######## store_buffer_lsu ########
Fig. 1: store_buffer_lsu, signal wires on met3
Scale: 3 px per um. Cells faint in the background.
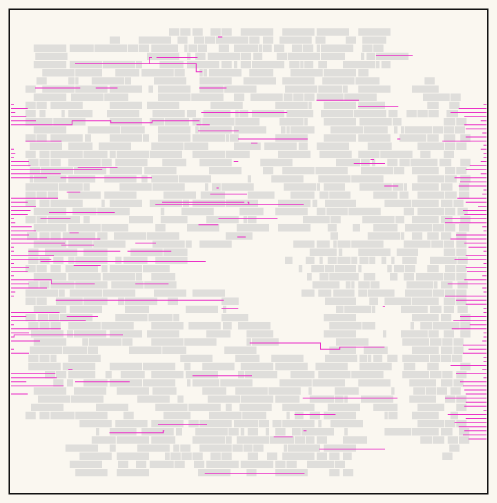

--- config.mk ---
export PLATFORM = sky130hd
export DESIGN_NAME = store_buffer_lsu
export DESIGN_NICKNAME = d
export VERILOG_FILES = /design/src/rtl/lsu_pkg.sv /design/src/rtl/store_buffer_lsu_fifo.sv /design/src/rtl/store_buffer_lsu.sv
export SDC_FILE = /design/constraint.sdc
export NUM_CORES = 1
export LEC_CHECK = 0
export CORE_AREA = 5 5 154 156
export DETAILED_ROUTE_END_ITERATION = 16
export DIE_AREA = 0 0 159 161
export PLACE_DENSITY = 0.82
export SLEW_MARGIN = 40
export SYNTH_ARGS = -nofsm -noshare
export SYNTH_HDL_FRONTEND = slang
export SYNTH_HIERARCHICAL = 1
export SYNTH_SLANG_ARGS = --single-unit
--- constraint.sdc ---
create_clock -name clk -period 5.2 [get_ports clk]
set_input_delay 0.78 -clock clk [delete_from_list [all_inputs] [get_ports clk]]
set_output_delay 0.78 -clock clk [all_outputs]
set_load 0.02 [all_outputs]
--- src/rtl/lsu_pkg.sv ---
// Shared types and defaults for the store-buffered load/store unit.
package lsu_pkg;
  localparam int DATA_W         = 32;
  localparam int MAX_ADDR_W     = 32;
  localparam int DEF_DEPTH      = 4;
  localparam int DEF_MAX_STARVE = 8;

  // Entry addresses are held at full width; narrower ADDR_W zero-extends on push.
  typedef struct packed {
    logic [MAX_ADDR_W-1:0] addr;
    logic [DATA_W-1:0]     data;
  } store_entry_t;
endpackage

--- src/rtl/store_buffer_lsu_fifo.sv ---
// Store FIFO: entry storage plus head/tail pointers, occupancy, full/empty.
// STORE_FORWARD_EN exposes the raw entries so the top can forward from them.
import lsu_pkg::*;

module store_fifo #(
  parameter int DEPTH = DEF_DEPTH,
  parameter int IDX_W = $clog2(DEPTH)
) (
  input  logic                      clk,
  input  logic                      reset,
  input  logic                      push,
  input  logic                      pop,
  input  store_entry_t              wentry,
  output store_entry_t              head_entry,
`ifdef STORE_FORWARD_EN
  output store_entry_t [DEPTH-1:0]  entries,
  output logic [IDX_W-1:0]          head_idx,
  output logic [IDX_W:0]            count,
`endif
  output logic                      full,
  output logic                      empty
);
  logic [IDX_W:0]           head_ptr, tail_ptr, occ;
  store_entry_t [DEPTH-1:0] mem;

  // Extra pointer bit distinguishes full from empty; occupancy is their difference.
  assign occ        = tail_ptr - head_ptr;
  assign full       = (occ == (IDX_W+1)'(DEPTH));
  assign empty      = (occ == '0);
  assign head_entry = mem[head_ptr[IDX_W-1:0]];

`ifdef STORE_FORWARD_EN
  assign entries  = mem;
  assign head_idx = head_ptr[IDX_W-1:0];
  assign count    = occ;
`endif

  always_ff @(posedge clk or negedge reset) begin
    if (!reset) begin
      head_ptr <= '0;
      tail_ptr <= '0;
    end else begin
      if (push) tail_ptr <= tail_ptr + 1'b1;
      if (pop)  head_ptr <= head_ptr + 1'b1;
    end
  end

  always_ff @(posedge clk) begin
    if (push) mem[tail_ptr[IDX_W-1:0]] <= wentry;
  end
endmodule

--- src/rtl/store_buffer_lsu.sv ---
// Load/store unit with a store buffer in front of word-addressed data memory.
// STORE_FORWARD_EN: loads forward from pending stores instead of waiting for drain.
import lsu_pkg::*;

module store_buffer_lsu #(
  parameter int DEPTH      = DEF_DEPTH,
  parameter int MAX_STARVE = DEF_MAX_STARVE,
  parameter int ADDR_W     = MAX_ADDR_W
) (
  input  logic              clk,
  input  logic              reset,
  input  logic              req_valid,
  input  logic              req_write,
  input  logic [ADDR_W-1:0] req_addr,
  input  logic [31:0]       req_wdata,
  output logic              req_ready,
  output logic              rsp_valid,
  output logic [31:0]       rsp_rdata,
  output logic              buf_empty,
  output logic [ADDR_W-1:0] mem_addr,
  output logic [31:0]       mem_wdata,
  output logic              mem_write,
  output logic              mem_read,
  input  logic [31:0]       mem_rdata
);
  localparam int IDX_W = $clog2(DEPTH);
  localparam int ST_W  = $clog2(MAX_STARVE + 1);

  logic              full, empty;
  logic              forced, load_ok, load_acc, store_ok, store_acc, drain;
  logic [ST_W-1:0]   starve_cnt;
  store_entry_t      push_entry, head_entry;
  logic              fwd_hit;
  logic [DATA_W-1:0] fwd_data;

`ifdef STORE_FORWARD_EN
  store_entry_t [DEPTH-1:0] entries;
  logic [IDX_W-1:0]         head_idx;
  logic [IDX_W:0]           count;
`endif

  assign push_entry.addr = MAX_ADDR_W'(req_addr);
  assign push_entry.data = req_wdata;

  store_fifo #(.DEPTH(DEPTH), .IDX_W(IDX_W)) u_fifo (
    .clk        (clk),
    .reset      (reset),
    .push       (store_acc),
    .pop        (drain),
    .wentry     (push_entry),
    .head_entry (head_entry),
`ifdef STORE_FORWARD_EN
    .entries    (entries),
    .head_idx   (head_idx),
    .count      (count),
`endif
    .full       (full),
    .empty      (empty)
  );

  assign forced = !empty && (starve_cnt >= ST_W'(MAX_STARVE));

`ifdef STORE_FORWARD_EN
  assign load_ok = !forced;
`else
  // Without forwarding a load must see memory after every older store lands.
  assign load_ok = empty;
`endif

  assign load_acc  = req_valid && !req_write && load_ok;
  assign drain     = !empty && !load_acc;
  assign store_ok  = !full || drain;
  assign store_acc = req_valid && req_write && store_ok;
  assign req_ready = req_write ? store_ok : load_ok;
  assign buf_empty = empty;

`ifdef STORE_FORWARD_EN
  // Walk oldest to youngest so the last match (youngest store) wins.
  always_comb begin
    logic [IDX_W-1:0] idx;
    fwd_hit  = 1'b0;
    fwd_data = '0;
    idx      = '0;
    for (int k = 0; k < DEPTH; k++) begin
      idx = head_idx + IDX_W'(k);
      if (((IDX_W+1)'(k) < count) && (entries[idx].addr == MAX_ADDR_W'(req_addr))) begin
        fwd_hit  = 1'b1;
        fwd_data = entries[idx].data;
      end
    end
  end
`else
  assign fwd_hit  = 1'b0;
  assign fwd_data = '0;
`endif

  always_comb begin
    mem_read  = 1'b0;
    mem_write = 1'b0;
    mem_addr  = '0;
    mem_wdata = '0;
    if (load_acc) begin
      mem_read = 1'b1;
      mem_addr = req_addr;
    end else if (drain) begin
      mem_write = 1'b1;
      mem_addr  = ADDR_W'(head_entry.addr);
      mem_wdata = head_entry.data;
    end
  end

  always_ff @(posedge clk or negedge reset) begin
    if (!reset) begin
      starve_cnt <= '0;
    end else if (drain) begin
      starve_cnt <= '0;
    end else if (load_acc && !empty && (starve_cnt < ST_W'(MAX_STARVE))) begin
      starve_cnt <= starve_cnt + 1'b1;
    end
  end

  always_ff @(posedge clk or negedge reset) begin
    if (!reset) begin
      rsp_valid <= 1'b0;
      rsp_rdata <= '0;
    end else begin
      rsp_valid <= load_acc;
      if (load_acc) rsp_rdata <= fwd_hit ? fwd_data : mem_rdata;
    end
  end
endmodule
######## branch_resolve_unit ########
**config.mk**
```make
export PLATFORM = sky130hd
export DESIGN_NAME = branch_resolve_unit
export DESIGN_NICKNAME = d
export VERILOG_FILES = /design/src/rtl/branch_resolve_unit.sv
export SDC_FILE = /design/constraint.sdc
export NUM_CORES = 1
export LEC_CHECK = 0
export CORE_MARGIN = 5
export CORE_UTILIZATION = 51
export CTS_BUF_LIST = sky130_fd_sc_hd__clkbuf_4 sky130_fd_sc_hd__clkbuf_8
export CTS_CLUSTER_SIZE = 20
export DETAILED_ROUTE_END_ITERATION = 10
export PLACE_DENSITY_LB_ADDON = 0.1
export SLEW_MARGIN = 20
export SYNTH_ARGS = -nofsm -noshare
export SYNTH_HDL_FRONTEND = slang
export SYNTH_SLANG_ARGS = --single-unit
```
**constraint.sdc**
```tcl
create_clock -name clk -period 3.1 [get_ports clk]
set_input_delay 0.465 -clock clk [delete_from_list [all_inputs] [get_ports clk]]
set_output_delay 0.465 -clock clk [all_outputs]
set_load 0.01 [all_outputs]
```
**src/rtl/branch_resolve_unit.sv**
```systemverilog
// Execute-stage branch resolver: condition-code register, JZ/JN/JC/JV/LOOP
// resolution, registered PC redirect and multi-cycle flush. Optional macro BU_STATS_EN.
module branch_resolve_unit #(
  parameter int DATA_W       = 8,
  parameter int FLUSH_CYCLES = 2
) (
  input  logic              clk,
  input  logic              rst_n,
  input  logic              stall_i,
  input  logic              valid_i,
  input  logic [2:0]        bu_op,
  input  logic              flags_we,
  input  logic [3:0]        alu_flags,
  input  logic [DATA_W-1:0] rb_val,
  input  logic [DATA_W-1:0] target,
  output logic              pc_src,
  output logic [DATA_W-1:0] pc_target,
  output logic              flush,
  output logic              loop_we,
  output logic [DATA_W-1:0] loop_wdata,
  output logic [3:0]        ccr,
  output logic              busy
`ifdef BU_STATS_EN
  ,
  output logic [15:0]       taken_cnt,
  output logic [15:0]       nt_cnt
`endif
);

  localparam logic [2:0] OP_JZ   = 3'b001;
  localparam logic [2:0] OP_JN   = 3'b010;
  localparam logic [2:0] OP_JC   = 3'b011;
  localparam logic [2:0] OP_JV   = 3'b100;
  localparam logic [2:0] OP_LOOP = 3'b101;
  localparam logic [2:0] CNT_INIT = 3'(FLUSH_CYCLES - 1);

  typedef enum logic [1:0] {IDLE, REDIRECT, FLUSH} state_t;

  state_t            state;
  logic [2:0]        cnt;
  logic [3:0]        eff_flags;
  logic [DATA_W-1:0] loop_d;
  logic              cond_taken;
  logic              is_branch;
  logic              accept;
  logic              take;

  // Same-cycle ALU flags win over the stored CCR so back-to-back compare/branch works.
  assign eff_flags = flags_we ? alu_flags : ccr;
  assign loop_d    = rb_val - DATA_W'(1);
  assign accept    = valid_i && !stall_i && (state == IDLE);
  assign take      = accept && cond_taken;

  always_comb begin
    cond_taken = 1'b0;
    is_branch  = 1'b1;
    case (bu_op)
      OP_JZ:   cond_taken = eff_flags[3];
      OP_JN:   cond_taken = eff_flags[2];
      OP_JC:   cond_taken = eff_flags[1];
      OP_JV:   cond_taken = eff_flags[0];
      OP_LOOP: cond_taken = (loop_d != '0);
      default: is_branch  = 1'b0;
    endcase
  end

  always_ff @(posedge clk or negedge rst_n) begin
    if (!rst_n) begin
      state      <= IDLE;
      cnt        <= '0;
      ccr        <= '0;
      pc_src     <= 1'b0;
      pc_target  <= '0;
      flush      <= 1'b0;
      busy       <= 1'b0;
      loop_we    <= 1'b0;
      loop_wdata <= '0;
    end else if (!stall_i) begin
      if (flags_we)
        ccr <= alu_flags;
      loop_we <= accept && (bu_op == OP_LOOP);
      if (accept && (bu_op == OP_LOOP))
        loop_wdata <= loop_d;
      pc_src <= 1'b0;
      case (state)
        IDLE: begin
          if (take) begin
            state     <= REDIRECT;
            pc_src    <= 1'b1;
            pc_target <= target;
            flush     <= 1'b1;
            busy      <= 1'b1;
            cnt       <= CNT_INIT;
          end
        end
        REDIRECT: begin
          if (cnt != 3'd0) begin
            state <= FLUSH;
            cnt   <= cnt - 3'd1;
          end else begin
            state <= IDLE;
            flush <= 1'b0;
            busy  <= 1'b0;
          end
        end
        FLUSH: begin
          if (cnt == 3'd0) begin
            state <= IDLE;
            flush <= 1'b0;
            busy  <= 1'b0;
          end else begin
            cnt <= cnt - 3'd1;
          end
        end
        default: begin
          state <= IDLE;
          flush <= 1'b0;
          busy  <= 1'b0;
        end
      endcase
    end
  end

`ifdef BU_STATS_EN
  // Saturating counters; reserved/none opcodes are not branches and are not counted.
  always_ff @(posedge clk or negedge rst_n) begin
    if (!rst_n) begin
      taken_cnt <= '0;
      nt_cnt    <= '0;
    end else if (accept && is_branch) begin
      if (cond_taken) begin
        if (taken_cnt != 16'hFFFF)
          taken_cnt <= taken_cnt + 16'd1;
      end else if (nt_cnt != 16'hFFFF) begin
        nt_cnt <= nt_cnt + 16'd1;
      end
    end
  end
`endif

endmodule

```
######## snddma_ctrl ########
$ cat config.mk
export PLATFORM = sky130hd
export DESIGN_NAME = snddma_ctrl
export DESIGN_NICKNAME = d
export VERILOG_FILES = /design/src/rtl/snddma_pkg.sv /design/src/rtl/snddma_addrreg.sv /design/src/rtl/snddma_ctrl.sv
export SDC_FILE = /design/constraint.sdc
export NUM_CORES = 1
export LEC_CHECK = 0
export CAP_MARGIN = 20
export CORE_MARGIN = 2
export CORE_UTILIZATION = 30
export CTS_BUF_LIST = sky130_fd_sc_hd__clkbuf_8
export DETAILED_ROUTE_END_ITERATION = 8
export HOLD_SLACK_MARGIN = 0.12
export PLACE_DENSITY_LB_ADDON = 0.3
export REMOVE_ABC_BUFFERS = 1
export SYNTH_ARGS = -nofsm -noshare
export SYNTH_HDL_FRONTEND = slang
export SYNTH_SLANG_ARGS = --single-unit
$ cat constraint.sdc
create_clock -name clk32 -period 1.89 [get_ports clk32]
set_clock_uncertainty 0.15 [all_clocks]
set_input_delay 0.189 -clock clk32 [delete_from_list [all_inputs] [get_ports clk32]]
set_output_delay 0.189 -clock clk32 [all_outputs]
set_load 0.01 [all_outputs]
$ cat src/rtl/snddma_pkg.sv
// snddma_pkg: register map, playback states and byte-packing layout for the DMA-sound controller
package snddma_pkg;
   localparam logic [4:0] SCNTL = 5'd0;
   localparam logic [4:0] SFBH  = 5'd1;
   localparam logic [4:0] SFBM  = 5'd2;
   localparam logic [4:0] SFBL  = 5'd3;
   localparam logic [4:0] SCAH  = 5'd4;
   localparam logic [4:0] SCAM  = 5'd5;
   localparam logic [4:0] SCAL  = 5'd6;
   localparam logic [4:0] SFTH  = 5'd7;
   localparam logic [4:0] SFTM  = 5'd8;
   localparam logic [4:0] SFTL  = 5'd9;
   localparam logic [4:0] SMODE = 5'd16;
   // word-address bit positions of A16 and A8 (bit 0 of a word address is A1)
   localparam int HI_LSB  = 15;
   localparam int MID_LSB = 7;
   typedef enum logic [1:0] {IDLE, LOAD, RUN} state_t;
   // bus view of one byte of a word address: 0 = hi, 1 = mid, 2 = lo
   function automatic logic [7:0] addr_byte(input logic [20:0] w, input logic [1:0] sel);
      return sel == 2'd0 ? {2'b00, w[20:HI_LSB]} :
             sel == 2'd1 ? w[HI_LSB-1:MID_LSB] : {w[MID_LSB-1:0], 1'b0};
   endfunction
endpackage

$ cat src/rtl/snddma_addrreg.sv
// snddma_addrreg: word address assembled from independent hi/mid/lo byte writes
module snddma_addrreg
   import snddma_pkg::*;
(
   input  logic        clk32,
   input  logic        resb,
   input  logic [7:0]  din_i,
   input  logic        we_hi_i,
   input  logic        we_mid_i,
   input  logic        we_lo_i,
   output logic [20:0] addr_o
);
   logic [20:0] addr_q;
   assign addr_o = addr_q;
   // byte-lane writes; bus bits above A21 and A0 have no storage
   always_ff @(posedge clk32 or negedge resb)
      if (!resb) addr_q <= '0;
      else begin
         if (we_hi_i) addr_q[20:HI_LSB] <= din_i[5:0];
         if (we_mid_i) addr_q[HI_LSB-1:MID_LSB] <= din_i;
         if (we_lo_i) addr_q[MID_LSB-1:0] <= din_i[7:1];
      end
endmodule

$ cat src/rtl/snddma_ctrl.sv
// snddma_ctrl: DMA-sound register file and single-shot/repeat frame sequencer
module snddma_ctrl
   import snddma_pkg::*;
#(
   parameter int          AW         = 21,
   parameter logic [1:0]  RESET_MODE = 2'b00
) (
   input  logic          clk32,
   input  logic          resb,
   input  logic          we,
   input  logic          re,
   input  logic [4:0]    a,
   input  logic [7:0]    din,
   input  logic [AW-1:0] snd,
   input  logic          send,
   output logic [7:0]    dout,
   output logic          dout_oe,
   output logic          sndon,
   output logic          sfrep,
   output logic [AW-1:0] sfb,
   output logic [AW-1:0] sft,
   output logic          sframe,
   output logic          sint,
   output logic [1:0]    rate,
   output logic          mono
);
   state_t        state_q;
   logic [AW-1:0] shb, sht, sfb_q, sft_q;
   logic          rep_q, sndon_q, sframe_q, sint_q, mono_q, oe_q;
   logic [1:0]    rate_q;
   logic [7:0]    dout_q, rdata;
   logic          wr_ctl, rep_d;

   assign wr_ctl  = we && a == SCNTL;
   assign rep_d   = wr_ctl ? din[1] : rep_q;
   assign dout    = dout_q;
   assign dout_oe = oe_q;
   assign sndon   = sndon_q;
   assign sfrep   = rep_q;
   assign sfb     = sfb_q;
   assign sft     = sft_q;
   assign sframe  = sframe_q;
   assign sint    = sint_q;
   assign rate    = rate_q;
   assign mono    = mono_q;

   snddma_addrreg u_start (
      .clk32    (clk32),
      .resb     (resb),
      .din_i    (din),
      .we_hi_i  (we && a == SFBH),
      .we_mid_i (we && a == SFBM),
      .we_lo_i  (we && a == SFBL),
      .addr_o   (shb)
   );

   snddma_addrreg u_end (
      .clk32    (clk32),
      .resb     (resb),
      .din_i    (din),
      .we_hi_i  (we && a == SFTH),
      .we_mid_i (we && a == SFTM),
      .we_lo_i  (we && a == SFTL),
      .addr_o   (sht)
   );

   // read-data mux; the counter bytes come from the live address counter
   always_comb begin
      rdata = '0;
      case (a)
         SCNTL:   rdata = {6'b0, rep_q, sndon_q};
         SFBH:    rdata = addr_byte(shb, 2'd0);
         SFBM:    rdata = addr_byte(shb, 2'd1);
         SFBL:    rdata = addr_byte(shb, 2'd2);
         SCAH:    rdata = addr_byte(snd, 2'd0);
         SCAM:    rdata = addr_byte(snd, 2'd1);
         SCAL:    rdata = addr_byte(snd, 2'd2);
         SFTH:    rdata = addr_byte(sht, 2'd0);
         SFTM:    rdata = addr_byte(sht, 2'd1);
         SFTL:    rdata = addr_byte(sht, 2'd2);
         SMODE:   rdata = {mono_q, 5'b0, rate_q};
         default: rdata = '0;
      endcase
   end

   // read data presented for exactly one cycle after the strobe
   always_ff @(posedge clk32 or negedge resb)
      if (!resb) begin
         dout_q <= '0;
         oe_q   <= 1'b0;
      end else begin
         dout_q <= re ? rdata : 8'h00;
         oe_q   <= re;
      end

   // mode register: sample rate and mono select
   always_ff @(posedge clk32 or negedge resb)
      if (!resb) begin
         rate_q <= RESET_MODE;
         mono_q <= 1'b0;
      end else if (we && a == SMODE) begin
         rate_q <= din[1:0];
         mono_q <= din[7];
      end

   // frame sequencer; the load into sfb/sft happens on entry to LOAD and on repeat wrap
   always_ff @(posedge clk32 or negedge resb)
      if (!resb) begin
         state_q  <= IDLE;
         rep_q    <= 1'b0;
         sndon_q  <= 1'b0;
         sframe_q <= 1'b0;
         sint_q   <= 1'b0;
         sfb_q    <= '0;
         sft_q    <= '0;
      end else begin
         rep_q    <= rep_d;
         sframe_q <= 1'b0;
         sint_q   <= 1'b0;
         if (state_q == IDLE) begin
            if (wr_ctl && din[0]) begin
               state_q  <= LOAD;
               sfb_q    <= shb;
               sft_q    <= sht;
               sframe_q <= 1'b1;
               sndon_q  <= 1'b1;
            end
         end else begin
            sint_q <= send;
            if (wr_ctl && !din[0]) begin
               state_q <= IDLE;
               sndon_q <= 1'b0;
            end else if (send && rep_d) begin
               state_q  <= RUN;
               sfb_q    <= shb;
               sft_q    <= sht;
               sframe_q <= 1'b1;
            end else if (send) begin
               state_q <= IDLE;
               sndon_q <= 1'b0;
            end else state_q <= RUN;
         end
      end
endmodule

Fig. 2: branch_resolve_unit, placement density heat map
Scale: 6 px per um. 7 x 7 tiles, from white (low) to dark blue (high), 0 to 100% covered.
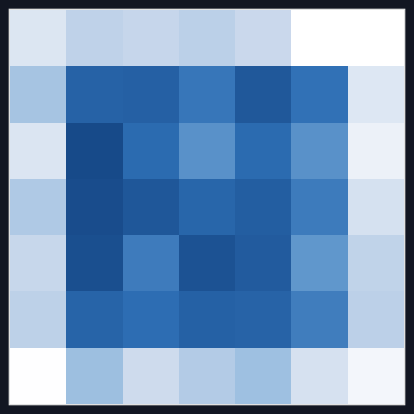
emptiest ninth of the die: north-east
mean over tiles: 50%
nearly empty tiles: 6.1%
fullest tile: 90%
tiles over 75% full: 35%
post-layout util: 72.7%
area of the placeable core: 3000 um^2
Core Util at FP: 52.6%

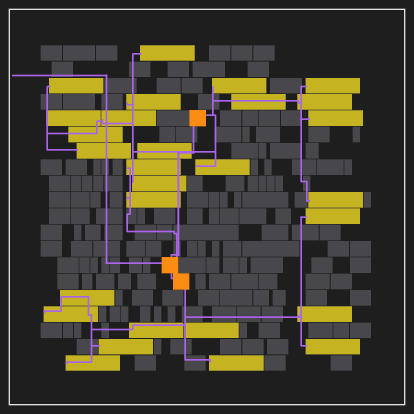
Fig. 3. Clock distribution (branch_resolve_unit).
Scale: 6 px per um.
[clock wires] purple | length: 352 um
[flip-flops] yellow | count: 28
[cells driving clock nets] orange | count: 3
flops lie: all over the die
Clk power: 0.238 mW
clock latency on the worst-skew pair: 0.33 ns

==> results.txt, branch_resolve_unit <==
Figures from the flow reports.

Status:
- The run finished with clean final reports.

Yosys:
- The most common cell in the synthesized netlist is sky130_fd_sc_hd__dfrtp_1.
- The commonest cells after synthesis are sky130_fd_sc_hd__dfrtp_1 (28), sky130_fd_sc_hd__nand2_1 (15), sky130_fd_sc_hd__o21ai_0 (10).
- The run gives the most frequently used flop master after synthesis as sky130_fd_sc_hd__dfrtp_1.
- The run gives the aoi/oai-family share of the synthesized area as 12.4%.
- Yosys attributes the largest share of cell area to sky130_fd_sc_hd__dfrtp_1 (44%), sky130_fd_sc_hd__mux2_4 (7.6%), sky130_fd_sc_hd__ha_1 (6.3%), sky130_fd_sc_hd__mux2_2 (5.0%), sky130_fd_sc_hd__nand2_1 (3.6%).
- The run gives the post-synthesis instance area as 1580 um^2.

Final layout:
- The run gives the area growth from synthesis to final layout as 38.3%.
- The run puts the number of sequential storage elements at 28.

STA:
- Per the timing report, the achievable frequency comes out to 0.410 GHz.
- The run puts the number of pins exceeding their max-slew limit in the final report at 0.

Critical path:
- Max fanout on the critical path was recorded as 6.
- The startpoint identified for the worst register-to-register timing path is state[0].
- On the critical path the largest part of the delay comes from AND-OR/OR-AND gates.
- The run gives the setup slack of the worst register-to-register path as 1.16 ns.
- The worst setup path is launched from a primary input.
- Measured in cells, the most critical reg-to-reg path has a length of 7.

Global route:
- The run puts the global routing met2 resource utilization at 32.9%.
- Total global-route track usage over all layers is 17.8%.

Detailed routing:
- The detail route stage leaves a number of antenna-violating nets equal to 0.
- For this block, wires on met1 add up to 1450 um.

Placement:
- The run puts the placed cell area at 2130 um^2.
- The run gives the setup slack at placement as 0.335 ns.

Power:
- The run puts the maximum ir drop on the vdd rail at 0.000370 V.
branch_resolve_unit: cell usage in the layout (no fill, tap or decap), drive strengths merged, types with 4 or more instances in the layout:
cell type      Yosys  final
xnor2              4      4
nor2               9      9
mux2i              5      5
mux2              15     15
o21ai             10     10
dfrtp             28     28
ha                 8      8
inv                9      9
nand2             15     15
clkdlybuf4s50      0     51
branch_resolve_unit: report_power, final:
| group | switching (mW) | total [mW] | leakage, nW | internal [mW] |
|---|---|---|---|---|
| combinational | 0.286 | 0.693 | 0.569 | 0.406 |
| sequential | 0.0772 | 0.572 | 0.352 | 0.495 |
| clock | 0.107 | 0.238 | 0.0279 | 0.131 |
branch_resolve_unit: worst register-to-register path, delay by kind of cell, from the launching register on:
| kind | cells | cell delay [ns] |
|---|---|---|
| AOI/OAI and AO/OA | 3 | 0.51 |
| DFF | 1 | 0.46 |
| muxes | 1 | 0.36 |
| adders and majority gates | 1 | 0.31 |
| buffers and inverters | 2 | 0.22 |
branch_resolve_unit: registers in the layout, summed over array words and instances, names as in the netlist:
name	count
state	2
loop_wdata	8
ccr	4
busy	1
pc_target	8
cnt	3
pc_src	1
loop_we	1
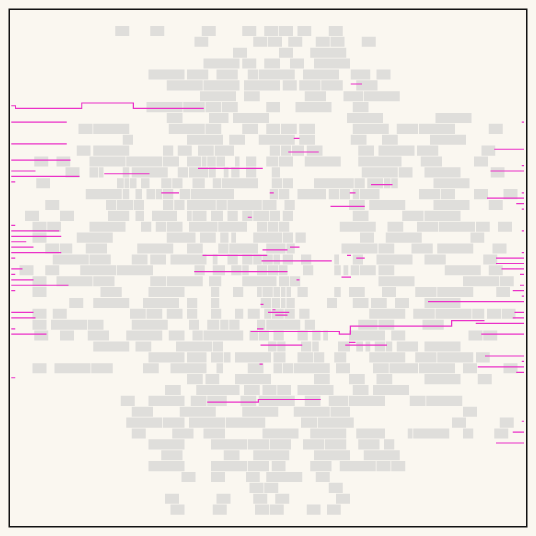
Fig. 4. Signal wires on met3 (snddma_ctrl).
Scale: 4 px per um. Cells faint in the background.
longest straight run: 25.3 um
share of all routed wire: 4.4%
nets with wire on the layer: 70
wire length on this layer: 588 um
main direction: horizontal
met3 usage: 3.91%
total via count in the routed design: 3380

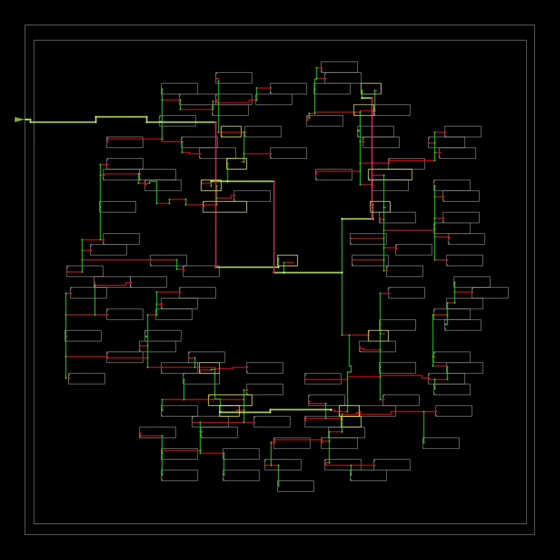
Fig. 5. Clock nets (snddma_ctrl).
Clk power: 1.71 mW
TritonCTS buffer count: 9
clock latency on the worst-skew pair: 0.37 ns
count of clock-net buffers in the final layout: 12

==> results.txt, snddma_ctrl <==
Figures from the flow reports.

Status:
- The run finished with clean final reports.

Critical path:
- The run gives the setup slack of the worst register-to-register path as 0.11 ns.
- The run puts the critical path arrival at 1.98 ns.
- The run puts the worst endpoint required time at 2.00 ns.
- STA lists the startpoint of the worst register-to-register path as state_q[1].
- Traced cell by cell, the critical path runs through clkdlybuf4s15_1, buf_6, nor4b_4, nand3_2, o22a_4, buf_12, clkbuf_16, mux2_4.
- Per STA, the startpoint of the critical path is a[0].

Global route:
- The run puts the first-pass GRT wire length at 20400 um.
- The run puts the aggregate global-route resource usage at 16.4%.

Yosys:
- The synthesis run shows multiplexers occupying 28.8% of the cell area.
- sky130_fd_sc_hd__dfrtp_1 takes more of the synthesized area than any other cell.
- The run gives the synthesized chip area reported by yosys as 4690 um^2.
- The run puts the post-synthesis register bit count at 102.
- The synthesized netlist was found by Yosys to have 332 cells.
- The run puts the share of flip-flops with an asynchronous set or reset after synthesis at 100%.

Power:
- The run puts the overall power of the completed layout at 5.45 mW.
- For this design the ratio of total power to cell area is 796 nW/um^2.
- Of all power groups, the one with the highest power is sequential cells.

STA:
- The run puts the fmax at 0.537 GHz.
- In the final report, the number of pins over their slew limit comes to 0.

Floorplanning:
- The run puts the top-level port count at 97.

Placement:
- The run puts the placed instance count at 676.

Detailed routing:
- Wires add up to 13200 um.
[snddma_ctrl: layer usage]
| layer | global-route usage (%) | wire, um | vias to the layer above |
|---|---|---|---|
| li1 | - | - | 1555 |
| met1 | 22.4 | 6170 | 1706 |
| met2 | 26.1 | 6250 | 101 |
| met3 | 3.91 | 587 | 18 |
| met4 | 4.86 | 219 | 0 |
| met5 | 0 | 0 | - |
[snddma_ctrl: per-stage QoR]
| stage | hold WS, ns | setup slack, ns |
|---|---|---|
| final | 0.202 | 0.0293 |
| after global routing | 0.227 | -0.000118 |
| after CTS | 0.210 | 0.0110 |
| after detailed placement | -0.0927 | -0.526 |
| after global placement | -0.0973 | -0.477 |
| after floorplan | -0.257 | -1.05 |
[snddma_ctrl: layout make-up]
type | count | area, um^2 | area share, %
Inverter | 1 | 3.75 | 0.0548
Clock inverter | 3 | 90.1 | 1.32
Tap cell | 211 | 264 | 3.86
Clock buffer | 12 | 165 | 2.41
Multi-Input combinational cell | 209 | 2050 | 29.9
Sequential cell | 102 | 2550 | 37.3
Timing Repair Buffer | 171 | 1720 | 25.1
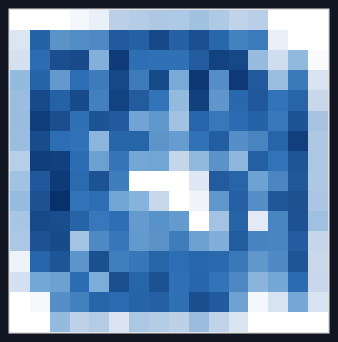
Fig. 6. Placement density heat map (store_buffer_lsu).
Scale: 2 px per um. 16 x 16 tiles, from white (low) to dark blue (high), 0 to 100% covered.
fullest tile: 100%
nearly empty tiles: 7.8%
mean over tiles: 57%
tiles over 75% full: 36%
post-layout util: 66.7%
area of the placeable core: 22200 um^2
Core Util at FP: 51.9%

About Fig. 1:
nets with wire on the layer: 163
share of all routed wire: 7.9%
main direction: horizontal
total via count in the routed design: 5985
final routed wirelength across all metal layers: 23900 um

==> results.txt, store_buffer_lsu <==
Figures from the flow reports.

Status:
- The run finished with clean final reports.

Critical path:
- The timing report lists the critical path depth as 9 cells.
- In this run the critical register-to-register path is captured at u_fifo/mem[15].
- Traced cell by cell, the critical path runs through inv_1, ha_1, nor2b_1, xnor2_1, nor2_4, buf_4, nand2_1, o2bb2ai_1, clkdlybuf4s50_1.
- The cell family contributing the most delay on the critical path is buffers and inverters.
- The capture point of the critical path was reported as mem_addr[3].

Yosys:
- The run puts the number of cells in the yosys synthesis report at 554.
- The run puts the post-synthesis instance area at 11500 um^2.
- The run puts the synthesized-area fraction occupied by adder cells at 0.759%.
- The commonest register cell is sky130_fd_sc_hd__edfxtp_1.
- The run gives the aoi/oai-family share of the synthesized area as 2.63%.

Clock network:
- The number of hold buffers added after CTS was 0.
- The run gives the number of instances resized during post-cts repair as 0.
- The run gives the clock slew seen by the registers of the worst setup and hold paths as 0.06 ns.
- In this run the number of H-tree levels came out at 1.
- The run puts the source-to-sink clock delay at the later pin of the worst-skew pair at 0.55 ns.

STA:
- At the pin with the least slew margin, the transition time is 0.749 ns.
- The run puts the final critical path time including I/O delays and setup at 4.48 ns.
- The run gives the clock skew as 0.0190 ns.
- The run puts the sum of negative setup slack at 0 ns.
- The run gives the fmax as 0.223 GHz.

Run:
- The tool warning count for the run is 29.

Final layout:
- The run gives the number of flip-flops in the largest register as 256.
- The layout summary lists the proportion of cells stronger than drive strength 1 as 16.5%.

Detailed routing:
- The run gives the detailed-routing iteration count for the pre-antenna-repair pass as 4.
- The run puts the final routed wire length divided by cell count at 22.3 um.
- The run puts the first-iteration detailed-routing DRC count at 448.
## store_buffer_lsu: layout make-up
cell class | instances | area, um^2
clock buffers | 42 | 806
clock inverters | 11 | 91.3
fillers | 1452 | 7390
inverters | 5 | 18.8
multi-input cells | 224 | 2680
flip-flops and latches | 295 | 8670
well taps | 285 | 357
repair buffers | 213 | 2210
## store_buffer_lsu: per-stage QoR
step                      instance area (um^2)  power, mW  hold slack, ns
after detailed placement                 13900       7.53           0.483
after global placement                   13800       7.43           0.473
final                                    14800       9.38           0.197
after global routing                     14800       9.85           0.228
after CTS                                14800       9.52           0.341
after floorplan                          11500       5.64           0.462
## store_buffer_lsu: routing by layer
layer | GRT usage [%] | vias up | part of all wire (%)
met5 | 0 | - | 0.10
met4 | 3.57 | 4 | 1.3
met3 | 4.82 | 32 | 7.9
met2 | 30.8 | 242 | 49
met1 | 25.2 | 3061 | 41
li1 | - | 2646 | -
## store_buffer_lsu: where the power goes
group	total (mW)	internal (mW)	switching [mW]	leakage [nW]
clock network	1.95	1.12	0.822	0.438
logic	4.34	2.07	2.27	1.77
registers	3.09	2.96	0.126	2.80

==> gallery <==
M1 wires.
picture 1
Scale: 2 px per um. Supply wires on this layer in gray.
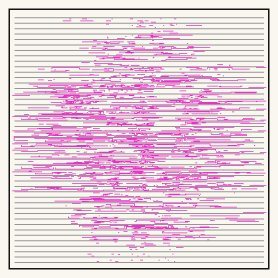
picture 2
Scale: 1.5 px per um. Supply wires on this layer in gray.
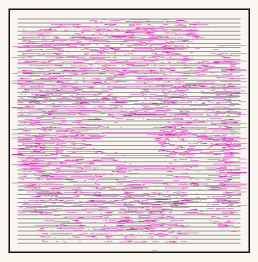
picture 3
Scale: 4 px per um. Supply wires on this layer in gray.
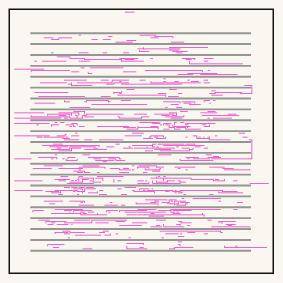
- smallest die: picture 3
- largest die: picture 2
picture 1: snddma_ctrl
picture 3: branch_resolve_unit
picture 2: store_buffer_lsu


######## freq_gen ########
File: src/rtl/freq_gen.sv
// Programmable square-wave generator: period/high time in clk cycles,
// new settings are staged and only take effect on a period boundary.
module freq_gen #(
  parameter int unsigned CNT_W    = 32,
  parameter int unsigned PER_RST  = 100000,
  parameter int unsigned HIGH_RST = 50000,
  parameter int unsigned CYC_W    = 16
) (
  input  logic             clk,
  input  logic             rstn,
  input  logic             i_en,
  input  logic             i_load,
  input  logic [CNT_W-1:0] i_period,
  input  logic [CNT_W-1:0] i_high,
  output logic             o_sig,
  output logic             o_tick,
  output logic             o_pend,
  output logic [CYC_W-1:0] o_cycles
);

  typedef enum logic {IDLE, RUN} state_t;

  state_t           state, state_d;
  logic [CNT_W-1:0] cnt, cnt_d;
  logic [CNT_W-1:0] per_act, high_act, per_nxt, high_nxt;
  logic [CNT_W-1:0] per_d, high_d, per_cap;
  logic [CYC_W-1:0] cycles_d;
  logic             last, apply, sig_d, tick_d, pend_d;

  assign last    = (state == RUN) && (cnt == per_act - CNT_W'(1));
  assign apply   = o_pend && ((state == IDLE) || last);
  assign per_cap = (i_period < CNT_W'(2)) ? CNT_W'(2) : i_period;

  always_ff @(posedge clk or negedge rstn) begin
    if (!rstn) state <= IDLE;
    else       state <= state_d;
  end

  always_comb begin
    state_d = state;
    case (state)
      IDLE:    if (i_en) state_d = RUN;
      RUN:     if (last && !i_en) state_d = IDLE;
      default: state_d = IDLE;
    endcase
  end

  // Outputs are registered from next-cycle values so o_sig/o_tick line up
  // with the cnt value of the cycle they appear in.
  always_comb begin
    cnt_d    = '0;
    per_d    = apply ? per_nxt  : per_act;
    high_d   = apply ? high_nxt : high_act;
    cycles_d = last ? o_cycles + CYC_W'(1) : o_cycles;
    pend_d   = i_load ? 1'b1 : (apply ? 1'b0 : o_pend);
    if (state == RUN && !last) cnt_d = cnt + CNT_W'(1);
    sig_d    = (state_d == RUN) && (cnt_d < high_d);
    tick_d   = (state_d == RUN) && (cnt_d == '0);
  end

  always_ff @(posedge clk or negedge rstn) begin
    if (!rstn) begin
      cnt      <= '0;
      per_act  <= CNT_W'(PER_RST);
      high_act <= CNT_W'(HIGH_RST);
      per_nxt  <= '0;
      high_nxt <= '0;
      o_sig    <= 1'b0;
      o_tick   <= 1'b0;
      o_pend   <= 1'b0;
      o_cycles <= '0;
    end else begin
      cnt      <= cnt_d;
      per_act  <= per_d;
      high_act <= high_d;
      o_sig    <= sig_d;
      o_tick   <= tick_d;
      o_pend   <= pend_d;
      o_cycles <= cycles_d;
      if (i_load) begin
        per_nxt  <= per_cap;
        high_nxt <= i_high;
      end
    end
  end

endmodule

File: config.mk
export PLATFORM = sky130hd
export DESIGN_NAME = freq_gen
export DESIGN_NICKNAME = d
export VERILOG_FILES = /design/src/rtl/freq_gen.sv
export SDC_FILE = /design/constraint.sdc
export NUM_CORES = 1
export LEC_CHECK = 0
export ABC_AREA = 1
export ABC_CLOCK_PERIOD_IN_PS = 4500
export CAP_MARGIN = 10
export CORE_UTILIZATION = 55
export DETAILED_ROUTE_END_ITERATION = 12
export GPL_TIMING_DRIVEN = 0
export HOLD_SLACK_MARGIN = 0.02
export PLACE_DENSITY = 0.79
export SETUP_SLACK_MARGIN = 0.4
export SLEW_MARGIN = 10
export SYNTH_ARGS = -nofsm -noshare
export SYNTH_HDL_FRONTEND = slang
export SYNTH_SLANG_ARGS = --single-unit
File: constraint.sdc
create_clock -name clk -period 4.5 [get_ports clk]
set_clock_uncertainty 0.15 [all_clocks]
set_input_delay 0.9 -clock clk [delete_from_list [all_inputs] [get_ports clk]]
set_output_delay 0.9 -clock clk [all_outputs]
set_load 0.005 [all_outputs]
######## mem_copy_ctrl_flat ########
$ cat config.mk
export PLATFORM = sky130hd
export DESIGN_NAME = mem_copy_ctrl_flat
export DESIGN_NICKNAME = d
export VERILOG_FILES = /design/src/rtl/mem_copy_ctrl_if.sv /design/src/rtl/mem_copy_ctrl.sv /design/src/flat_wrapper.sv
export SDC_FILE = /design/constraint.sdc
export NUM_CORES = 1
export LEC_CHECK = 0
export CAP_MARGIN = 5
export CORE_MARGIN = 1
export CORE_UTILIZATION = 35
export DETAILED_ROUTE_END_ITERATION = 16
export GPL_TIMING_DRIVEN = 0
export PLACE_DENSITY = 0.63
export SETUP_SLACK_MARGIN = 0.15
export SLEW_MARGIN = 20
export SYNTH_ARGS = -nofsm -noshare
export SYNTH_HDL_FRONTEND = slang
export SYNTH_SLANG_ARGS = --single-unit
$ cat constraint.sdc
create_clock -name clk -period 8.96 [get_ports clk]
set_clock_uncertainty 0.15 [all_clocks]
set_input_delay 1.792 -clock clk [delete_from_list [all_inputs] [get_ports clk]]
set_output_delay 1.792 -clock clk [all_outputs]
set_load 0.02 [all_outputs]
$ cat src/rtl/mem_copy_ctrl_if.sv
// Control and address bus between a block-copy requester, mem_copy_ctrl and the two RAMs.
interface mem_copy_ctrl_if #(
    parameter int unsigned AddressWidth = 32
) ();
    logic                    Start;
    logic [AddressWidth-1:0] SrcBase;
    logic [AddressWidth-1:0] DstBase;
    logic [AddressWidth-1:0] Length;
    logic [AddressWidth-1:0] RAddr;
    logic [AddressWidth-1:0] WAddr;
    logic                    WEn;
    logic                    Busy;
    logic                    Done;

    modport master (
        output Start, SrcBase, DstBase, Length,
        input  RAddr, WAddr, WEn, Busy, Done
    );

    modport slave (
        input  Start, SrcBase, DstBase, Length,
        output RAddr, WAddr, WEn, Busy, Done
    );
endinterface

$ cat src/rtl/mem_copy_ctrl.sv
// Block copy engine: streams Length reads from SrcBase and writes each word to DstBase
// ReadLatency cycles later, with the source RAM q wired straight to the destination data.
module mem_copy_ctrl #(
    parameter int unsigned AddressWidth = 32,
    parameter int unsigned ReadLatency  = 1
) (
    input  logic           clk,
    input  logic           aclr,
    mem_copy_ctrl_if.slave bus
);
    localparam int unsigned AW = AddressWidth;
    localparam int unsigned RL = ReadLatency;

    typedef enum logic [1:0] {IDLE, READ, DRAIN, DONE} state_e;

    state_e        state, stateNext;
    logic [AW-1:0] srcQ, srcNext;
    logic [AW-1:0] dstQ, dstNext;
    logic [AW-1:0] lenQ, lenNext;
    logic [AW-1:0] rdIdx, rdIdxNext;
    logic [AW-1:0] wrIdx, wrIdxNext;
    logic [AW-1:0] rAddrQ, rAddrNext;
    logic [AW-1:0] wAddrQ, wAddrNext;
    logic [RL:1]   issuePipe;
    logic [RL:0]   issueVec;
    logic          wEnNext;
    logic          busyQ, busyNext;
    logic          doneQ, doneNext;

    // Stage 0 is the live read issue; the registered stages carry it towards WEn.
    assign issueVec = {issuePipe, (state == READ)};
    assign wEnNext  = issueVec[RL-1];

    always_ff @(posedge clk or posedge aclr) begin
        if (aclr) begin
            state     <= IDLE;
            srcQ      <= '0;
            dstQ      <= '0;
            lenQ      <= '0;
            rdIdx     <= '0;
            wrIdx     <= '0;
            rAddrQ    <= '0;
            wAddrQ    <= '0;
            issuePipe <= '0;
            busyQ     <= 1'b0;
            doneQ     <= 1'b0;
        end else begin
            state     <= stateNext;
            srcQ      <= srcNext;
            dstQ      <= dstNext;
            lenQ      <= lenNext;
            rdIdx     <= rdIdxNext;
            wrIdx     <= wrIdxNext;
            rAddrQ    <= rAddrNext;
            wAddrQ    <= wAddrNext;
            issuePipe <= issueVec[RL-1:0];
            busyQ     <= busyNext;
            doneQ     <= doneNext;
        end
    end

    always_comb begin
        stateNext = state;
        srcNext   = srcQ;
        dstNext   = dstQ;
        lenNext   = lenQ;
        rdIdxNext = rdIdx;
        wrIdxNext = wrIdx;
        rAddrNext = '0;
        wAddrNext = '0;

        // Write side follows the delayed issue flag; address counts completed writes.
        if (wEnNext) begin
            wAddrNext = dstQ + wrIdx;
            wrIdxNext = wrIdx + AW'(1);
        end

        unique case (state)
            IDLE: begin
                if (bus.Start) begin
                    srcNext   = bus.SrcBase;
                    dstNext   = bus.DstBase;
                    lenNext   = bus.Length;
                    rdIdxNext = '0;
                    wrIdxNext = '0;
                    if (bus.Length != '0) begin
                        stateNext = READ;
                        rAddrNext = bus.SrcBase;
                    end else begin
                        stateNext = DONE;
                    end
                end
            end
            READ: begin
                if (rdIdx == lenQ - AW'(1)) begin
                    stateNext = DRAIN;
                end else begin
                    rAddrNext = srcQ + rdIdx + AW'(1);
                    rdIdxNext = rdIdx + AW'(1);
                end
            end
            DRAIN: begin
                // Only the output stage may still hold a flag: this cycle carries the last WEn.
                if (issueVec[RL-1:0] == '0) begin
                    stateNext = DONE;
                end
            end
            DONE: begin
                stateNext = IDLE;
            end
            default: begin
                stateNext = IDLE;
            end
        endcase

        busyNext = (stateNext != IDLE);
        doneNext = (stateNext == DONE);
    end

    assign bus.RAddr = rAddrQ;
    assign bus.WAddr = wAddrQ;
    assign bus.WEn   = issuePipe[RL];
    assign bus.Busy  = busyQ;
    assign bus.Done  = doneQ;
endmodule

$ cat src/flat_wrapper.sv
// flat-port wrapper written by rule: the top's interface ports become plain ports
module mem_copy_ctrl_flat 
#(
    parameter int unsigned AddressWidth = 32,
    parameter int unsigned ReadLatency  = 1
)
  (clk, aclr, bus_Start, bus_SrcBase, bus_DstBase, bus_Length, bus_RAddr, bus_WAddr, bus_WEn, bus_Busy, bus_Done);
  mem_copy_ctrl_if #(.AddressWidth(AddressWidth)) bus_i ();
  input  logic clk;
  input  logic aclr;
  input wire logic [$bits(bus_i.Start)-1:0] bus_Start;
  input wire logic [$bits(bus_i.SrcBase)-1:0] bus_SrcBase;
  input wire logic [$bits(bus_i.DstBase)-1:0] bus_DstBase;
  input wire logic [$bits(bus_i.Length)-1:0] bus_Length;
  output wire logic [$bits(bus_i.RAddr)-1:0] bus_RAddr;
  output wire logic [$bits(bus_i.WAddr)-1:0] bus_WAddr;
  output wire logic [$bits(bus_i.WEn)-1:0] bus_WEn;
  output wire logic [$bits(bus_i.Busy)-1:0] bus_Busy;
  output wire logic [$bits(bus_i.Done)-1:0] bus_Done;
  assign bus_i.Start = bus_Start;
  assign bus_i.SrcBase = bus_SrcBase;
  assign bus_i.DstBase = bus_DstBase;
  assign bus_i.Length = bus_Length;
  assign bus_RAddr = bus_i.RAddr;
  assign bus_WAddr = bus_i.WAddr;
  assign bus_WEn = bus_i.WEn;
  assign bus_Busy = bus_i.Busy;
  assign bus_Done = bus_i.Done;
  mem_copy_ctrl #(.AddressWidth(AddressWidth), .ReadLatency(ReadLatency)) u_core (.clk(clk), .aclr(aclr), .bus(bus_i));
endmodule
######## regfile_mp ########
==> config.mk <==
export PLATFORM = sky130hd
export DESIGN_NAME = regfile_mp
export DESIGN_NICKNAME = d
export VERILOG_FILES = /design/src/rtl/regfile_mp_pkg.sv /design/src/rtl/regfile_mp_pend_ctr.sv /design/src/rtl/regfile_mp.sv
export SDC_FILE = /design/constraint.sdc
export NUM_CORES = 2
export LEC_CHECK = 0
export CORE_ASPECT_RATIO = 1.4
export CORE_MARGIN = 1
export CORE_UTILIZATION = 60
export DETAILED_ROUTE_END_ITERATION = 8
export HOLD_SLACK_MARGIN = 0.15
export PLACE_DENSITY = 0.83
export SYNTH_ARGS = -nofsm -noshare
export SYNTH_HDL_FRONTEND = slang
export SYNTH_SLANG_ARGS = --single-unit
==> constraint.sdc <==
create_clock -name CLK -period 11.9 [get_ports CLK]
set_clock_uncertainty 0.05 [all_clocks]
set_input_delay 3.57 -clock CLK [delete_from_list [all_inputs] [get_ports CLK]]
set_output_delay 3.57 -clock CLK [all_outputs]
set_load 0.02 [all_outputs]
==> src/rtl/regfile_mp_pkg.sv <==
// Shared register-file types: the register index type and the hard-wired zero register.
// Modules size their own index width from NREGS through regIdxWidth().
package regfile_mp_pkg;

  localparam int NREGS_DEF = 32;
  localparam int REG_IDX_W = $clog2(NREGS_DEF);

  typedef logic [REG_IDX_W-1:0] regbits_t;

  localparam regbits_t REG_ZERO = '0;

  function automatic int regIdxWidth(input int nregs);
    return (nregs > 1) ? $clog2(nregs) : 1;
  endfunction

endpackage

==> src/rtl/regfile_mp_pend_ctr.sv <==
// One saturating pending-write counter for a single architectural register.
// clr takes priority; a simultaneous accepted inc and dec leave the count unchanged.
module rf_pend_ctr #(
  parameter int W = 2
) (
  input  logic         CLK,
  input  logic         nRST,
  input  logic         inc_i,
  input  logic         dec_i,
  input  logic         clr_i,
  output logic [W-1:0] count_o,
  output logic         nonzero_o
);

  logic [W-1:0] count_q;
  logic [W-1:0] count_d;
  logic         incEff;
  logic         decEff;

  // Saturate at all-ones and stop at zero, so the count never wraps.
  always_comb begin
    incEff  = inc_i && (count_q != '1);
    decEff  = dec_i && (count_q != '0);
    count_d = count_q;
    if (clr_i) begin
      count_d = '0;
    end else if (incEff && !decEff) begin
      count_d = count_q + W'(1);
    end else if (decEff && !incEff) begin
      count_d = count_q - W'(1);
    end
  end

  always_ff @(posedge CLK or negedge nRST) begin
    if (!nRST) begin
      count_q <= '0;
    end else begin
      count_q <= count_d;
    end
  end

  assign count_o   = count_q;
  assign nonzero_o = (count_q != '0);

endmodule

==> src/rtl/regfile_mp.sv <==
// Multi-port register file with optional write-to-read bypass and a per-register
// pending-write scoreboard that lets decode detect RAW hazards directly.
module regfile_mp
  import regfile_mp_pkg::*;
#(
  parameter int DATA_W = 32,
  parameter int NREGS  = 32,
  parameter int NRD    = 2,
  parameter int NWR    = 1,
  parameter int BYPASS = 1,
  parameter int PEND_W = 2,
  localparam int IDX_W = regIdxWidth(NREGS)
) (
  input  logic                         CLK,
  input  logic                         nRST,
  input  logic [NWR-1:0]               wen_i,
  input  logic [NWR-1:0][IDX_W-1:0]    wsel_i,
  input  logic [NWR-1:0][DATA_W-1:0]   wdat_i,
  input  logic [NRD-1:0][IDX_W-1:0]    rsel_i,
  output logic [NRD-1:0][DATA_W-1:0]   rdat_o,
  input  logic                         res_en_i,
  input  logic [IDX_W-1:0]             res_sel_i,
  output logic                         res_ok_o,
  input  logic                         flush_i,
  output logic [NREGS-1:0]             busy_o
);

  localparam logic [IDX_W-1:0]  ZERO_IDX = IDX_W'(REG_ZERO);
  localparam logic [PEND_W-1:0] PEND_MAX = '1;

  logic [DATA_W-1:0]              rf_q [NREGS];
  logic [DATA_W-1:0]              rf_d [NREGS];
  logic [NREGS-1:0]               wrHit;
  logic [NREGS-1:0][PEND_W-1:0]   pend;

  // Ports are applied in ascending order so the highest-index writer wins.
  always_comb begin
    for (int i = 0; i < NREGS; i++) begin
      rf_d[i] = rf_q[i];
    end
    wrHit = '0;
    for (int p = 0; p < NWR; p++) begin
      if (wen_i[p] && (wsel_i[p] != ZERO_IDX)) begin
        rf_d[wsel_i[p]]  = wdat_i[p];
        wrHit[wsel_i[p]] = 1'b1;
      end
    end
    rf_d[0] = '0;
  end

  always_ff @(posedge CLK or negedge nRST) begin
    if (!nRST) begin
      for (int i = 0; i < NREGS; i++) begin
        rf_q[i] <= '0;
      end
    end else begin
      for (int i = 0; i < NREGS; i++) begin
        rf_q[i] <= rf_d[i];
      end
    end
  end

  // Bypass is suppressed while reset is held, since no write can land then.
  always_comb begin
    for (int r = 0; r < NRD; r++) begin
      rdat_o[r] = rf_q[rsel_i[r]];
      if ((BYPASS != 0) && nRST) begin
        for (int p = 0; p < NWR; p++) begin
          if (wen_i[p] && (wsel_i[p] == rsel_i[r])) begin
            rdat_o[r] = wdat_i[p];
          end
        end
      end
      if (rsel_i[r] == ZERO_IDX) begin
        rdat_o[r] = '0;
      end
    end
  end

  assign pend[0]   = '0;
  assign busy_o[0] = 1'b0;

  for (genvar i = 1; i < NREGS; i++) begin : g_ctr
    rf_pend_ctr #(
      .W(PEND_W)
    ) u_ctr (
      .CLK       (CLK),
      .nRST      (nRST),
      .inc_i     (res_en_i && (res_sel_i == IDX_W'(i))),
      .dec_i     (wrHit[i]),
      .clr_i     (flush_i),
      .count_o   (pend[i]),
      .nonzero_o (busy_o[i])
    );
  end

  assign res_ok_o = !(res_en_i && (res_sel_i != ZERO_IDX) && (pend[res_sel_i] == PEND_MAX));

endmodule

######## exec_issue_unit ########
<file path="src/rtl/felis_exec_pkg.sv">
// felis_exec_pkg: shared FSM state, instruction-number type and opcode constants for the exec pipeline
package felis_exec_pkg;
  typedef logic [5:0] inst_num_t;
  typedef enum logic [1:0] {IDLE = 2'd0, RUN = 2'd1, WRITEBACK = 2'd2} exec_state_t;
  typedef struct packed {
    inst_num_t   inst_num;
    logic [4:0]  shift5;
    logic [4:0]  dest;
    logic [31:0] rs;
    logic [31:0] rt;
    logic [31:0] const16_x;
  } issue_op_t;
  localparam inst_num_t OP_SLL = 6'd0;
  localparam inst_num_t OP_ADD = 6'd8;
  localparam inst_num_t OP_SUB = 6'd10;
  localparam inst_num_t OP_DIV = 6'd12;
  localparam inst_num_t OP_ORI = 6'd23;
endpackage

</file>
<file path="src/rtl/exec_issue_unit.sv">
// exec_issue_unit: single-op-in-flight issue FSM driving an external exec element, with timeout, cancel and writeback
module exec_issue_unit
  import felis_exec_pkg::*;
#(
  parameter int TIMEOUT_CYCLES = 64
) (
  input  logic        clk,
  input  logic        reset,
  input  logic        issue_valid,
  output logic        issue_ready,
  input  logic [5:0]  issue_inst_num,
  input  logic [4:0]  issue_shift5,
  input  logic [4:0]  issue_dest,
  input  logic [31:0] issue_rs,
  input  logic [31:0] issue_rt,
  input  logic [31:0] issue_const16_x,
  output logic        ee_reset,
  output logic [5:0]  ee_inst_num,
  output logic [4:0]  ee_shift5,
  output logic [31:0] ee_rs,
  output logic [31:0] ee_rt,
  output logic [31:0] ee_const16_x,
  input  logic        ee_completed,
  input  logic [31:0] ee_out,
  output logic        wb_valid,
  output logic [4:0]  wb_dest,
  output logic [31:0] wb_data,
  input  logic        cancel,
  output logic        busy,
  output logic        err_timeout
);
  exec_state_t state, state_nxt;
  issue_op_t   op_q;
  logic [7:0]  cyc_cnt;
  logic        timeout_hit;
  logic        accept;
  logic        run_live;
  assign timeout_hit = cyc_cnt == 8'(TIMEOUT_CYCLES - 1);
  assign accept      = state == IDLE && issue_valid;
  assign run_live    = state == RUN && !cancel;
  // state register; reset pulls the FSM to IDLE immediately, even mid-op
  always_ff @(posedge clk or negedge reset)
    if (!reset) state <= IDLE;
    else state <= state_nxt;
  // next state: in RUN, cancel beats completion, completion beats timeout
  always_comb begin
    state_nxt = (state == IDLE) ? (issue_valid ? RUN : IDLE) :
                (state == RUN)  ? (cancel ? IDLE : ee_completed ? WRITEBACK : timeout_hit ? IDLE : RUN) :
                IDLE;
  end
  // state-decoded outputs; r0 writes are swallowed here
  always_comb begin
    issue_ready = state == IDLE;
    busy        = state != IDLE;
    ee_reset    = state != RUN;
    wb_valid    = state == WRITEBACK && wb_dest != 5'd0;
  end
  // operand latch, cycle counter, result capture and sticky timeout flag
  always_ff @(posedge clk or negedge reset)
    if (!reset) begin
      op_q        <= '0;
      cyc_cnt     <= '0;
      wb_dest     <= '0;
      wb_data     <= '0;
      err_timeout <= 1'b0;
    end else begin
      if (accept) begin
        op_q    <= '{issue_inst_num, issue_shift5, issue_dest, issue_rs, issue_rt, issue_const16_x};
        cyc_cnt <= '0;
      end
      if (run_live && ee_completed) begin
        wb_data <= ee_out;
        wb_dest <= op_q.dest;
      end
      if (run_live && !ee_completed && timeout_hit) err_timeout <= 1'b1;
      if (run_live && !ee_completed && !timeout_hit) cyc_cnt <= cyc_cnt + 8'd1;
    end
  assign ee_inst_num  = op_q.inst_num;
  assign ee_shift5    = op_q.shift5;
  assign ee_rs        = op_q.rs;
  assign ee_rt        = op_q.rt;
  assign ee_const16_x = op_q.const16_x;
endmodule

</file>
<file path="config.mk">
export PLATFORM = sky130hd
export DESIGN_NAME = exec_issue_unit
export DESIGN_NICKNAME = d
export VERILOG_FILES = /design/src/rtl/felis_exec_pkg.sv /design/src/rtl/exec_issue_unit.sv
export SDC_FILE = /design/constraint.sdc
export NUM_CORES = 1
export LEC_CHECK = 0
export ABC_AREA = 1
export CAP_MARGIN = 20
export CORE_ASPECT_RATIO = 0.5
export CORE_MARGIN = 2
export CORE_UTILIZATION = 28
export DETAILED_ROUTE_END_ITERATION = 12
export PLACE_DENSITY = 0.52
export SLEW_MARGIN = 5
export SYNTH_ARGS = -nofsm -noshare
export SYNTH_HDL_FRONTEND = slang
export SYNTH_SLANG_ARGS = --single-unit
</file>
<file path="constraint.sdc">
create_clock -name clk -period 1.4 [get_ports clk]
set_input_delay 0.14 -clock clk [delete_from_list [all_inputs] [get_ports clk]]
set_output_delay 0.14 -clock clk [all_outputs]
set_load 0.02 [all_outputs]
</file>
Fig. 7: regfile_mp, clock nets
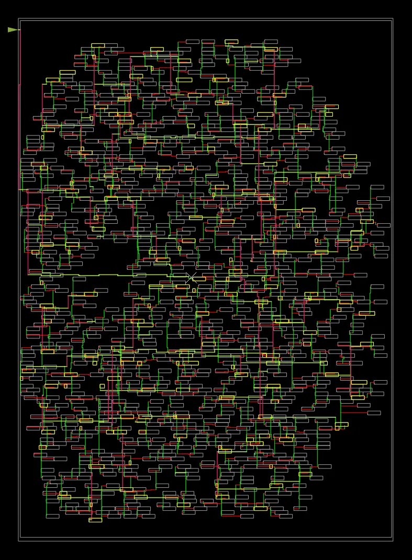
sequential cell count of the final layout: 1054
Clk power: 3.44 mW
TritonCTS sink count: 1054
TritonCTS buffer count: 104
clock latency on the worst-skew pair: 0.73 ns

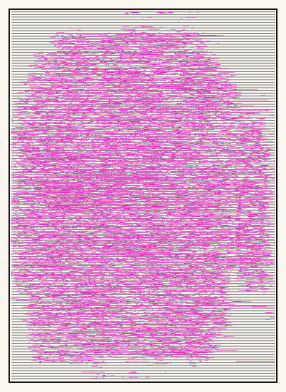
Fig. 8. M1 wires (regfile_mp).
Scale: 1 px per um. Supply wires on this layer in gray.
main direction: horizontal
longest straight run: 82.8 um
share of all routed wire: 32%
nets with wire on the layer: 4442
wire length on this layer: 64.0 mm
total via count in the routed design: 45600
GR met1 Demand/Resource: 48.9%

==> results.txt, regfile_mp <==
Figures from the flow reports.

Status:
- The flow ran to the end, but the final reports show violations.
- The final reports fail on DRC, capacitance limit, slew limit.

Yosys:
- Yosys attributes the largest share of cell area to sky130_fd_sc_hd__dfrtp_1 (45%), sky130_fd_sc_hd__mux4_2 (17%), sky130_fd_sc_hd__mux2_2 (16%), sky130_fd_sc_hd__nand2_1 (6.6%), sky130_fd_sc_hd__clkbuf_1 (1.7%).
- The run puts the portion of netlist area occupied by mux cells at 33.9%.
- The run puts the synthesized chip area reported by yosys at 58500 um^2.
- The run gives the synthesized-area fraction occupied by adder cells as 0%.

STA:
- The run puts the number of pins exceeding their max-slew limit in the final report at 23.

Critical path:
- The startpoint identified for the worst register-to-register timing path is g_ctr[21].u_ctr.count_o[0].
- The run gives the end of the worst register-to-register path as g_ctr[21].u_ctr.count_o[0].
- The run gives the startpoint of the worst setup timing path as wsel_i[2].

Worst hold path:
- The run gives the number of instances on the worst hold path as 2.

Detailed routing:
- The script parses the final routing iteration and logs DRC violations as 1.

Run:
- Max-cap violations in this run came to 1.

Final layout:
- The run puts the number of inserted diodes at 7.
- For this run, combinational gates with multiple inputs come to 3268.

Clock network:
- TritonCTS built the clock tree.
regfile_mp: per-layer routing:
metal	up-vias	track usage (%)	wire length (um)
li1	17500	-	-
met1	22900	48.9	64000
met2	3947	60.1	87500
met3	1250	16.1	28800
met4	15	34.8	21200
met5	-	2.16	238
regfile_mp: stage by stage:
step / power (mW) / worst slack, ns / utilization (%) / hold slack [ns] / instance area (um^2)
2_1_floorplan: 6.22 / 2.85 / - / 0.407 / 58500
3_3_place_gp: 6.86 / 0.528 / 62.7 / 0.420 / 60700
3_5_place_dp: 7.00 / 0.794 / 62.7 / 0.427 / 60700
4_1_cts: 10.4 / 0.778 / 66.4 / 0.442 / 64200
5_1_grt: 10.8 / 0.598 / 66.4 / 0.463 / 64300
6_report: 10.5 / 0.516 / 66.4 / 0.446 / 64300
regfile_mp: critical path, cell delays in order:
cell and delay (ns):
sky130_fd_sc_hd__clkdlybuf4s50_1 0.69, sky130_fd_sc_hd__xor2_1 0.27, sky130_fd_sc_hd__nor4_2 0.82, sky130_fd_sc_hd__and3b_2 0.96
sky130_fd_sc_hd__buf_4 0.35, sky130_fd_sc_hd__nand2_1 0.08, sky130_fd_sc_hd__o31ai_1 0.25, sky130_fd_sc_hd__clkdlybuf4s50_1 0.76
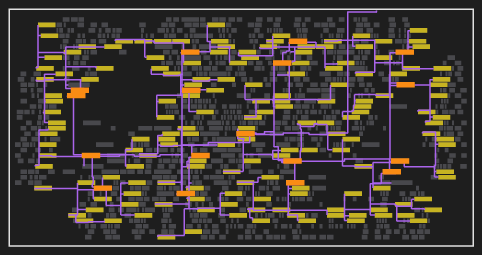
Fig. 9. Clock distribution (exec_issue_unit).
Scale: 2 px per um.
[cells driving clock nets] orange | count: 17
[clock wires] purple | length: 2300 um
[flip-flops] yellow | count: 160
flops lie: all over the die
routed clock nets: 18
fraction of power consumed by the clock network: 28.0%
largest clock skew in the final design: 0.00952 ns
clock latency on the worst-skew pair: 0.43 ns
Clk power: 4.84 mW

==> results.txt, exec_issue_unit <==
Figures from the flow reports.

Status:
- The run finished, with violations left.
- The checks that failed: setup timing.

Yosys:
- The run gives the count of yosys warnings during synthesis as 0.
- The synthesis report gives the async set-or-reset register share as 100%.
- Per the synth log, the flip-flop and latch total comes to 160.
- The run gives the synthesized-area fraction occupied by adder cells as 0.173%.
- The run gives the synthesized area per cell as 8.66 um^2.
- The commonest cells after synthesis are sky130_fd_sc_hd__nand2_1 (357), sky130_fd_sc_hd__dfrtp_1 (160), sky130_fd_sc_hd__nand3_1 (125).

Run:
- The run puts the number of violations of the max-capacitance limit at 0.

Clock network:
- The run gives the number of buffers on the longest clock path as 2.
- The run puts the number of buffers created by CTS at 17.

Detailed routing:
- The run gives the routed via count as 6276.
- The run gives the post-route DRC violation count as 0.
- Using the TritonRoute via totals, the vias-per-cell ratio works out to 4.40.

STA:
- The run gives the number of setup violations in the final report as 123.
- The run puts the final worst-path setup slack at -0.0695 ns.
- Setup repair after global routing could not meet its margin everywhere.

Critical path:
- STA classifies the critical path endpoint as a flip-flop.
- STA classifies the critical path startpoint as a flip-flop.
- The run gives the largest driver fanout on the critical path as 8.
- In this run the critical register-to-register path is captured at ee_const16_x[8].
- The cell that appears most often on the critical path is sky130_fd_sc_hd__nand2_1.

Final layout:
- The run gives the number of inserted diodes as 1.
- The run gives the fraction of cell area in non-clock buffers as 32.7%.
- The run puts the number of sequential storage elements at 160.
- The run gives the fraction of final layout cells with drive strength greater than 1 as 28.0%.
- The run gives the summed area of non-filler cells in the final layout as 12000 um^2.

Global route:
- The run puts the via count of the first global-routing pass at 5909.

Power:
- The largest part of the power goes to sequential cells.
==> exec_issue_unit: layout by cell type (no fill, tap or decap), types with 5 or more instances in the layout <==
cell type / netlist / routed
sky130_fd_sc_hd__buf_4: 115 / 17
sky130_fd_sc_hd__nand2_4: 0 / 40
sky130_fd_sc_hd__clkbuf_16: 0 / 34
sky130_fd_sc_hd__dlygate4sd2_1: 0 / 139
sky130_fd_sc_hd__buf_6: 2 / 13
sky130_fd_sc_hd__inv_1: 10 / 7
sky130_fd_sc_hd__buf_8: 0 / 5
sky130_fd_sc_hd__nor2_1: 12 / 10
sky130_fd_sc_hd__nand2_1: 357 / 215
sky130_fd_sc_hd__nand3_1: 125 / 87
sky130_fd_sc_hd__dfrtp_1: 160 / 159
sky130_fd_sc_hd__nand2_2: 2 / 103
sky130_fd_sc_hd__clkdlybuf4s50_1: 0 / 146
sky130_fd_sc_hd__nand3_2: 1 / 36
sky130_fd_sc_hd__buf_12: 0 / 17
==> exec_issue_unit: metal layers <==
layer	vias up	wire, um
met1	3136	10800
met4	0	472
met3	27	657
met2	111	12400
li1	3002	-
met5	-	0
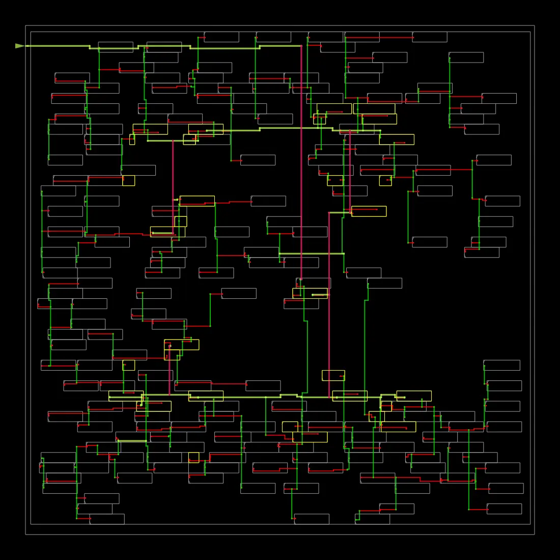
Fig. 10. Clock nets (freq_gen).
count of clock-net buffers in the final layout: 18
Clk power: 1.51 mW

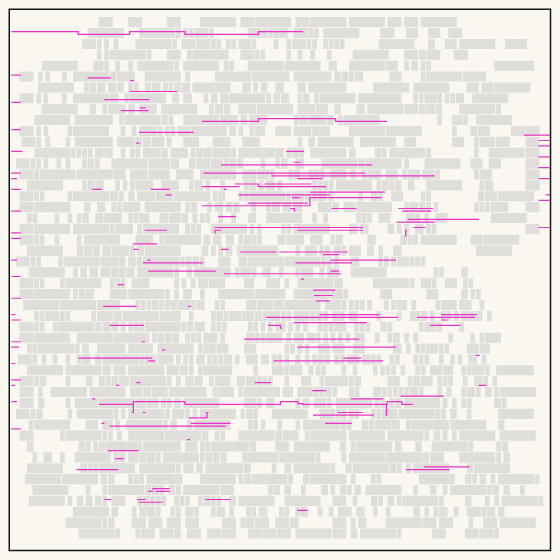
Fig. 11. Signal wires on met3 (freq_gen).
Scale: 4 px per um. Cells faint in the background.
main direction: horizontal
longest straight run: 40.5 um
met3 usage: 5.44%
final routed wirelength across all metal layers: 24600 um
total via count in the routed design: 8328

==> results.txt, freq_gen <==
Figures from the flow reports.

Status:
- The run finished with clean final reports.

Yosys:
- After synthesis, the share of flip-flops with an asynchronous set or reset is 100%.
- Synthesis produced 1221 cells.
- In the Yosys stats the netlist draws on 49 distinct library cells.
- The most used flip-flop cell after synthesis is sky130_fd_sc_hd__dfrtp_1.
- The most frequently used library cell after synthesis is sky130_fd_sc_hd__nand2_1.

Final layout:
- Non-clock buffers make up 9.63% of the layout cell area.
- The run gives the multi-input combinational cell count as 845.

Placement:
- Per the placement log, port buffering inserted 85 buffers.

Detailed routing:
- The run puts the post-route DRC violation count at 0.

Power:
- For this design the total switching power over the nets is 1.45 mW.
- The run gives the overall power of the completed layout as 4.44 mW.

Global route:
- The run gives the maximum number of pins on one net before global-route repair as 114.

STA:
- The run puts the fmax at 0.254 GHz.

Critical path:
- The run puts the critical path arrival at 4.15 ns.
- The run puts the setup slack of the worst register-to-register path at 0.56 ns.
- Counting cells, the worst reg-to-reg path comes to 23.

Run:
- The run gives the number of violations of the max-capacitance limit as 0.
freq_gen: timing repair:
item                                    4_1_cts  5_1_grt
gates cloned                                  0        0
gates resized                                24       46
pin swaps                                     3        9
buffers inserted                              2        7
endpoints found under the setup margin        1        1
freq_gen: cell families after synthesis:
logic type | count (synthesis) | share of synthesized area [%]
AOI/OAI and AO/OA | 143 | 7.80
buffers and inverters | 196 | 7.75
xor gates and xnor gates | 59 | 5.31
and+or+nand+nor | 609 | 28.3
DFF | 180 | 46.5
adders and majority gates | 34 | 4.38
freq_gen: registers in the layout, summed over array words and instances (netlist names):
register / count
state: 1
cnt: 32
o_sig: 1
o_pend: 1
high_act: 32
high_nxt: 32
o_cycles: 16
o_tick: 1
per_nxt: 32
per_act: 32
freq_gen: critical path, delay by kind of cell, from the launching register on:
| kind | cells | cell delay, ns |
|---|---|---|
| flops | 1 | 0.42 |
| buf+inv | 5 | 0.68 |
| compound gates | 4 | 0.75 |
| simple gates | 11 | 1.25 |
| xor+xnor | 1 | 0.14 |
| fa+ha+maj | 2 | 0.47 |
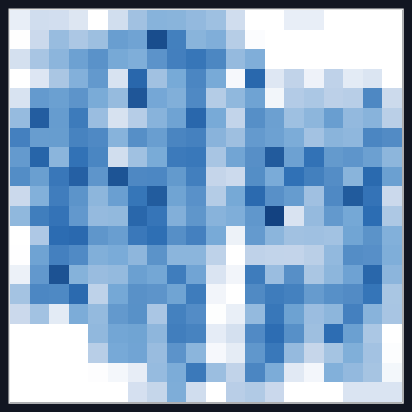
Fig. 12. Placement density heat map (mem_copy_ctrl_flat).
Scale: 2 px per um. 20 x 20 tiles, from white (low) to dark blue (high), 0 to 100% covered.
tiles over 75% full: 6.0%
emptiest ninth of the die: north-east
fullest tile: 93%
nearly empty tiles: 14%
mean over tiles: 41%
area of the placeable core: 36900 um^2
Core Util at FP: 35.8%
post-layout util: 44.6%

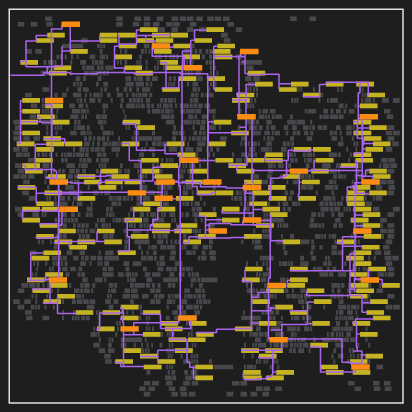
Fig. 13. Clock distribution (mem_copy_ctrl_flat).
Scale: 2 px per um.
[cells driving clock nets] orange | count: 27
[flip-flops] yellow | count: 229
[clock wires] purple | length: 3330 um
flops lie: all over the die
fraction of power consumed by the clock network: 24.2%
clock latency on the worst-skew pair: 0.53 ns
Clk power: 1.14 mW

==> results.txt, mem_copy_ctrl_flat <==
Figures from the flow reports.

Final layout:
- The run gives the area used by sequential logic in the layout as 5730 um^2.
- The largest cell class by area is multi-input combinational cells.
- The run gives the total area of multi-input combinational cells as 7100 um^2.
- The run gives the fraction of area in clock buffers and inverters as 5.57%.
- Per the layout area report, the sequential fraction of cell area is 34.8%.
- After routing the design area is 16500 um^2.

Clock network:
- No sink is reached through more buffers than the 3 on the longest clock path.
- On the worst setup and hold paths after CTS, the clock-pin slew comes to 0.06 ns.
- The run puts the number of buffers created by CTS at 27.

Critical path:
- The run gives the kind of capture point of the worst setup path as a flip-flop.
- The run gives the element type at the critical path start as a flip-flop.
- STA lists the maximum fanout along the critical path as 10.

Floorplanning:
- The run gives the total die area as 38500 um^2.

Global route:
- The run gives the number of antenna violations at the first check in global routing as 0.
- The first global-routing pass estimated 61100 um of wire.

Yosys:
- Yosys reports that the most numerous cell types are sky130_fd_sc_hd__nand2_1 (349), sky130_fd_sc_hd__dfrtp_1 (229), sky130_fd_sc_hd__nor2_1 (118).
- The run puts the count of flip-flops with a built-in enable after synthesis at 0.
- The run puts the portion of synthesized cell area occupied by the leading cell type at 43.4%.

Worst hold path:
- The tightest min-delay check is of the reg2reg type.

Placement:
- The run gives the placed cell area as 15500 um^2.

STA:
- In this run the tightest slew margin relative to its limit is 40.8%.
- The final layout reports a setup TNS of 0 ns.
- Setup repair after global routing left no endpoint under its margin.
- The run puts the actual slew at the worst max-slew pin at 0.887 ns.

Status:
- The run finished with clean final reports.

Run:
- The run puts the number of violations of the max-capacitance limit at 0.
mem_copy_ctrl_flat: worst paths after layout:
| check | startpoint | endpoint | slack [ns] | cells after the start |
|---|---|---|---|---|
| setup reg to reg | u_core.lenQ[0] | u_core.bus.RAddr[2] | 4.61 | 12 |
| min in group asynchronous | aclr | u_core.bus.WAddr[3] | 1.50 | 2 |
| setup / recovery | u_core.lenQ[0] | u_core.bus.RAddr[2] | 4.61 | 12 |
| hold / removal | u_core.srcQ[29] | u_core.srcQ[29] | 0.33 | 2 |
| hold reg to reg | u_core.srcQ[29] | u_core.srcQ[29] | 0.33 | 2 |
| max in group asynchronous | aclr | u_core.dstQ[25] | 6.32 | 3 |
mem_copy_ctrl_flat: cell families (layout without fill, tap and decap cells):
group,after synthesis,after routing,synth area share [%]
simple gates,712,712,25.0
compound gates,251,251,12.3
flops,229,229,43.4
xor+xnor,141,141,9.36
buf+inv,92,307,2.73
fa+ha+maj,67,67,6.47
mux,8,8,0.626
mem_copy_ctrl_flat: power by group:
| part | switching, mW | internal, mW | total, mW |
|---|---|---|---|
| registers | 0.258 | 1.37 | 1.63 |
| clock network | 0.443 | 0.700 | 1.14 |
| logic | 1.08 | 0.874 | 1.95 |

######## uart_word_receiver_flat ########
Fig. 14: uart_word_receiver_flat, clock nets
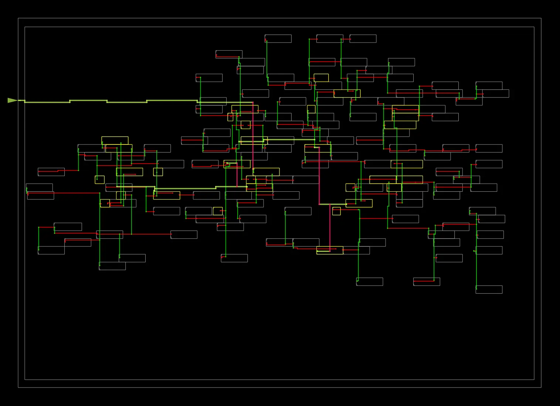

$ cat src/rtl/uart_pkg.sv
// Shared UART constants and receive FSM encoding.
// Used by both the transmit and receive paths.
package uart_pkg;

  localparam int DELAY_FRAMES   = 234;
  localparam int DATA_BITS      = 8;
  localparam int STOP_BITS      = 1;
  localparam int ARRAY_WORDS    = 100;
  localparam int BYTES_PER_WORD = 4;
  localparam int CNT_W          = 16;

  typedef enum logic [1:0] {
    IDLE,
    START,
    DATA,
    STOP
  } rx_state_e;

endpackage

$ cat src/rtl/uart_word_receiver_if.sv
// Receive-side result bundle: byte, word and error strobes.
// master drives results, slave consumes them.
interface uart_word_receiver_if #(
  parameter int IDX_W = 7
);

  logic [7:0]       rx_byte;
  logic             byte_valid;
  logic [31:0]      word_data;
  logic [IDX_W-1:0] word_index;
  logic             word_valid;
  logic             frame_done;
  logic             framing_error;

  modport master (
    output rx_byte,
    output byte_valid,
    output word_data,
    output word_index,
    output word_valid,
    output frame_done,
    output framing_error
  );

  modport slave (
    input rx_byte,
    input byte_valid,
    input word_data,
    input word_index,
    input word_valid,
    input frame_done,
    input framing_error
  );

endinterface

$ cat src/rtl/uart_rx_byte.sv
// 8N1 byte receiver: 2-FF synchroniser, mid-bit sampling FSM,
// byte strobe and framing-error strobe.
module uart_rx_byte
  import uart_pkg::*;
#(
  parameter int DELAY_FRAMES = uart_pkg::DELAY_FRAMES
) (
  input  logic       clk,
  input  logic       rst_n,
  input  logic       uart_rx,
  output logic [7:0] rx_byte,
  output logic       byte_valid,
  output logic       framing_error
);

  localparam logic [CNT_W-1:0] LAST =
    CNT_W'(DELAY_FRAMES);
  localparam logic [CNT_W-1:0] HALF =
    CNT_W'((DELAY_FRAMES + 1) / 2);
  localparam logic [2:0] LAST_BIT =
    3'(DATA_BITS - 1);

  logic             sync1, sync2;
  rx_state_e        state, state_n;
  logic [CNT_W-1:0] cnt, cnt_n;
  logic [2:0]       bit_cnt, bit_n;
  logic [7:0]       shift, shift_n;
  logic [7:0]       byte_n;
  logic             bv_n, fe_n;

  // Flops reset high so a released reset never looks like a start bit
  always_ff @(posedge clk or negedge rst_n) begin
    if (!rst_n) begin
      sync1 <= 1'b1;
      sync2 <= 1'b1;
    end else begin
      sync1 <= uart_rx;
      sync2 <= sync1;
    end
  end

  always_ff @(posedge clk or negedge rst_n) begin
    if (!rst_n) begin
      state         <= IDLE;
      cnt           <= '0;
      bit_cnt       <= '0;
      shift         <= '0;
      rx_byte       <= '0;
      byte_valid    <= 1'b0;
      framing_error <= 1'b0;
    end else begin
      state         <= state_n;
      cnt           <= cnt_n;
      bit_cnt       <= bit_n;
      shift         <= shift_n;
      rx_byte       <= byte_n;
      byte_valid    <= bv_n;
      framing_error <= fe_n;
    end
  end

  always_comb begin
    state_n = state;
    cnt_n   = cnt;
    bit_n   = bit_cnt;
    shift_n = shift;
    byte_n  = rx_byte;
    bv_n    = 1'b0;
    fe_n    = 1'b0;
    unique case (state)
      IDLE: begin
        cnt_n = '0;
        if (!sync2) state_n = START;
      end
      START: begin
        if (cnt == HALF) begin
          cnt_n   = '0;
          bit_n   = '0;
          state_n = sync2 ? IDLE : DATA;
        end else begin
          cnt_n = cnt + CNT_W'(1);
        end
      end
      DATA: begin
        if (cnt == LAST) begin
          cnt_n   = '0;
          shift_n = {sync2, shift[7:1]};
          bit_n   = bit_cnt + 3'd1;
          if (bit_cnt == LAST_BIT) state_n = STOP;
        end else begin
          cnt_n = cnt + CNT_W'(1);
        end
      end
      STOP: begin
        if (cnt == LAST) begin
          cnt_n   = '0;
          state_n = IDLE;
          if (sync2) begin
            byte_n = shift;
            bv_n   = 1'b1;
          end else begin
            fe_n = 1'b1;
          end
        end else begin
          cnt_n = cnt + CNT_W'(1);
        end
      end
      default: state_n = IDLE;
    endcase
  end

endmodule

$ cat src/rtl/uart_word_receiver.sv
// UART receiver packing bytes little-endian into indexed
// 32-bit words for array loading.
module uart_word_receiver
  import uart_pkg::*;
#(
  parameter int DELAY_FRAMES = uart_pkg::DELAY_FRAMES,
  parameter int WORDS        = ARRAY_WORDS,
  parameter int IDX_W        = 7
) (
  input  logic clk,
  input  logic rst_n,
  input  logic uart_rx,
  input  logic clear,
  uart_word_receiver_if.master rx_if
);

  localparam logic [IDX_W-1:0] LAST_IDX =
    IDX_W'(WORDS - 1);
  localparam logic [1:0] LAST_LANE =
    2'(BYTES_PER_WORD - 1);

  logic [7:0]       rx_byte;
  logic             byte_valid;
  logic             framing_error;
  logic [1:0]       lane;
  logic [23:0]      acc;
  logic [IDX_W-1:0] idx, idx_q;
  logic [31:0]      word_q;
  logic             word_fire;

  uart_rx_byte #(
    .DELAY_FRAMES (DELAY_FRAMES)
  ) u_rx (
    .clk           (clk),
    .rst_n         (rst_n),
    .uart_rx       (uart_rx),
    .rx_byte       (rx_byte),
    .byte_valid    (byte_valid),
    .framing_error (framing_error)
  );

  assign word_fire = byte_valid && (lane == LAST_LANE)
                     && !clear;

  always_ff @(posedge clk or negedge rst_n) begin
    if (!rst_n) begin
      lane   <= '0;
      acc    <= '0;
      idx    <= '0;
      idx_q  <= '0;
      word_q <= '0;
    end else if (clear) begin
      lane <= '0;
      idx  <= '0;
    end else if (framing_error) begin
      lane <= '0;
    end else if (byte_valid) begin
      if (lane == LAST_LANE) begin
        word_q <= {rx_byte, acc};
        idx_q  <= idx;
        idx    <= (idx == LAST_IDX) ? '0
                  : idx + IDX_W'(1);
        lane   <= '0;
      end else begin
        unique case (lane)
          2'd0:    acc[7:0]   <= rx_byte;
          2'd1:    acc[15:8]  <= rx_byte;
          default: acc[23:16] <= rx_byte;
        endcase
        lane <= lane + 2'd1;
      end
    end
  end

  // Completed word is shown on the pulse itself, then held
  assign rx_if.rx_byte       = rx_byte;
  assign rx_if.byte_valid    = byte_valid;
  assign rx_if.framing_error = framing_error;
  assign rx_if.word_valid    = word_fire;
  assign rx_if.word_data     = word_fire ? {rx_byte, acc}
                                         : word_q;
  assign rx_if.word_index    = word_fire ? idx : idx_q;
  assign rx_if.frame_done    = word_fire && (idx == LAST_IDX);

endmodule

$ cat src/flat_wrapper.sv
// flat-port wrapper written by rule: the top's interface ports become plain ports
module uart_word_receiver_flat import uart_pkg::*;
#(
  parameter int DELAY_FRAMES = uart_pkg::DELAY_FRAMES,
  parameter int WORDS        = ARRAY_WORDS,
  parameter int IDX_W        = 7
)
  (clk, rst_n, uart_rx, clear, rx_if_rx_byte, rx_if_byte_valid, rx_if_word_data, rx_if_word_index, rx_if_word_valid, rx_if_frame_done, rx_if_framing_error);
  uart_word_receiver_if #(.IDX_W(IDX_W)) rx_if_i ();
  input  logic clk;
  input  logic rst_n;
  input  logic uart_rx;
  input  logic clear;
  output wire logic [$bits(rx_if_i.rx_byte)-1:0] rx_if_rx_byte;
  output wire logic [$bits(rx_if_i.byte_valid)-1:0] rx_if_byte_valid;
  output wire logic [$bits(rx_if_i.word_data)-1:0] rx_if_word_data;
  output wire logic [$bits(rx_if_i.word_index)-1:0] rx_if_word_index;
  output wire logic [$bits(rx_if_i.word_valid)-1:0] rx_if_word_valid;
  output wire logic [$bits(rx_if_i.frame_done)-1:0] rx_if_frame_done;
  output wire logic [$bits(rx_if_i.framing_error)-1:0] rx_if_framing_error;
  assign rx_if_rx_byte = rx_if_i.rx_byte;
  assign rx_if_byte_valid = rx_if_i.byte_valid;
  assign rx_if_word_data = rx_if_i.word_data;
  assign rx_if_word_index = rx_if_i.word_index;
  assign rx_if_word_valid = rx_if_i.word_valid;
  assign rx_if_frame_done = rx_if_i.frame_done;
  assign rx_if_framing_error = rx_if_i.framing_error;
  uart_word_receiver #(.DELAY_FRAMES(DELAY_FRAMES), .WORDS(WORDS), .IDX_W(IDX_W)) u_core (.clk(clk), .rst_n(rst_n), .uart_rx(uart_rx), .clear(clear), .rx_if(rx_if_i));
endmodule
$ cat config.mk
export PLATFORM = sky130hd
export DESIGN_NAME = uart_word_receiver_flat
export DESIGN_NICKNAME = d
export VERILOG_FILES = /design/src/rtl/uart_pkg.sv /design/src/rtl/uart_word_receiver_if.sv /design/src/rtl/uart_rx_byte.sv /design/src/rtl/uart_word_receiver.sv /design/src/flat_wrapper.sv
export SDC_FILE = /design/constraint.sdc
export NUM_CORES = 1
export LEC_CHECK = 0
export CAP_MARGIN = 20
export CORE_ASPECT_RATIO = 0.7
export CORE_MARGIN = 2
export CORE_UTILIZATION = 25
export DETAILED_ROUTE_END_ITERATION = 6
export GPL_TIMING_DRIVEN = 0
export SYNTH_ARGS = -nofsm -noshare
export SYNTH_HDL_FRONTEND = slang
export SYNTH_HIERARCHICAL = 1
export SYNTH_SLANG_ARGS = --single-unit
$ cat constraint.sdc
create_clock -name clk -period 4.19 [get_ports clk]
set_input_delay 1.0475 -clock clk [delete_from_list [all_inputs] [get_ports clk]]
set_output_delay 1.0475 -clock clk [all_outputs]
set_load 0.1 [all_outputs]
######## circuit_2_prio_enc ########
[src/rtl/circuit_2_prio_enc.sv]
`default_nettype none
// ============================================================================
//  Module   : circuit_2_prio_enc
//  Purpose  : Registered MSB-first priority encoder with capture enable.
//  Revision : 1.0  initial release
// ============================================================================
module circuit_2_prio_enc #(
   parameter int N = 4,
   parameter int W = $clog2(N)
) (
   input  logic         clk,
   input  logic         rst_n,
   input  logic         en,
   input  logic [N-1:0] x,
   output logic [W-1:0] y,
   output logic         y_valid
);

   logic [W-1:0] w_idx;
   logic         w_any;
   logic [W-1:0] r_y;
   logic         r_y_valid;

   // Ascending scan lets the highest set bit win; an all-zero x leaves index 0.
   always_comb begin
      w_idx = '0;
      for (int i = 0; i < N; i++) begin
         if (x[i]) begin
            w_idx = W'(i);
         end
      end
   end

   assign w_any = |x;

   always_ff @(posedge clk or negedge rst_n) begin
      if (!rst_n) begin
         r_y       <= '0;
         r_y_valid <= 1'b0;
      end else if (en) begin
         r_y       <= w_idx;
         r_y_valid <= w_any;
      end
   end

   assign y       = r_y;
   assign y_valid = r_y_valid;

endmodule
`default_nettype wire

[config.mk]
export PLATFORM = sky130hd
export DESIGN_NAME = circuit_2_prio_enc
export DESIGN_NICKNAME = d
export VERILOG_FILES = /design/src/rtl/circuit_2_prio_enc.sv
export SDC_FILE = /design/constraint.sdc
export NUM_CORES = 1
export LEC_CHECK = 0
export CORE_AREA = 2 2 39 41
export DETAILED_ROUTE_END_ITERATION = 7
export DIE_AREA = 0 0 41 43
export GPL_ROUTABILITY_DRIVEN = 0
export PLACE_DENSITY = 0.36
export SKIP_CTS_REPAIR_TIMING = 1
export SLEW_MARGIN = 20
export SYNTH_ARGS = -nofsm -noshare
export SYNTH_HDL_FRONTEND = slang
export SYNTH_SLANG_ARGS = --single-unit
[constraint.sdc]
create_clock -name clk -period 1.6 [get_ports clk]
set_clock_uncertainty 0.1 [all_clocks]
set_input_delay 0.24 -clock clk [delete_from_list [all_inputs] [get_ports clk]]
set_output_delay 0.24 -clock clk [all_outputs]
set_load 0.01 [all_outputs]
Fig. 15: uart_word_receiver_flat, M1 wires
Scale: 1.5 px per um. Supply wires on this layer in gray.
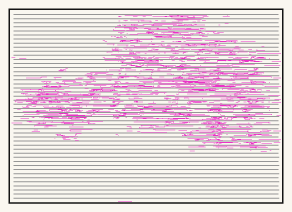
main direction: horizontal
wire length on this layer: 6300 um
longest straight run: 46.9 um
nets with wire on the layer: 516
share of all routed wire: 52%
GR met1 Demand/Resource: 15.1%
total via count in the routed design: 3657
final routed wirelength across all metal layers: 12200 um

About Fig. 14:
TritonCTS buffer count: 17
TritonCTS sink count: 113

==> results.txt, uart_word_receiver_flat <==
Figures from the flow reports.

Critical path:
- The run puts the critical path arrival at 3.01 ns.
- STA classifies the critical path startpoint as a primary input.
- The run gives the classification of the worst setup path as in2out.

Final layout:
- The run gives the fraction of area in clock buffers and inverters as 8.52%.
- The run puts the area used by sequential logic in the layout at 2830 um^2.
- u_core/word_q holds more flip-flops than any other register.
- The run puts the area growth from synthesis to final layout at 28.6%.
- The run gives the largest cell class by area as flip-flops and latches.

STA:
- The run puts the number of pins exceeding their max-slew limit in the final report at 0.

Run:
- OpenROAD emitted warnings numbering 30.

Status:
- The flow ran to the end, and the final reports show no timing, DRC or antenna violations.

Placement:
- The run gives the post-DP HPWL as 8170 um.

Clock network:
- Per the CTS log, the root buffer master is sky130_fd_sc_hd__clkbuf_16.

Detailed routing:
- The run puts the length of routed met3 wiring at 541 um.
- Per the post-route antenna check, the number of violating nets is 0.

Yosys:
- The run puts the count of yosys warnings during synthesis at 6.
- The run puts the portion of netlist area occupied by mux cells at 20.2%.
- The run puts the post-synthesis instance area at 5510 um^2.

Floorplanning:
- During I/O placement, the number of pins put on the boundary was 55.

Global route:
- Across every metal layer, demand over resource in global routing totals 10.7%.
- The run puts the maximum number of pins on one net before global-route repair at 93.
==> uart_word_receiver_flat: per-stage QoR <==
step	area (um^2)	setup slack [ns]
floorplan	5510	0.131
global placement	6390	-2.44
detailed placement	6420	-0.0364
CTS	7010	0.00122
global route	7080	0.0150
finish	7080	0.131
==> uart_word_receiver_flat: critical path: stages <==
cell and delay, ns:
sky130_fd_sc_hd__clkbuf_2 0.17, sky130_fd_sc_hd__or2_1 0.27, sky130_fd_sc_hd__buf_6 0.15, sky130_fd_sc_hd__mux2_2 0.24, sky130_fd_sc_hd__clkdlybuf4s50_1 1.12
==> uart_word_receiver_flat: path summary, 6_finish.rpt <==
kind                                    start                   to  slack, ns  cells after the start
max                                     clear  rx_if_word_index[6]       0.13                      5
min                         u_core/u_rx/sync1    u_core/u_rx/sync2       0.38                      0
max reg2reg                u_core/u_rx/cnt[8]  u_core/u_rx/cnt[14]       1.90                      5
min reg2reg                 u_core/u_rx/sync1    u_core/u_rx/sync2       0.38                      0
max in group asynchronous               rst_n      u_core/idx_q[6]       2.98                      2
min in group asynchronous               rst_n  u_core/u_rx/cnt[10]       0.49                      1
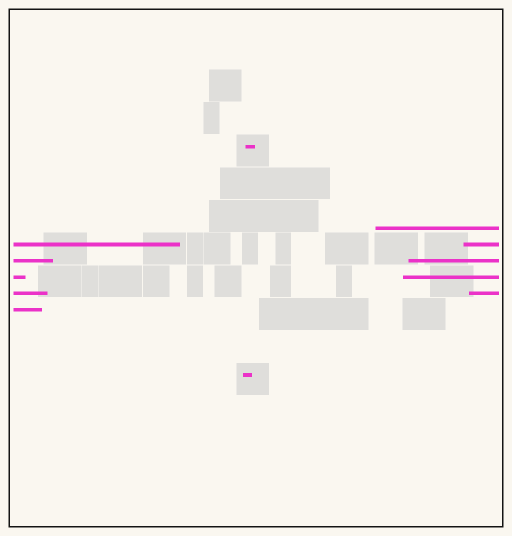
Fig. 16. Signal wires on met3 (circuit_2_prio_enc).
Scale: 12 px per um. Cells faint in the background.
wire length on this layer: 52.1 um
share of all routed wire: 16%
main direction: horizontal
final routed wirelength across all metal layers: 319 um
met3 usage: 3.14%
total via count in the routed design: 136

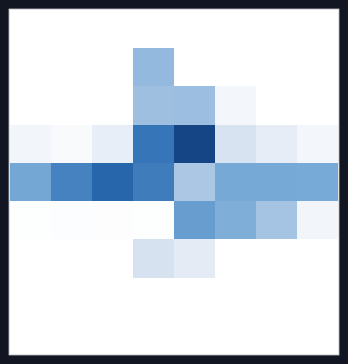
Fig. 17. Placement density heat map (circuit_2_prio_enc).
Scale: 8 px per um. 8 x 9 tiles, from white (low) to dark blue (high), 0 to 100% covered.
mean over tiles: 14%
nearly empty tiles: 64%
densest ninth of the die: center
tiles over 75% full: 2.8%
fullest tile: 91%
Core Util at FP: 8.77%
post-layout util: 18.6%
area of the placeable core: 1380 um^2

==> results.txt, circuit_2_prio_enc <==
Figures from the flow reports.

Final layout:
- Registers represent a cell area share of 29.1%.
- Per the cell usage report, the commonest logic cell in the layout is sky130_fd_sc_hd__clkdlybuf4s50_1.
- The run gives the total area of multi-input combinational cells as 42.5 um^2.
- The run gives the inverter count of the layout excluding clock inverters as 1.
- For this run, the number of standard cells in the final layout without fillers is 42.

Yosys:
- Looking at the cell usage after synthesis, the top flip-flop cell is sky130_fd_sc_hd__dfrtp_1.
- The run gives the share of flip-flops with an asynchronous set or reset after synthesis as 100%.
- The run puts the portion of the post-synthesis area used by sequential elements at 61.9%.
- Yosys printed 0 warnings.
- The run puts the post-synthesis instance area at 121 um^2.
- The run puts the portion of synthesized cell area occupied by the leading cell type at 61.9%.

Status:
- The run finished with clean final reports.

Critical path:
- Per STA, the worst path is made up of clkdlybuf4s50_1.
- The run puts the worst endpoint required time at 1.26 ns.

Power:
- The run puts the cell leakage power at 0.101 nW.

STA:
- Subtracting the final worst setup slack from the clock period gives 1.45 ns.
- Setup repair after global routing left no endpoint under its margin.
- The run gives the sum of negative setup slack as 0 ns.

Floorplanning:
- The run gives the width of the die as 41 um.
- The run puts the total die area at 1760 um^2.

Global route:
- Recorded from the global router log, the overflow total was 0.
- met2 track demand over resource after global routing is 5.31%.
- The run gives the via count of the first global-routing pass as 151.
- The run gives the global-route track usage on met1 as 6.45%.

Detailed routing:
- The run gives the average via count per standard cell as 3.24.
- The run puts the count of nets left with antenna violations after detail routing at 0.
- The run puts the detailed-routing iteration count for the pre-antenna-repair pass at 3.

Placement:
- The run gives the placed instance count as 38.
circuit_2_prio_enc: flip-flops by register name, indices dropped and copies added (netlist names):
signal and cells:
y_valid 1, y 2
circuit_2_prio_enc: path summary, 6_finish.rpt:
check,start,to,depth (start not counted),slack (ns)
max reg2reg,y[0],y[0],2,0.85
max in group asynchronous,rst_n,y_valid,1,1.17
min,rst_n,y[1],1,0.09
min in group clk,y[1],y[1],2,0.42
max,y_valid,y_valid,1,0.15
min reg2reg,y[1],y[1],2,0.42
circuit_2_prio_enc: per-stage QoR:
step           util, %  total power, mW  setup WS (ns)  cell area (um^2)
2_1_floorplan        -           0.0947          0.844               121
3_3_place_gp      16.7            0.124          0.400               231
3_5_place_dp      16.7            0.125          0.390               231
4_1_cts           18.6            0.264          0.137               258
5_1_grt           18.6            0.275          0.104               258
6_report          18.6            0.256          0.145               258
circuit_2_prio_enc: report_power, final:
part	switching, mW	internal [mW]
Sequential	0.00279	0.0817
Combinational	0.0134	0.0255
Clock	0.0395	0.0935
Total	0.0557	0.201
circuit_2_prio_enc: logic make-up after synthesis:
logic type,synth area share (%)
AOI/OAI and AO/OA,14.4
buffers and inverters,3.09
DFF,61.9
and+or+nand+nor,20.6

######## ram_burst_ctrl ########
Fig. 18: ram_burst_ctrl, clock nets
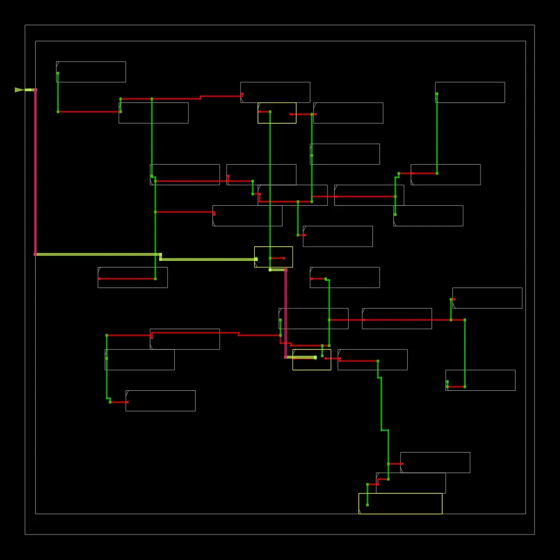

<file path="config.mk">
export PLATFORM = sky130hd
export DESIGN_NAME = ram_burst_ctrl
export DESIGN_NICKNAME = d
export VERILOG_FILES = /design/src/rtl/ram_burst_pkg.sv /design/src/rtl/ram_burst_obuf.sv /design/src/rtl/ram_burst_ctrl.sv
export SDC_FILE = /design/constraint.sdc
export NUM_CORES = 1
export LEC_CHECK = 0
export ABC_AREA = 1
export ABC_CLOCK_PERIOD_IN_PS = 3600
export CELL_PAD_IN_SITES_DETAIL_PLACEMENT = 1
export CELL_PAD_IN_SITES_GLOBAL_PLACEMENT = 1
export CORE_UTILIZATION = 37
export CTS_CLUSTER_DIAMETER = 50
export DETAILED_ROUTE_END_ITERATION = 6
export HOLD_SLACK_MARGIN = 0.1
export PLACE_DENSITY_LB_ADDON = 0.15
export SLEW_MARGIN = 20
export SYNTH_ARGS = -nofsm -noshare
export SYNTH_HDL_FRONTEND = slang
export SYNTH_SLANG_ARGS = --single-unit
</file>
<file path="constraint.sdc">
create_clock -name CLK -period 3.6 [get_ports CLK]
set_clock_uncertainty 0.2 [all_clocks]
set_input_delay 0.54 -clock CLK [delete_from_list [all_inputs] [get_ports CLK]]
set_output_delay 0.54 -clock CLK [all_outputs]
set_load 0.005 [all_outputs]
</file>
<file path="src/rtl/ram_burst_pkg.sv">
// Shared types and default widths for the RAM burst sequencer.
package ram_burst_pkg;
  localparam int AW_DEF     = 4;
  localparam int DW_DEF     = 4;
  localparam int LENW_DEF   = 4;
  localparam int OBUF_DEPTH = 2;

  typedef enum logic [1:0] {
    S_IDLE  = 2'd0,
    S_WRITE = 2'd1,
    S_READ  = 2'd2,
    S_DRAIN = 2'd3
  } state_e;
endpackage

</file>
<file path="src/rtl/ram_burst_obuf.sv">
// Small synchronous FIFO holding {data, last} read beats between the RAM and the client.
module ram_burst_obuf
  import ram_burst_pkg::*;
#(
  parameter int DW = DW_DEF
) (
  input  logic          CLK,
  input  logic          RST_N,
  input  logic          push,
  input  logic [DW-1:0] push_data,
  input  logic          push_last,
  input  logic          pop,
  output logic [DW-1:0] head_data,
  output logic          head_last,
  output logic          full,
  output logic          empty
);
  localparam int PW = $clog2(OBUF_DEPTH);
  localparam int OW = $clog2(OBUF_DEPTH + 1);

  logic [DW-1:0]         data_q [OBUF_DEPTH];
  logic [DW-1:0]         data_d [OBUF_DEPTH];
  logic [OBUF_DEPTH-1:0] last_q, last_d;
  logic [PW-1:0]         wr_ptr_q, wr_ptr_d, rd_ptr_q, rd_ptr_d;
  logic [OW-1:0]         occ_q, occ_d;

  assign head_data = data_q[rd_ptr_q];
  assign head_last = last_q[rd_ptr_q];
  assign full      = (occ_q == OW'(OBUF_DEPTH));
  assign empty     = (occ_q == '0);

  always_comb begin
    data_d   = data_q;
    last_d   = last_q;
    wr_ptr_d = wr_ptr_q;
    rd_ptr_d = rd_ptr_q;
    occ_d    = occ_q;
    if (push) begin
      data_d[wr_ptr_q] = push_data;
      last_d[wr_ptr_q] = push_last;
      wr_ptr_d         = wr_ptr_q + PW'(1);
    end
    if (pop) rd_ptr_d = rd_ptr_q + PW'(1);
    case ({push, pop})
      2'b10:   occ_d = occ_q + OW'(1);
      2'b01:   occ_d = occ_q - OW'(1);
      default: occ_d = occ_q;
    endcase
  end

  always_ff @(posedge CLK or negedge RST_N) begin
    if (!RST_N) begin
      data_q   <= '{default: '0};
      last_q   <= '0;
      wr_ptr_q <= '0;
      rd_ptr_q <= '0;
      occ_q    <= '0;
    end else begin
      data_q   <= data_d;
      last_q   <= last_d;
      wr_ptr_q <= wr_ptr_d;
      rd_ptr_q <= rd_ptr_d;
      occ_q    <= occ_d;
    end
  end
endmodule

</file>
<file path="src/rtl/ram_burst_ctrl.sv">
// Burst sequencer in front of a single-port RAM: streams write beats in, and
// issues reads whose registered results are buffered onto a back-pressurable stream.
module ram_burst_ctrl
  import ram_burst_pkg::*;
#(
  parameter int AW   = AW_DEF,
  parameter int DW   = DW_DEF,
  parameter int LENW = LENW_DEF
) (
  input  logic            CLK,
  input  logic            RST_N,
  input  logic            REQ_VALID,
  output logic            REQ_READY,
  input  logic            REQ_WR,
  input  logic [AW-1:0]   REQ_ADDR,
  input  logic [LENW-1:0] REQ_LEN,
  input  logic            WD_VALID,
  output logic            WD_READY,
  input  logic [DW-1:0]   WD_DATA,
  output logic            RD_VALID,
  input  logic            RD_READY,
  output logic [DW-1:0]   RD_DATA,
  output logic            RD_LAST,
  output logic            BUSY,
  output logic            RAM_EN,
  output logic            RAM_WR,
  output logic [AW-1:0]   RAM_A,
  output logic [DW-1:0]   RAM_D,
  input  logic [DW-1:0]   RAM_Q,
  output state_e          DBG_STATE
);
  // All channels are valid/ready: a transfer happens on a rising CLK edge where
  // both are high; valid never waits on ready, and payload is held while valid && !ready.
  state_e          state_q, state_d;
  logic [AW-1:0]   addr_q, addr_d;
  logic [LENW-1:0] count_q, count_d;
  logic            inflight_q, inflight_d;
  logic            infl_last_q, infl_last_d;

  logic            ob_full, ob_empty, ob_pop, room;
  logic [DW-1:0]   ob_head_data;
  logic            ob_head_last;

  ram_burst_obuf #(.DW(DW)) u_obuf (
    .CLK      (CLK),
    .RST_N    (RST_N),
    .push     (inflight_q),
    .push_data(RAM_Q),
    .push_last(infl_last_q),
    .pop      (ob_pop),
    .head_data(ob_head_data),
    .head_last(ob_head_last),
    .full     (ob_full),
    .empty    (ob_empty)
  );

  assign ob_pop    = !ob_empty && RD_READY;
  assign RD_VALID  = !ob_empty;
  assign RD_DATA   = ob_empty ? '0 : ob_head_data;
  assign RD_LAST   = !ob_empty && ob_head_last;
  assign BUSY      = (state_q != S_IDLE);
  assign DBG_STATE = state_q;

  // Occupancy after this cycle's pop plus the beat in flight must stay below two;
  // counting the pop keeps one beat per cycle flowing while the client is ready.
  assign room = inflight_q ? (ob_empty || (ob_pop && !ob_full)) : (!ob_full || ob_pop);

  always_comb begin
    state_d     = state_q;
    addr_d      = addr_q;
    count_d     = count_q;
    inflight_d  = 1'b0;
    infl_last_d = infl_last_q;
    REQ_READY   = 1'b0;
    WD_READY    = 1'b0;
    RAM_EN      = 1'b0;
    RAM_WR      = 1'b0;
    RAM_A       = '0;
    RAM_D       = '0;
    case (state_q)
      S_IDLE: begin
        REQ_READY = RST_N;
        if (REQ_VALID) begin
          addr_d  = REQ_ADDR;
          count_d = REQ_LEN;
          state_d = REQ_WR ? S_WRITE : S_READ;
        end
      end
      S_WRITE: begin
        WD_READY = 1'b1;
        RAM_EN   = WD_VALID;
        RAM_WR   = 1'b1;
        RAM_A    = addr_q;
        RAM_D    = WD_DATA;
        if (WD_VALID) begin
          addr_d  = addr_q + AW'(1);
          count_d = count_q - LENW'(1);
          if (count_q == '0) state_d = S_IDLE;
        end
      end
      S_READ: begin
        RAM_A = addr_q;
        if (room) begin
          RAM_EN      = 1'b1;
          inflight_d  = 1'b1;
          infl_last_d = (count_q == '0);
          addr_d      = addr_q + AW'(1);
          count_d     = count_q - LENW'(1);
          if (count_q == '0) state_d = S_DRAIN;
        end
      end
      S_DRAIN: begin
        if (ob_empty && !inflight_q) state_d = S_IDLE;
      end
      default: state_d = S_IDLE;
    endcase
  end

  always_ff @(posedge CLK or negedge RST_N) begin
    if (!RST_N) begin
      state_q     <= S_IDLE;
      addr_q      <= '0;
      count_q     <= '0;
      inflight_q  <= 1'b0;
      infl_last_q <= 1'b0;
    end else begin
      state_q     <= state_d;
      addr_q      <= addr_d;
      count_q     <= count_d;
      inflight_q  <= inflight_d;
      infl_last_q <= infl_last_d;
    end
  end
endmodule

</file>
######## psm_host ########
[src/rtl/psm_pkg.sv]
// psm_pkg: shared timing defaults, counter width, state types and the
// expected-result helpers used by the PSM host and its testbench.
package psm_pkg;

  localparam int TIME_OP1_DEF = 3;
  localparam int TIME_OP2_DEF = 1;
  localparam int TIME_OP3_DEF = 8;
  localparam int WDOG_CYC_DEF = 32;
  localparam int CNT_W        = 5;

  typedef enum logic [2:0] {
    SEQ_IDLE  = 3'd0,
    SEQ_START = 3'd1,
    SEQ_OP1   = 3'd2,
    SEQ_OP2   = 3'd3,
    SEQ_OP3   = 3'd4,
    SEQ_READY = 3'd5
  } t_seq_state;

  typedef enum logic [2:0] {
    IDLE   = 3'd0,
    LAUNCH = 3'd1,
    PH1    = 3'd2,
    PH2    = 3'd3,
    PH3    = 3'd4,
    DONE   = 3'd5
  } t_host_state;

  function automatic logic [7:0] exp_or(input logic [7:0] a, input logic [7:0] b);
    return a | b;
  endfunction

  function automatic logic [7:0] exp_xor(input logic [7:0] a, input logic [7:0] b);
    return a ^ b;
  endfunction

  function automatic logic [7:0] exp_op3(input logic [7:0] a, input logic [7:0] b);
    return ~(~a & b);
  endfunction

endpackage

[src/rtl/psm_phase_cnt.sv]
// psm_phase_cnt: 5-bit cycle counter with synchronous clear that saturates
// at its maximum value instead of wrapping.
module psm_phase_cnt
  import psm_pkg::*;
(
  input  logic             Clock,
  input  logic             Reset,
  input  logic             clear,
  input  logic             inc,
  output logic [CNT_W-1:0] count
);

  logic [CNT_W-1:0] count_q, count_d;

  // Next count: clear wins, then increment unless already saturated.
  always_comb begin
    count_d = count_q;
    if (clear) begin
      count_d = {CNT_W{1'b0}};
    end else if (inc && (count_q != {CNT_W{1'b1}})) begin
      count_d = count_q + 5'd1;
    end else begin
      count_d = count_q;
    end
  end

  // Count register.
  always_ff @(posedge Clock or negedge Reset) begin
    if (!Reset) count_q <= {CNT_W{1'b0}};
    else        count_q <= count_d;
  end

  assign count = count_q;

endmodule

[src/rtl/psm_host.sv]
// psm_host: launches one operand pair on the phased sequencer, collects the
// three phase results and returns them with a watchdog-backed error flag.
// Define PSM_HOST_CHECK_EN to add phase-length, protocol and result checks.
module psm_host
  import psm_pkg::*;
#(
  parameter int TIME_OP1 = TIME_OP1_DEF,
  parameter int TIME_OP2 = TIME_OP2_DEF,
  parameter int TIME_OP3 = TIME_OP3_DEF,
  parameter int WDOG_CYC = WDOG_CYC_DEF
) (
  input  logic       Clock,
  input  logic       Reset,
  input  logic       ReqValid,
  output logic       ReqReady,
  input  logic [7:0] ReqA,
  input  logic [7:0] ReqB,
  output logic       Start,
  output logic [7:0] Din1,
  output logic [7:0] Din2,
  input  logic       Ready,
  input  logic       Op1,
  input  logic       Op2,
  input  logic       Op3,
  input  logic [7:0] Dout,
  output logic       RspValid,
  input  logic       RspReady,
  output logic [7:0] RspOr,
  output logic [7:0] RspXor,
  output logic [7:0] RspOp3,
  output logic       RspErr
);

  t_host_state      state_q, state_d;
  logic             req_ready_s, accept_s, in_op_s, timeout_s, chk_s;
  logic             inc1_s, inc2_s, inc3_s, smp_or_s, smp_xor_s, smp_op3_s;
  logic [CNT_W-1:0] cnt1_s, cnt2_s, cnt3_s, wd_cnt_s;
  logic             start_q, start_d, rsp_valid_q, rsp_valid_d, rsp_err_q, rsp_err_d;
  logic [7:0]       din1_q, din1_d, din2_q, din2_d;
  logic [7:0]       rsp_or_q, rsp_or_d, rsp_xor_q, rsp_xor_d, rsp_op3_q, rsp_op3_d;

  // Gated by Reset so ReqReady stays low while the block is held in reset.
  assign req_ready_s = Reset && (state_q == IDLE) && Ready;
  assign accept_s    = ReqValid && req_ready_s;
  assign in_op_s     = (state_q == LAUNCH) || (state_q == PH1) ||
                       (state_q == PH2) || (state_q == PH3);
  assign timeout_s   = in_op_s && ((int'(wd_cnt_s) + 1) >= WDOG_CYC);

  // A phase counts from the cycle its OpN first appears, even while the FSM
  // is still in the previous phase state taking the transition.
  assign inc1_s    = (state_q == PH1) && Op1;
  assign inc2_s    = ((state_q == PH1) || (state_q == PH2)) && Op2;
  assign inc3_s    = ((state_q == PH2) || (state_q == PH3)) && Op3;
  assign smp_or_s  = inc1_s && (cnt1_s == 5'd0);
  assign smp_xor_s = inc2_s && (cnt2_s == 5'd0);
  assign smp_op3_s = inc3_s && (cnt3_s == 5'd0);

  psm_phase_cnt u_cnt1 (.Clock(Clock), .Reset(Reset), .clear(accept_s), .inc(inc1_s),  .count(cnt1_s));
  psm_phase_cnt u_cnt2 (.Clock(Clock), .Reset(Reset), .clear(accept_s), .inc(inc2_s),  .count(cnt2_s));
  psm_phase_cnt u_cnt3 (.Clock(Clock), .Reset(Reset), .clear(accept_s), .inc(inc3_s),  .count(cnt3_s));
  psm_phase_cnt u_wdog (.Clock(Clock), .Reset(Reset), .clear(accept_s), .inc(in_op_s), .count(wd_cnt_s));

  // FSM state register.
  always_ff @(posedge Clock or negedge Reset) begin
    if (!Reset) state_q <= IDLE;
    else        state_q <= state_d;
  end

  // FSM next state; the watchdog overrides every operating state.
  always_comb begin
    state_d = state_q;
    case (state_q)
      IDLE:    if (accept_s) state_d = LAUNCH; else state_d = IDLE;
      LAUNCH:  if (timeout_s) state_d = DONE; else state_d = PH1;
      PH1:     if (timeout_s) state_d = DONE; else if (Op2) state_d = PH2; else state_d = PH1;
      PH2:     if (timeout_s) state_d = DONE; else if (Op3) state_d = PH3; else state_d = PH2;
      PH3:     if (timeout_s || Ready) state_d = DONE; else state_d = PH3;
      DONE:    if (RspReady) state_d = IDLE; else state_d = DONE;
      default: state_d = IDLE;
    endcase
  end

`ifdef PSM_HOST_CHECK_EN
  logic after_start_q, after_start_d;
  logic len_err_s, seq_err_s, dout_err_s;

  // Protocol, phase-length and result checks against the captured operands.
  always_comb begin
    after_start_d = start_q;
    len_err_s  = ((state_q == PH1) && Op2 && (int'(cnt1_s) != TIME_OP1)) ||
                 ((state_q == PH2) && Op3 && (int'(cnt2_s) != TIME_OP2)) ||
                 ((state_q == PH3) && Ready && (int'(cnt3_s) != TIME_OP3));
    seq_err_s  = (after_start_q && !Op1) ||
                 (in_op_s && ((Op1 && Op2) || (Op1 && Op3) || (Op2 && Op3))) ||
                 (((state_q == PH1) || (state_q == PH2)) && Ready);
    dout_err_s = (smp_or_s  && (Dout != exp_or(din1_q, din2_q))) ||
                 (smp_xor_s && (Dout != exp_xor(din1_q, din2_q))) ||
                 (smp_op3_s && (Dout != exp_op3(din1_q, din2_q)));
    chk_s = len_err_s || seq_err_s || dout_err_s;
  end

  // Delayed Start, marking the cycle in which Op1 must be high.
  always_ff @(posedge Clock or negedge Reset) begin
    if (!Reset) after_start_q <= 1'b0;
    else        after_start_q <= after_start_d;
  end
`else
  assign chk_s = 1'b0;
`endif

  // FSM outputs: capture on accept, sample phase results, latch errors.
  always_comb begin
    start_d     = accept_s;
    rsp_valid_d = (state_d == DONE);
    din1_d      = din1_q;
    din2_d      = din2_q;
    rsp_or_d    = rsp_or_q;
    rsp_xor_d   = rsp_xor_q;
    rsp_op3_d   = rsp_op3_q;
    rsp_err_d   = rsp_err_q;
    if (accept_s) begin
      din1_d    = ReqA;
      din2_d    = ReqB;
      rsp_or_d  = 8'h00;
      rsp_xor_d = 8'h00;
      rsp_op3_d = 8'h00;
      rsp_err_d = 1'b0;
    end else begin
      if (smp_or_s)  rsp_or_d  = Dout; else rsp_or_d  = rsp_or_q;
      if (smp_xor_s) rsp_xor_d = Dout; else rsp_xor_d = rsp_xor_q;
      if (smp_op3_s) rsp_op3_d = Dout; else rsp_op3_d = rsp_op3_q;
      if (timeout_s || chk_s) rsp_err_d = 1'b1; else rsp_err_d = rsp_err_q;
    end
  end

  // Output registers.
  always_ff @(posedge Clock or negedge Reset) begin
    if (!Reset) begin
      start_q     <= 1'b0;
      rsp_valid_q <= 1'b0;
      rsp_err_q   <= 1'b0;
      din1_q      <= 8'h00;
      din2_q      <= 8'h00;
      rsp_or_q    <= 8'h00;
      rsp_xor_q   <= 8'h00;
      rsp_op3_q   <= 8'h00;
    end else begin
      start_q     <= start_d;
      rsp_valid_q <= rsp_valid_d;
      rsp_err_q   <= rsp_err_d;
      din1_q      <= din1_d;
      din2_q      <= din2_d;
      rsp_or_q    <= rsp_or_d;
      rsp_xor_q   <= rsp_xor_d;
      rsp_op3_q   <= rsp_op3_d;
    end
  end

  assign ReqReady = req_ready_s;
  assign Start    = start_q;
  assign Din1     = din1_q;
  assign Din2     = din2_q;
  assign RspValid = rsp_valid_q;
  assign RspOr    = rsp_or_q;
  assign RspXor   = rsp_xor_q;
  assign RspOp3   = rsp_op3_q;
  assign RspErr   = rsp_err_q;

endmodule

[config.mk]
export PLATFORM = sky130hd
export DESIGN_NAME = psm_host
export DESIGN_NICKNAME = d
export VERILOG_FILES = /design/src/rtl/psm_pkg.sv /design/src/rtl/psm_phase_cnt.sv /design/src/rtl/psm_host.sv
export SDC_FILE = /design/constraint.sdc
export NUM_CORES = 1
export LEC_CHECK = 0
export CAP_MARGIN = 20
export CORE_ASPECT_RATIO = 1.75
export CORE_MARGIN = 4
export CORE_UTILIZATION = 50
export CTS_BUF_LIST = sky130_fd_sc_hd__clkbuf_4 sky130_fd_sc_hd__clkbuf_8
export DETAILED_ROUTE_END_ITERATION = 6
export PLACE_DENSITY_LB_ADDON = 0.2
export SYNTH_ARGS = -nofsm -noshare
export SYNTH_HDL_FRONTEND = slang
export SYNTH_SLANG_ARGS = --single-unit
[constraint.sdc]
create_clock -name Clock -period 5.4 [get_ports Clock]
set_input_delay 1.35 -clock Clock [delete_from_list [all_inputs] [get_ports Clock]]
set_output_delay 1.35 -clock Clock [all_outputs]
set_load 0.01 [all_outputs]
Fig. 19: psm_host, placement density heat map
Scale: 4 px per um. 7 x 11 tiles, from white (low) to dark blue (high), 0 to 100% covered.
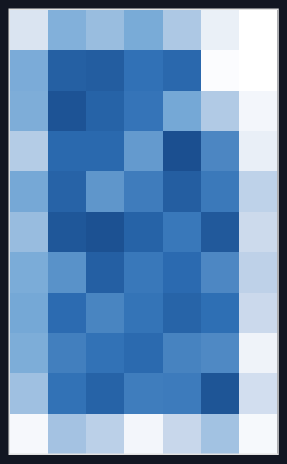
tiles over 75% full: 27%
densest ninth of the die: center
nearly empty tiles: 3.9%
emptiest ninth of the die: north-east
mean over tiles: 53%
area of the placeable core: 5880 um^2
Core Util at FP: 51.5%
post-layout util: 68.7%

==> results.txt, psm_host <==
Figures from the flow reports.

Clock network:
- The run gives the setup fix buffers added after clock tree synthesis as 0.

Critical path:
- The worst setup path is launched from a primary input.
- The run puts the worst endpoint required time at 4.05 ns.
- In this design, the stage delay of the slowest critical-path cell is 0.53 ns.
- According to the timing report, the arrival time at the worst endpoint equals 2.67 ns.
- Together, buffers and inverters on the worst path number 2.
- The run gives the largest driver fanout on the critical path as 2.

Run:
- The run puts the tool warning count at 29.

Detailed routing:
- After detailed routing, the number of remaining DRC violations is 0.
- For this run, the detailed router's first-pass iteration total came to 4.

Yosys:
- The run puts the count of flip-flops with a built-in enable after synthesis at 0.
- In the post-synthesis netlist, the biggest area contributors are sky130_fd_sc_hd__dfrtp_1 (55%), sky130_fd_sc_hd__nand2_1 (9.8%), sky130_fd_sc_hd__mux2i_1 (8.3%), sky130_fd_sc_hd__ha_1 (4.5%), sky130_fd_sc_hd__nor2_1 (4.1%).
- In the synthesized netlist the async set-or-reset flop fraction comes to 100%.
- The run gives the portion of netlist area occupied by mux cells as 8.27%.
- The run puts the unique cell type count in the Yosys netlist at 36.
- Counting every net in the synthesized netlist gives 346.

Final layout:
- The run puts the filler cell count at 473.
- The run puts the area growth from synthesis to final layout at 33.5%.

Worst hold path:
- The run gives the hold path endpoint as Din1[6].

Global route:
- The first global-routing pass estimated 11300 um of wire.
- The run gives the number of antenna violations at the first check in global routing as 0.

STA:
- The run gives the number of setup violations in the final report as 0.
- The run gives the final-layout worst hold slack as 0.473 ns.
- Static timing analysis puts the maximum clock frequency at 0.249 GHz.

Status:
- The run finished with clean final reports.

Power:
- The run puts the total power per unit cell area at 534 nW/um^2.
==> psm_host: where the power goes <==
part / switching, mW / internal (mW) / total [mW] / leakage (nW)
clock: 0.178 / 0.254 / 0.432 / 0.111
combinational: 0.402 / 0.464 / 0.866 / 1.06
sequential: 0.159 / 0.701 / 0.860 / 0.848
total: 0.740 / 1.42 / 2.16 / 2.02
==> psm_host: state kept, by name, indices dropped and copies added (netlist names) <==
name and count:
Din1 8, Din2 8, RspErr 1, RspOp3 8, RspOr 8, RspValid 1
RspXor 8, Start 1, state_q 3, u_cnt1.count 5, u_cnt2.count 5, u_cnt3.count 5
u_wdog.count 5
==> psm_host: metal layers <==
metal	up-vias	GRT usage [%]	routed length, um	part of all wire, %
met5	-	0	0	0
met3	16	7.91	450	6.7
li1	1146	-	-	-
met1	1096	23.0	2720	40
met4	0	11.1	217	3.2
met2	66	31.9	3340	50
==> psm_host: area by class of cell <==
class	count	share of cell area, %
clock inverter	2	0.867
clock buffer	14	4.31
tap	78	2.42
inverter	9	0.836
sequential	66	40.9
timing repair buffer	79	19.2
multi-input combinational	214	31.5
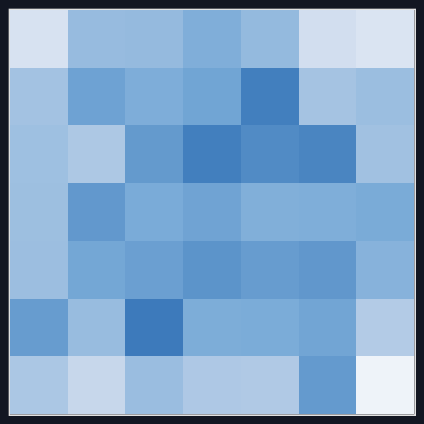
Fig. 20. Placement density heat map (ram_burst_ctrl).
Scale: 6 px per um. 7 x 7 tiles, from white (low) to dark blue (high), 0 to 100% covered.
fullest tile: 70%
mean over tiles: 45%
densest ninth of the die: center
Core Util at FP: 39.0%
post-layout util: 51.8%
area of the placeable core: 4060 um^2

About Fig. 18:
Clk power: 0.247 mW
TritonCTS sink count: 26
clock latency on the worst-skew pair: 0.28 ns

==> results.txt, ram_burst_ctrl <==
Figures from the flow reports.

Status:
- The flow ran to the end, and the final reports show no timing, DRC or antenna violations.

Detailed routing:
- The run puts the detailed-routing iteration count for the pre-antenna-repair pass at 4.
- The run gives the routed via count as 1398.

Critical path:
- STA lists the startpoint of the worst register-to-register path as DBG_STATE[1].

Final layout:
- The run gives the area used by sequential logic in the layout as 651 um^2.
- The run gives the fraction of cell area in non-clock buffers as 20.3%.
- The run puts the number of flip-flops in the largest register at 8.
- Leaving out fill and tap cells, the most frequent cells in the layout are sky130_fd_sc_hd__nand2_1 (72), sky130_fd_sc_hd__clkdlybuf4s50_1 (42), sky130_fd_sc_hd__inv_1 (32).
- The run puts the non-clock buffer instance count of the final layout at 43.
- The run puts the multi-input combinational cell count at 142.
- With fillers left out, the area of the finished cells amounts to 2100 um^2.
- The run gives the fraction of area in clock buffers and inverters as 3.39%.

STA:
- Setup repair after global routing left no endpoint under its margin.

Placement:
- The run puts the setup slack at placement at 0.847 ns.

Power:
- The run gives the overall power of the completed layout as 1.88 mW.

Global route:
- The run gives the first-pass GRT wire length as 6030 um.

Floorplanning:
- For this design the top-level I/O count stands at 43.

Clock network:
- The run gives the number of buffers created by CTS as 3.
## ram_burst_ctrl: worst reg2reg max path, stage by stage (launching register included)
cell	delay (ns)
sky130_fd_sc_hd__dfrtp_1	0.45
sky130_fd_sc_hd__inv_1	0.12
sky130_fd_sc_hd__ha_1	0.31
sky130_fd_sc_hd__or2_2	0.31
sky130_fd_sc_hd__nand2_1	0.07
sky130_fd_sc_hd__nand2_1	0.05
sky130_fd_sc_hd__nor2_1	0.16
sky130_fd_sc_hd__nand2_1	0.10
sky130_fd_sc_hd__nand2_1	0.07
sky130_fd_sc_hd__nand2_1	0.06
## ram_burst_ctrl: layer usage
metal  vias to the layer above  share of wire [%]  wire (um)  GRT usage (%)
li1                        712                  -          -              -
met1                       654                 48       1700           23.6
met2                        28                 48       1720           29.1
met3                         4                3.3        119           2.87
met4                         0               0.93         33           6.38
met5                         -                  0          0              0
## ram_burst_ctrl: cell families (layout without fill, tap and decap cells)
group,Yosys count,count (layout)
xor+xnor,4,4
flops,26,26
compound gates,34,34
buf+inv,37,79
simple gates,94,94
fa+ha+maj,9,9
mux,1,1

==> notes/layouts.md <==
Pictures saved along the way, in no particular order.

Signal wires on met3.
shot_01.png
Scale: 6 px per um. Cells faint in the background.
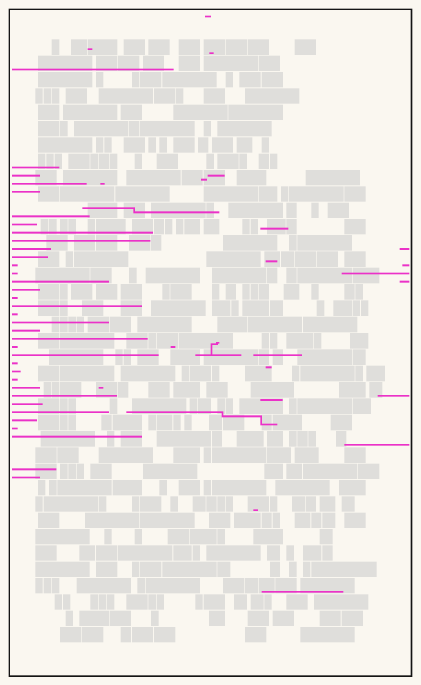
shot_02.png
Scale: 8 px per um. Cells faint in the background.
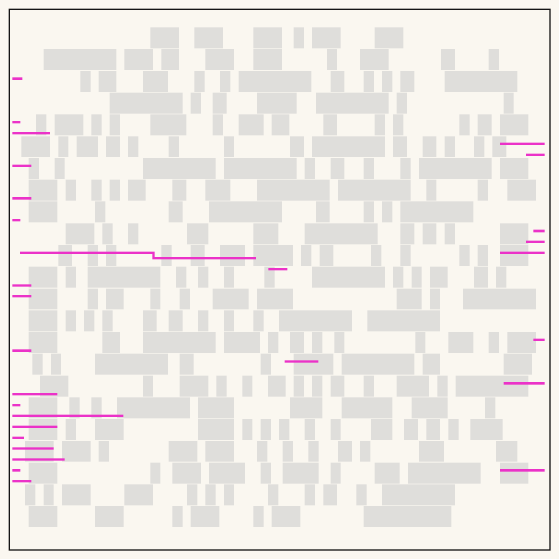
The one with the largest die is shot_01.png.
ram_burst_ctrl -> shot_02.png
psm_host -> shot_01.png

Key to shot_02.png:
main direction: horizontal
wire length on this layer: 120 um
nets with wire on the layer: 27
longest straight run: 16.6 um



==> notes/layouts.md <==
Pictures saved along the way, in no particular order.

Signal wires on met3.
panel A
Scale: 3 px per um. Cells faint in the background.
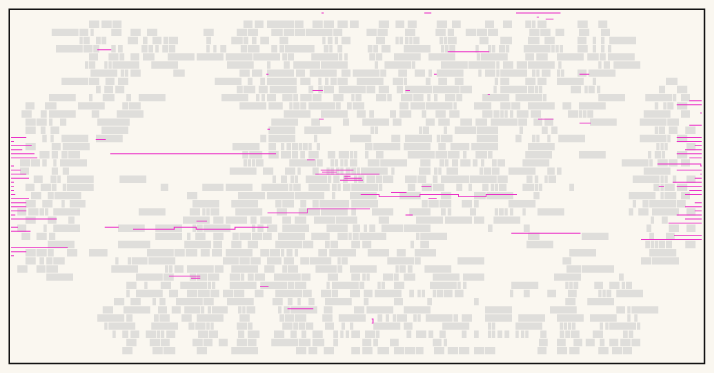
panel B
Scale: 8 px per um. Cells faint in the background.
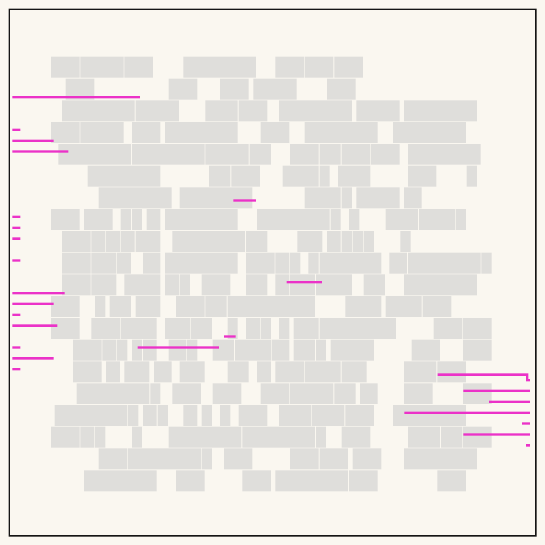
panel C
Scale: 1 px per um. Cells faint in the background.
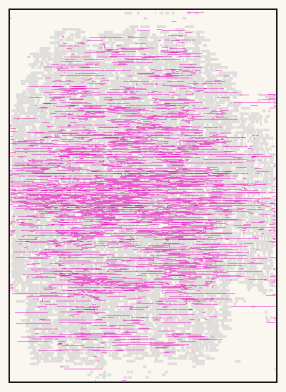
panel D
Scale: 2 px per um. Cells faint in the background.
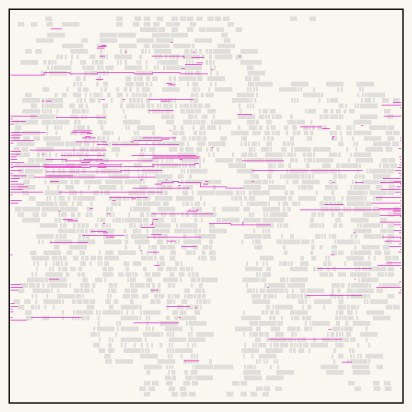
panel E
Scale: 2 px per um. Cells faint in the background.
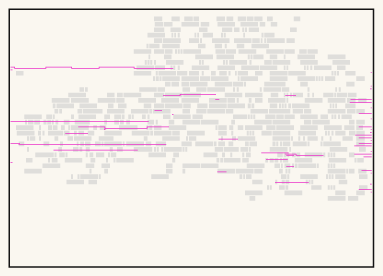
Panel E comes from uart_word_receiver_flat.
Panel D comes from mem_copy_ctrl_flat.
Panel B comes from branch_resolve_unit.
Panel A comes from exec_issue_unit.
Panel C comes from regfile_mp.
The one with the largest die is panel C.
The one with the smallest die is panel B.

Key to panel D:
share of all routed wire: 5.0%
nets with wire on the layer: 152
main direction: horizontal
wire length on this layer: 1940 um
longest straight run: 60.3 um


==> screenshots <==
M1 wires.
Plate I
Scale: 1.5 px per um. Supply wires on this layer in gray.
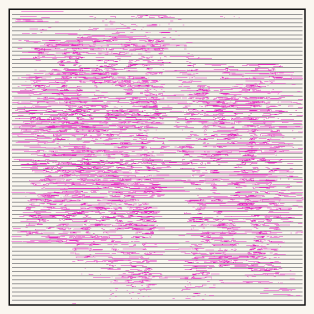
Plate II
Scale: 2 px per um. Supply wires on this layer in gray.
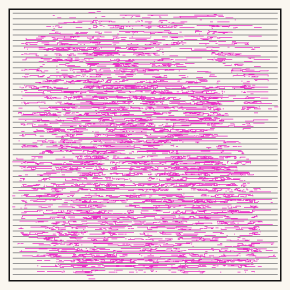
Plate III
Scale: 3 px per um. Supply wires on this layer in gray.
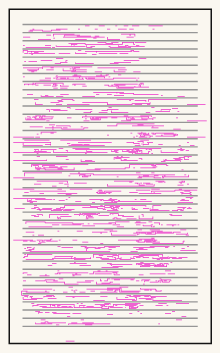
Plate IV
Scale: 6 px per um. Supply wires on this layer in gray.
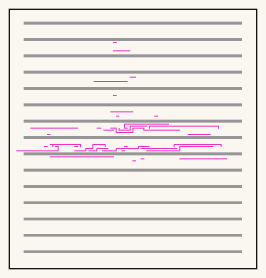
Plate V
Scale: 1.5 px per um. Supply wires on this layer in gray.
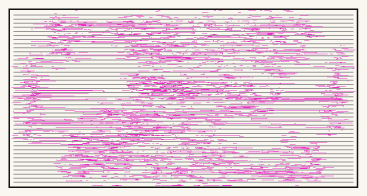
Plate VI
Scale: 4 px per um. Supply wires on this layer in gray.
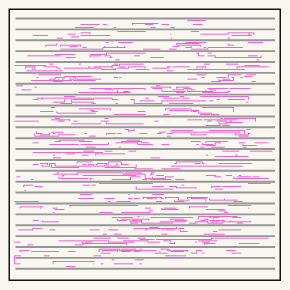
Plate V: exec_issue_unit
Plate VI: ram_burst_ctrl
Plate IV: circuit_2_prio_enc
Plate I: mem_copy_ctrl_flat
Plate III: psm_host
Plate II: freq_gen
- largest die: Plate I
- smallest die: Plate IV

Key to Plate III:
longest straight run: 27.1 um
nets with wire on the layer: 371
share of all routed wire: 40%
main direction: horizontal
wire length on this layer: 2720 um

No activity file was given, so power comes from the tool's default toggle rates.
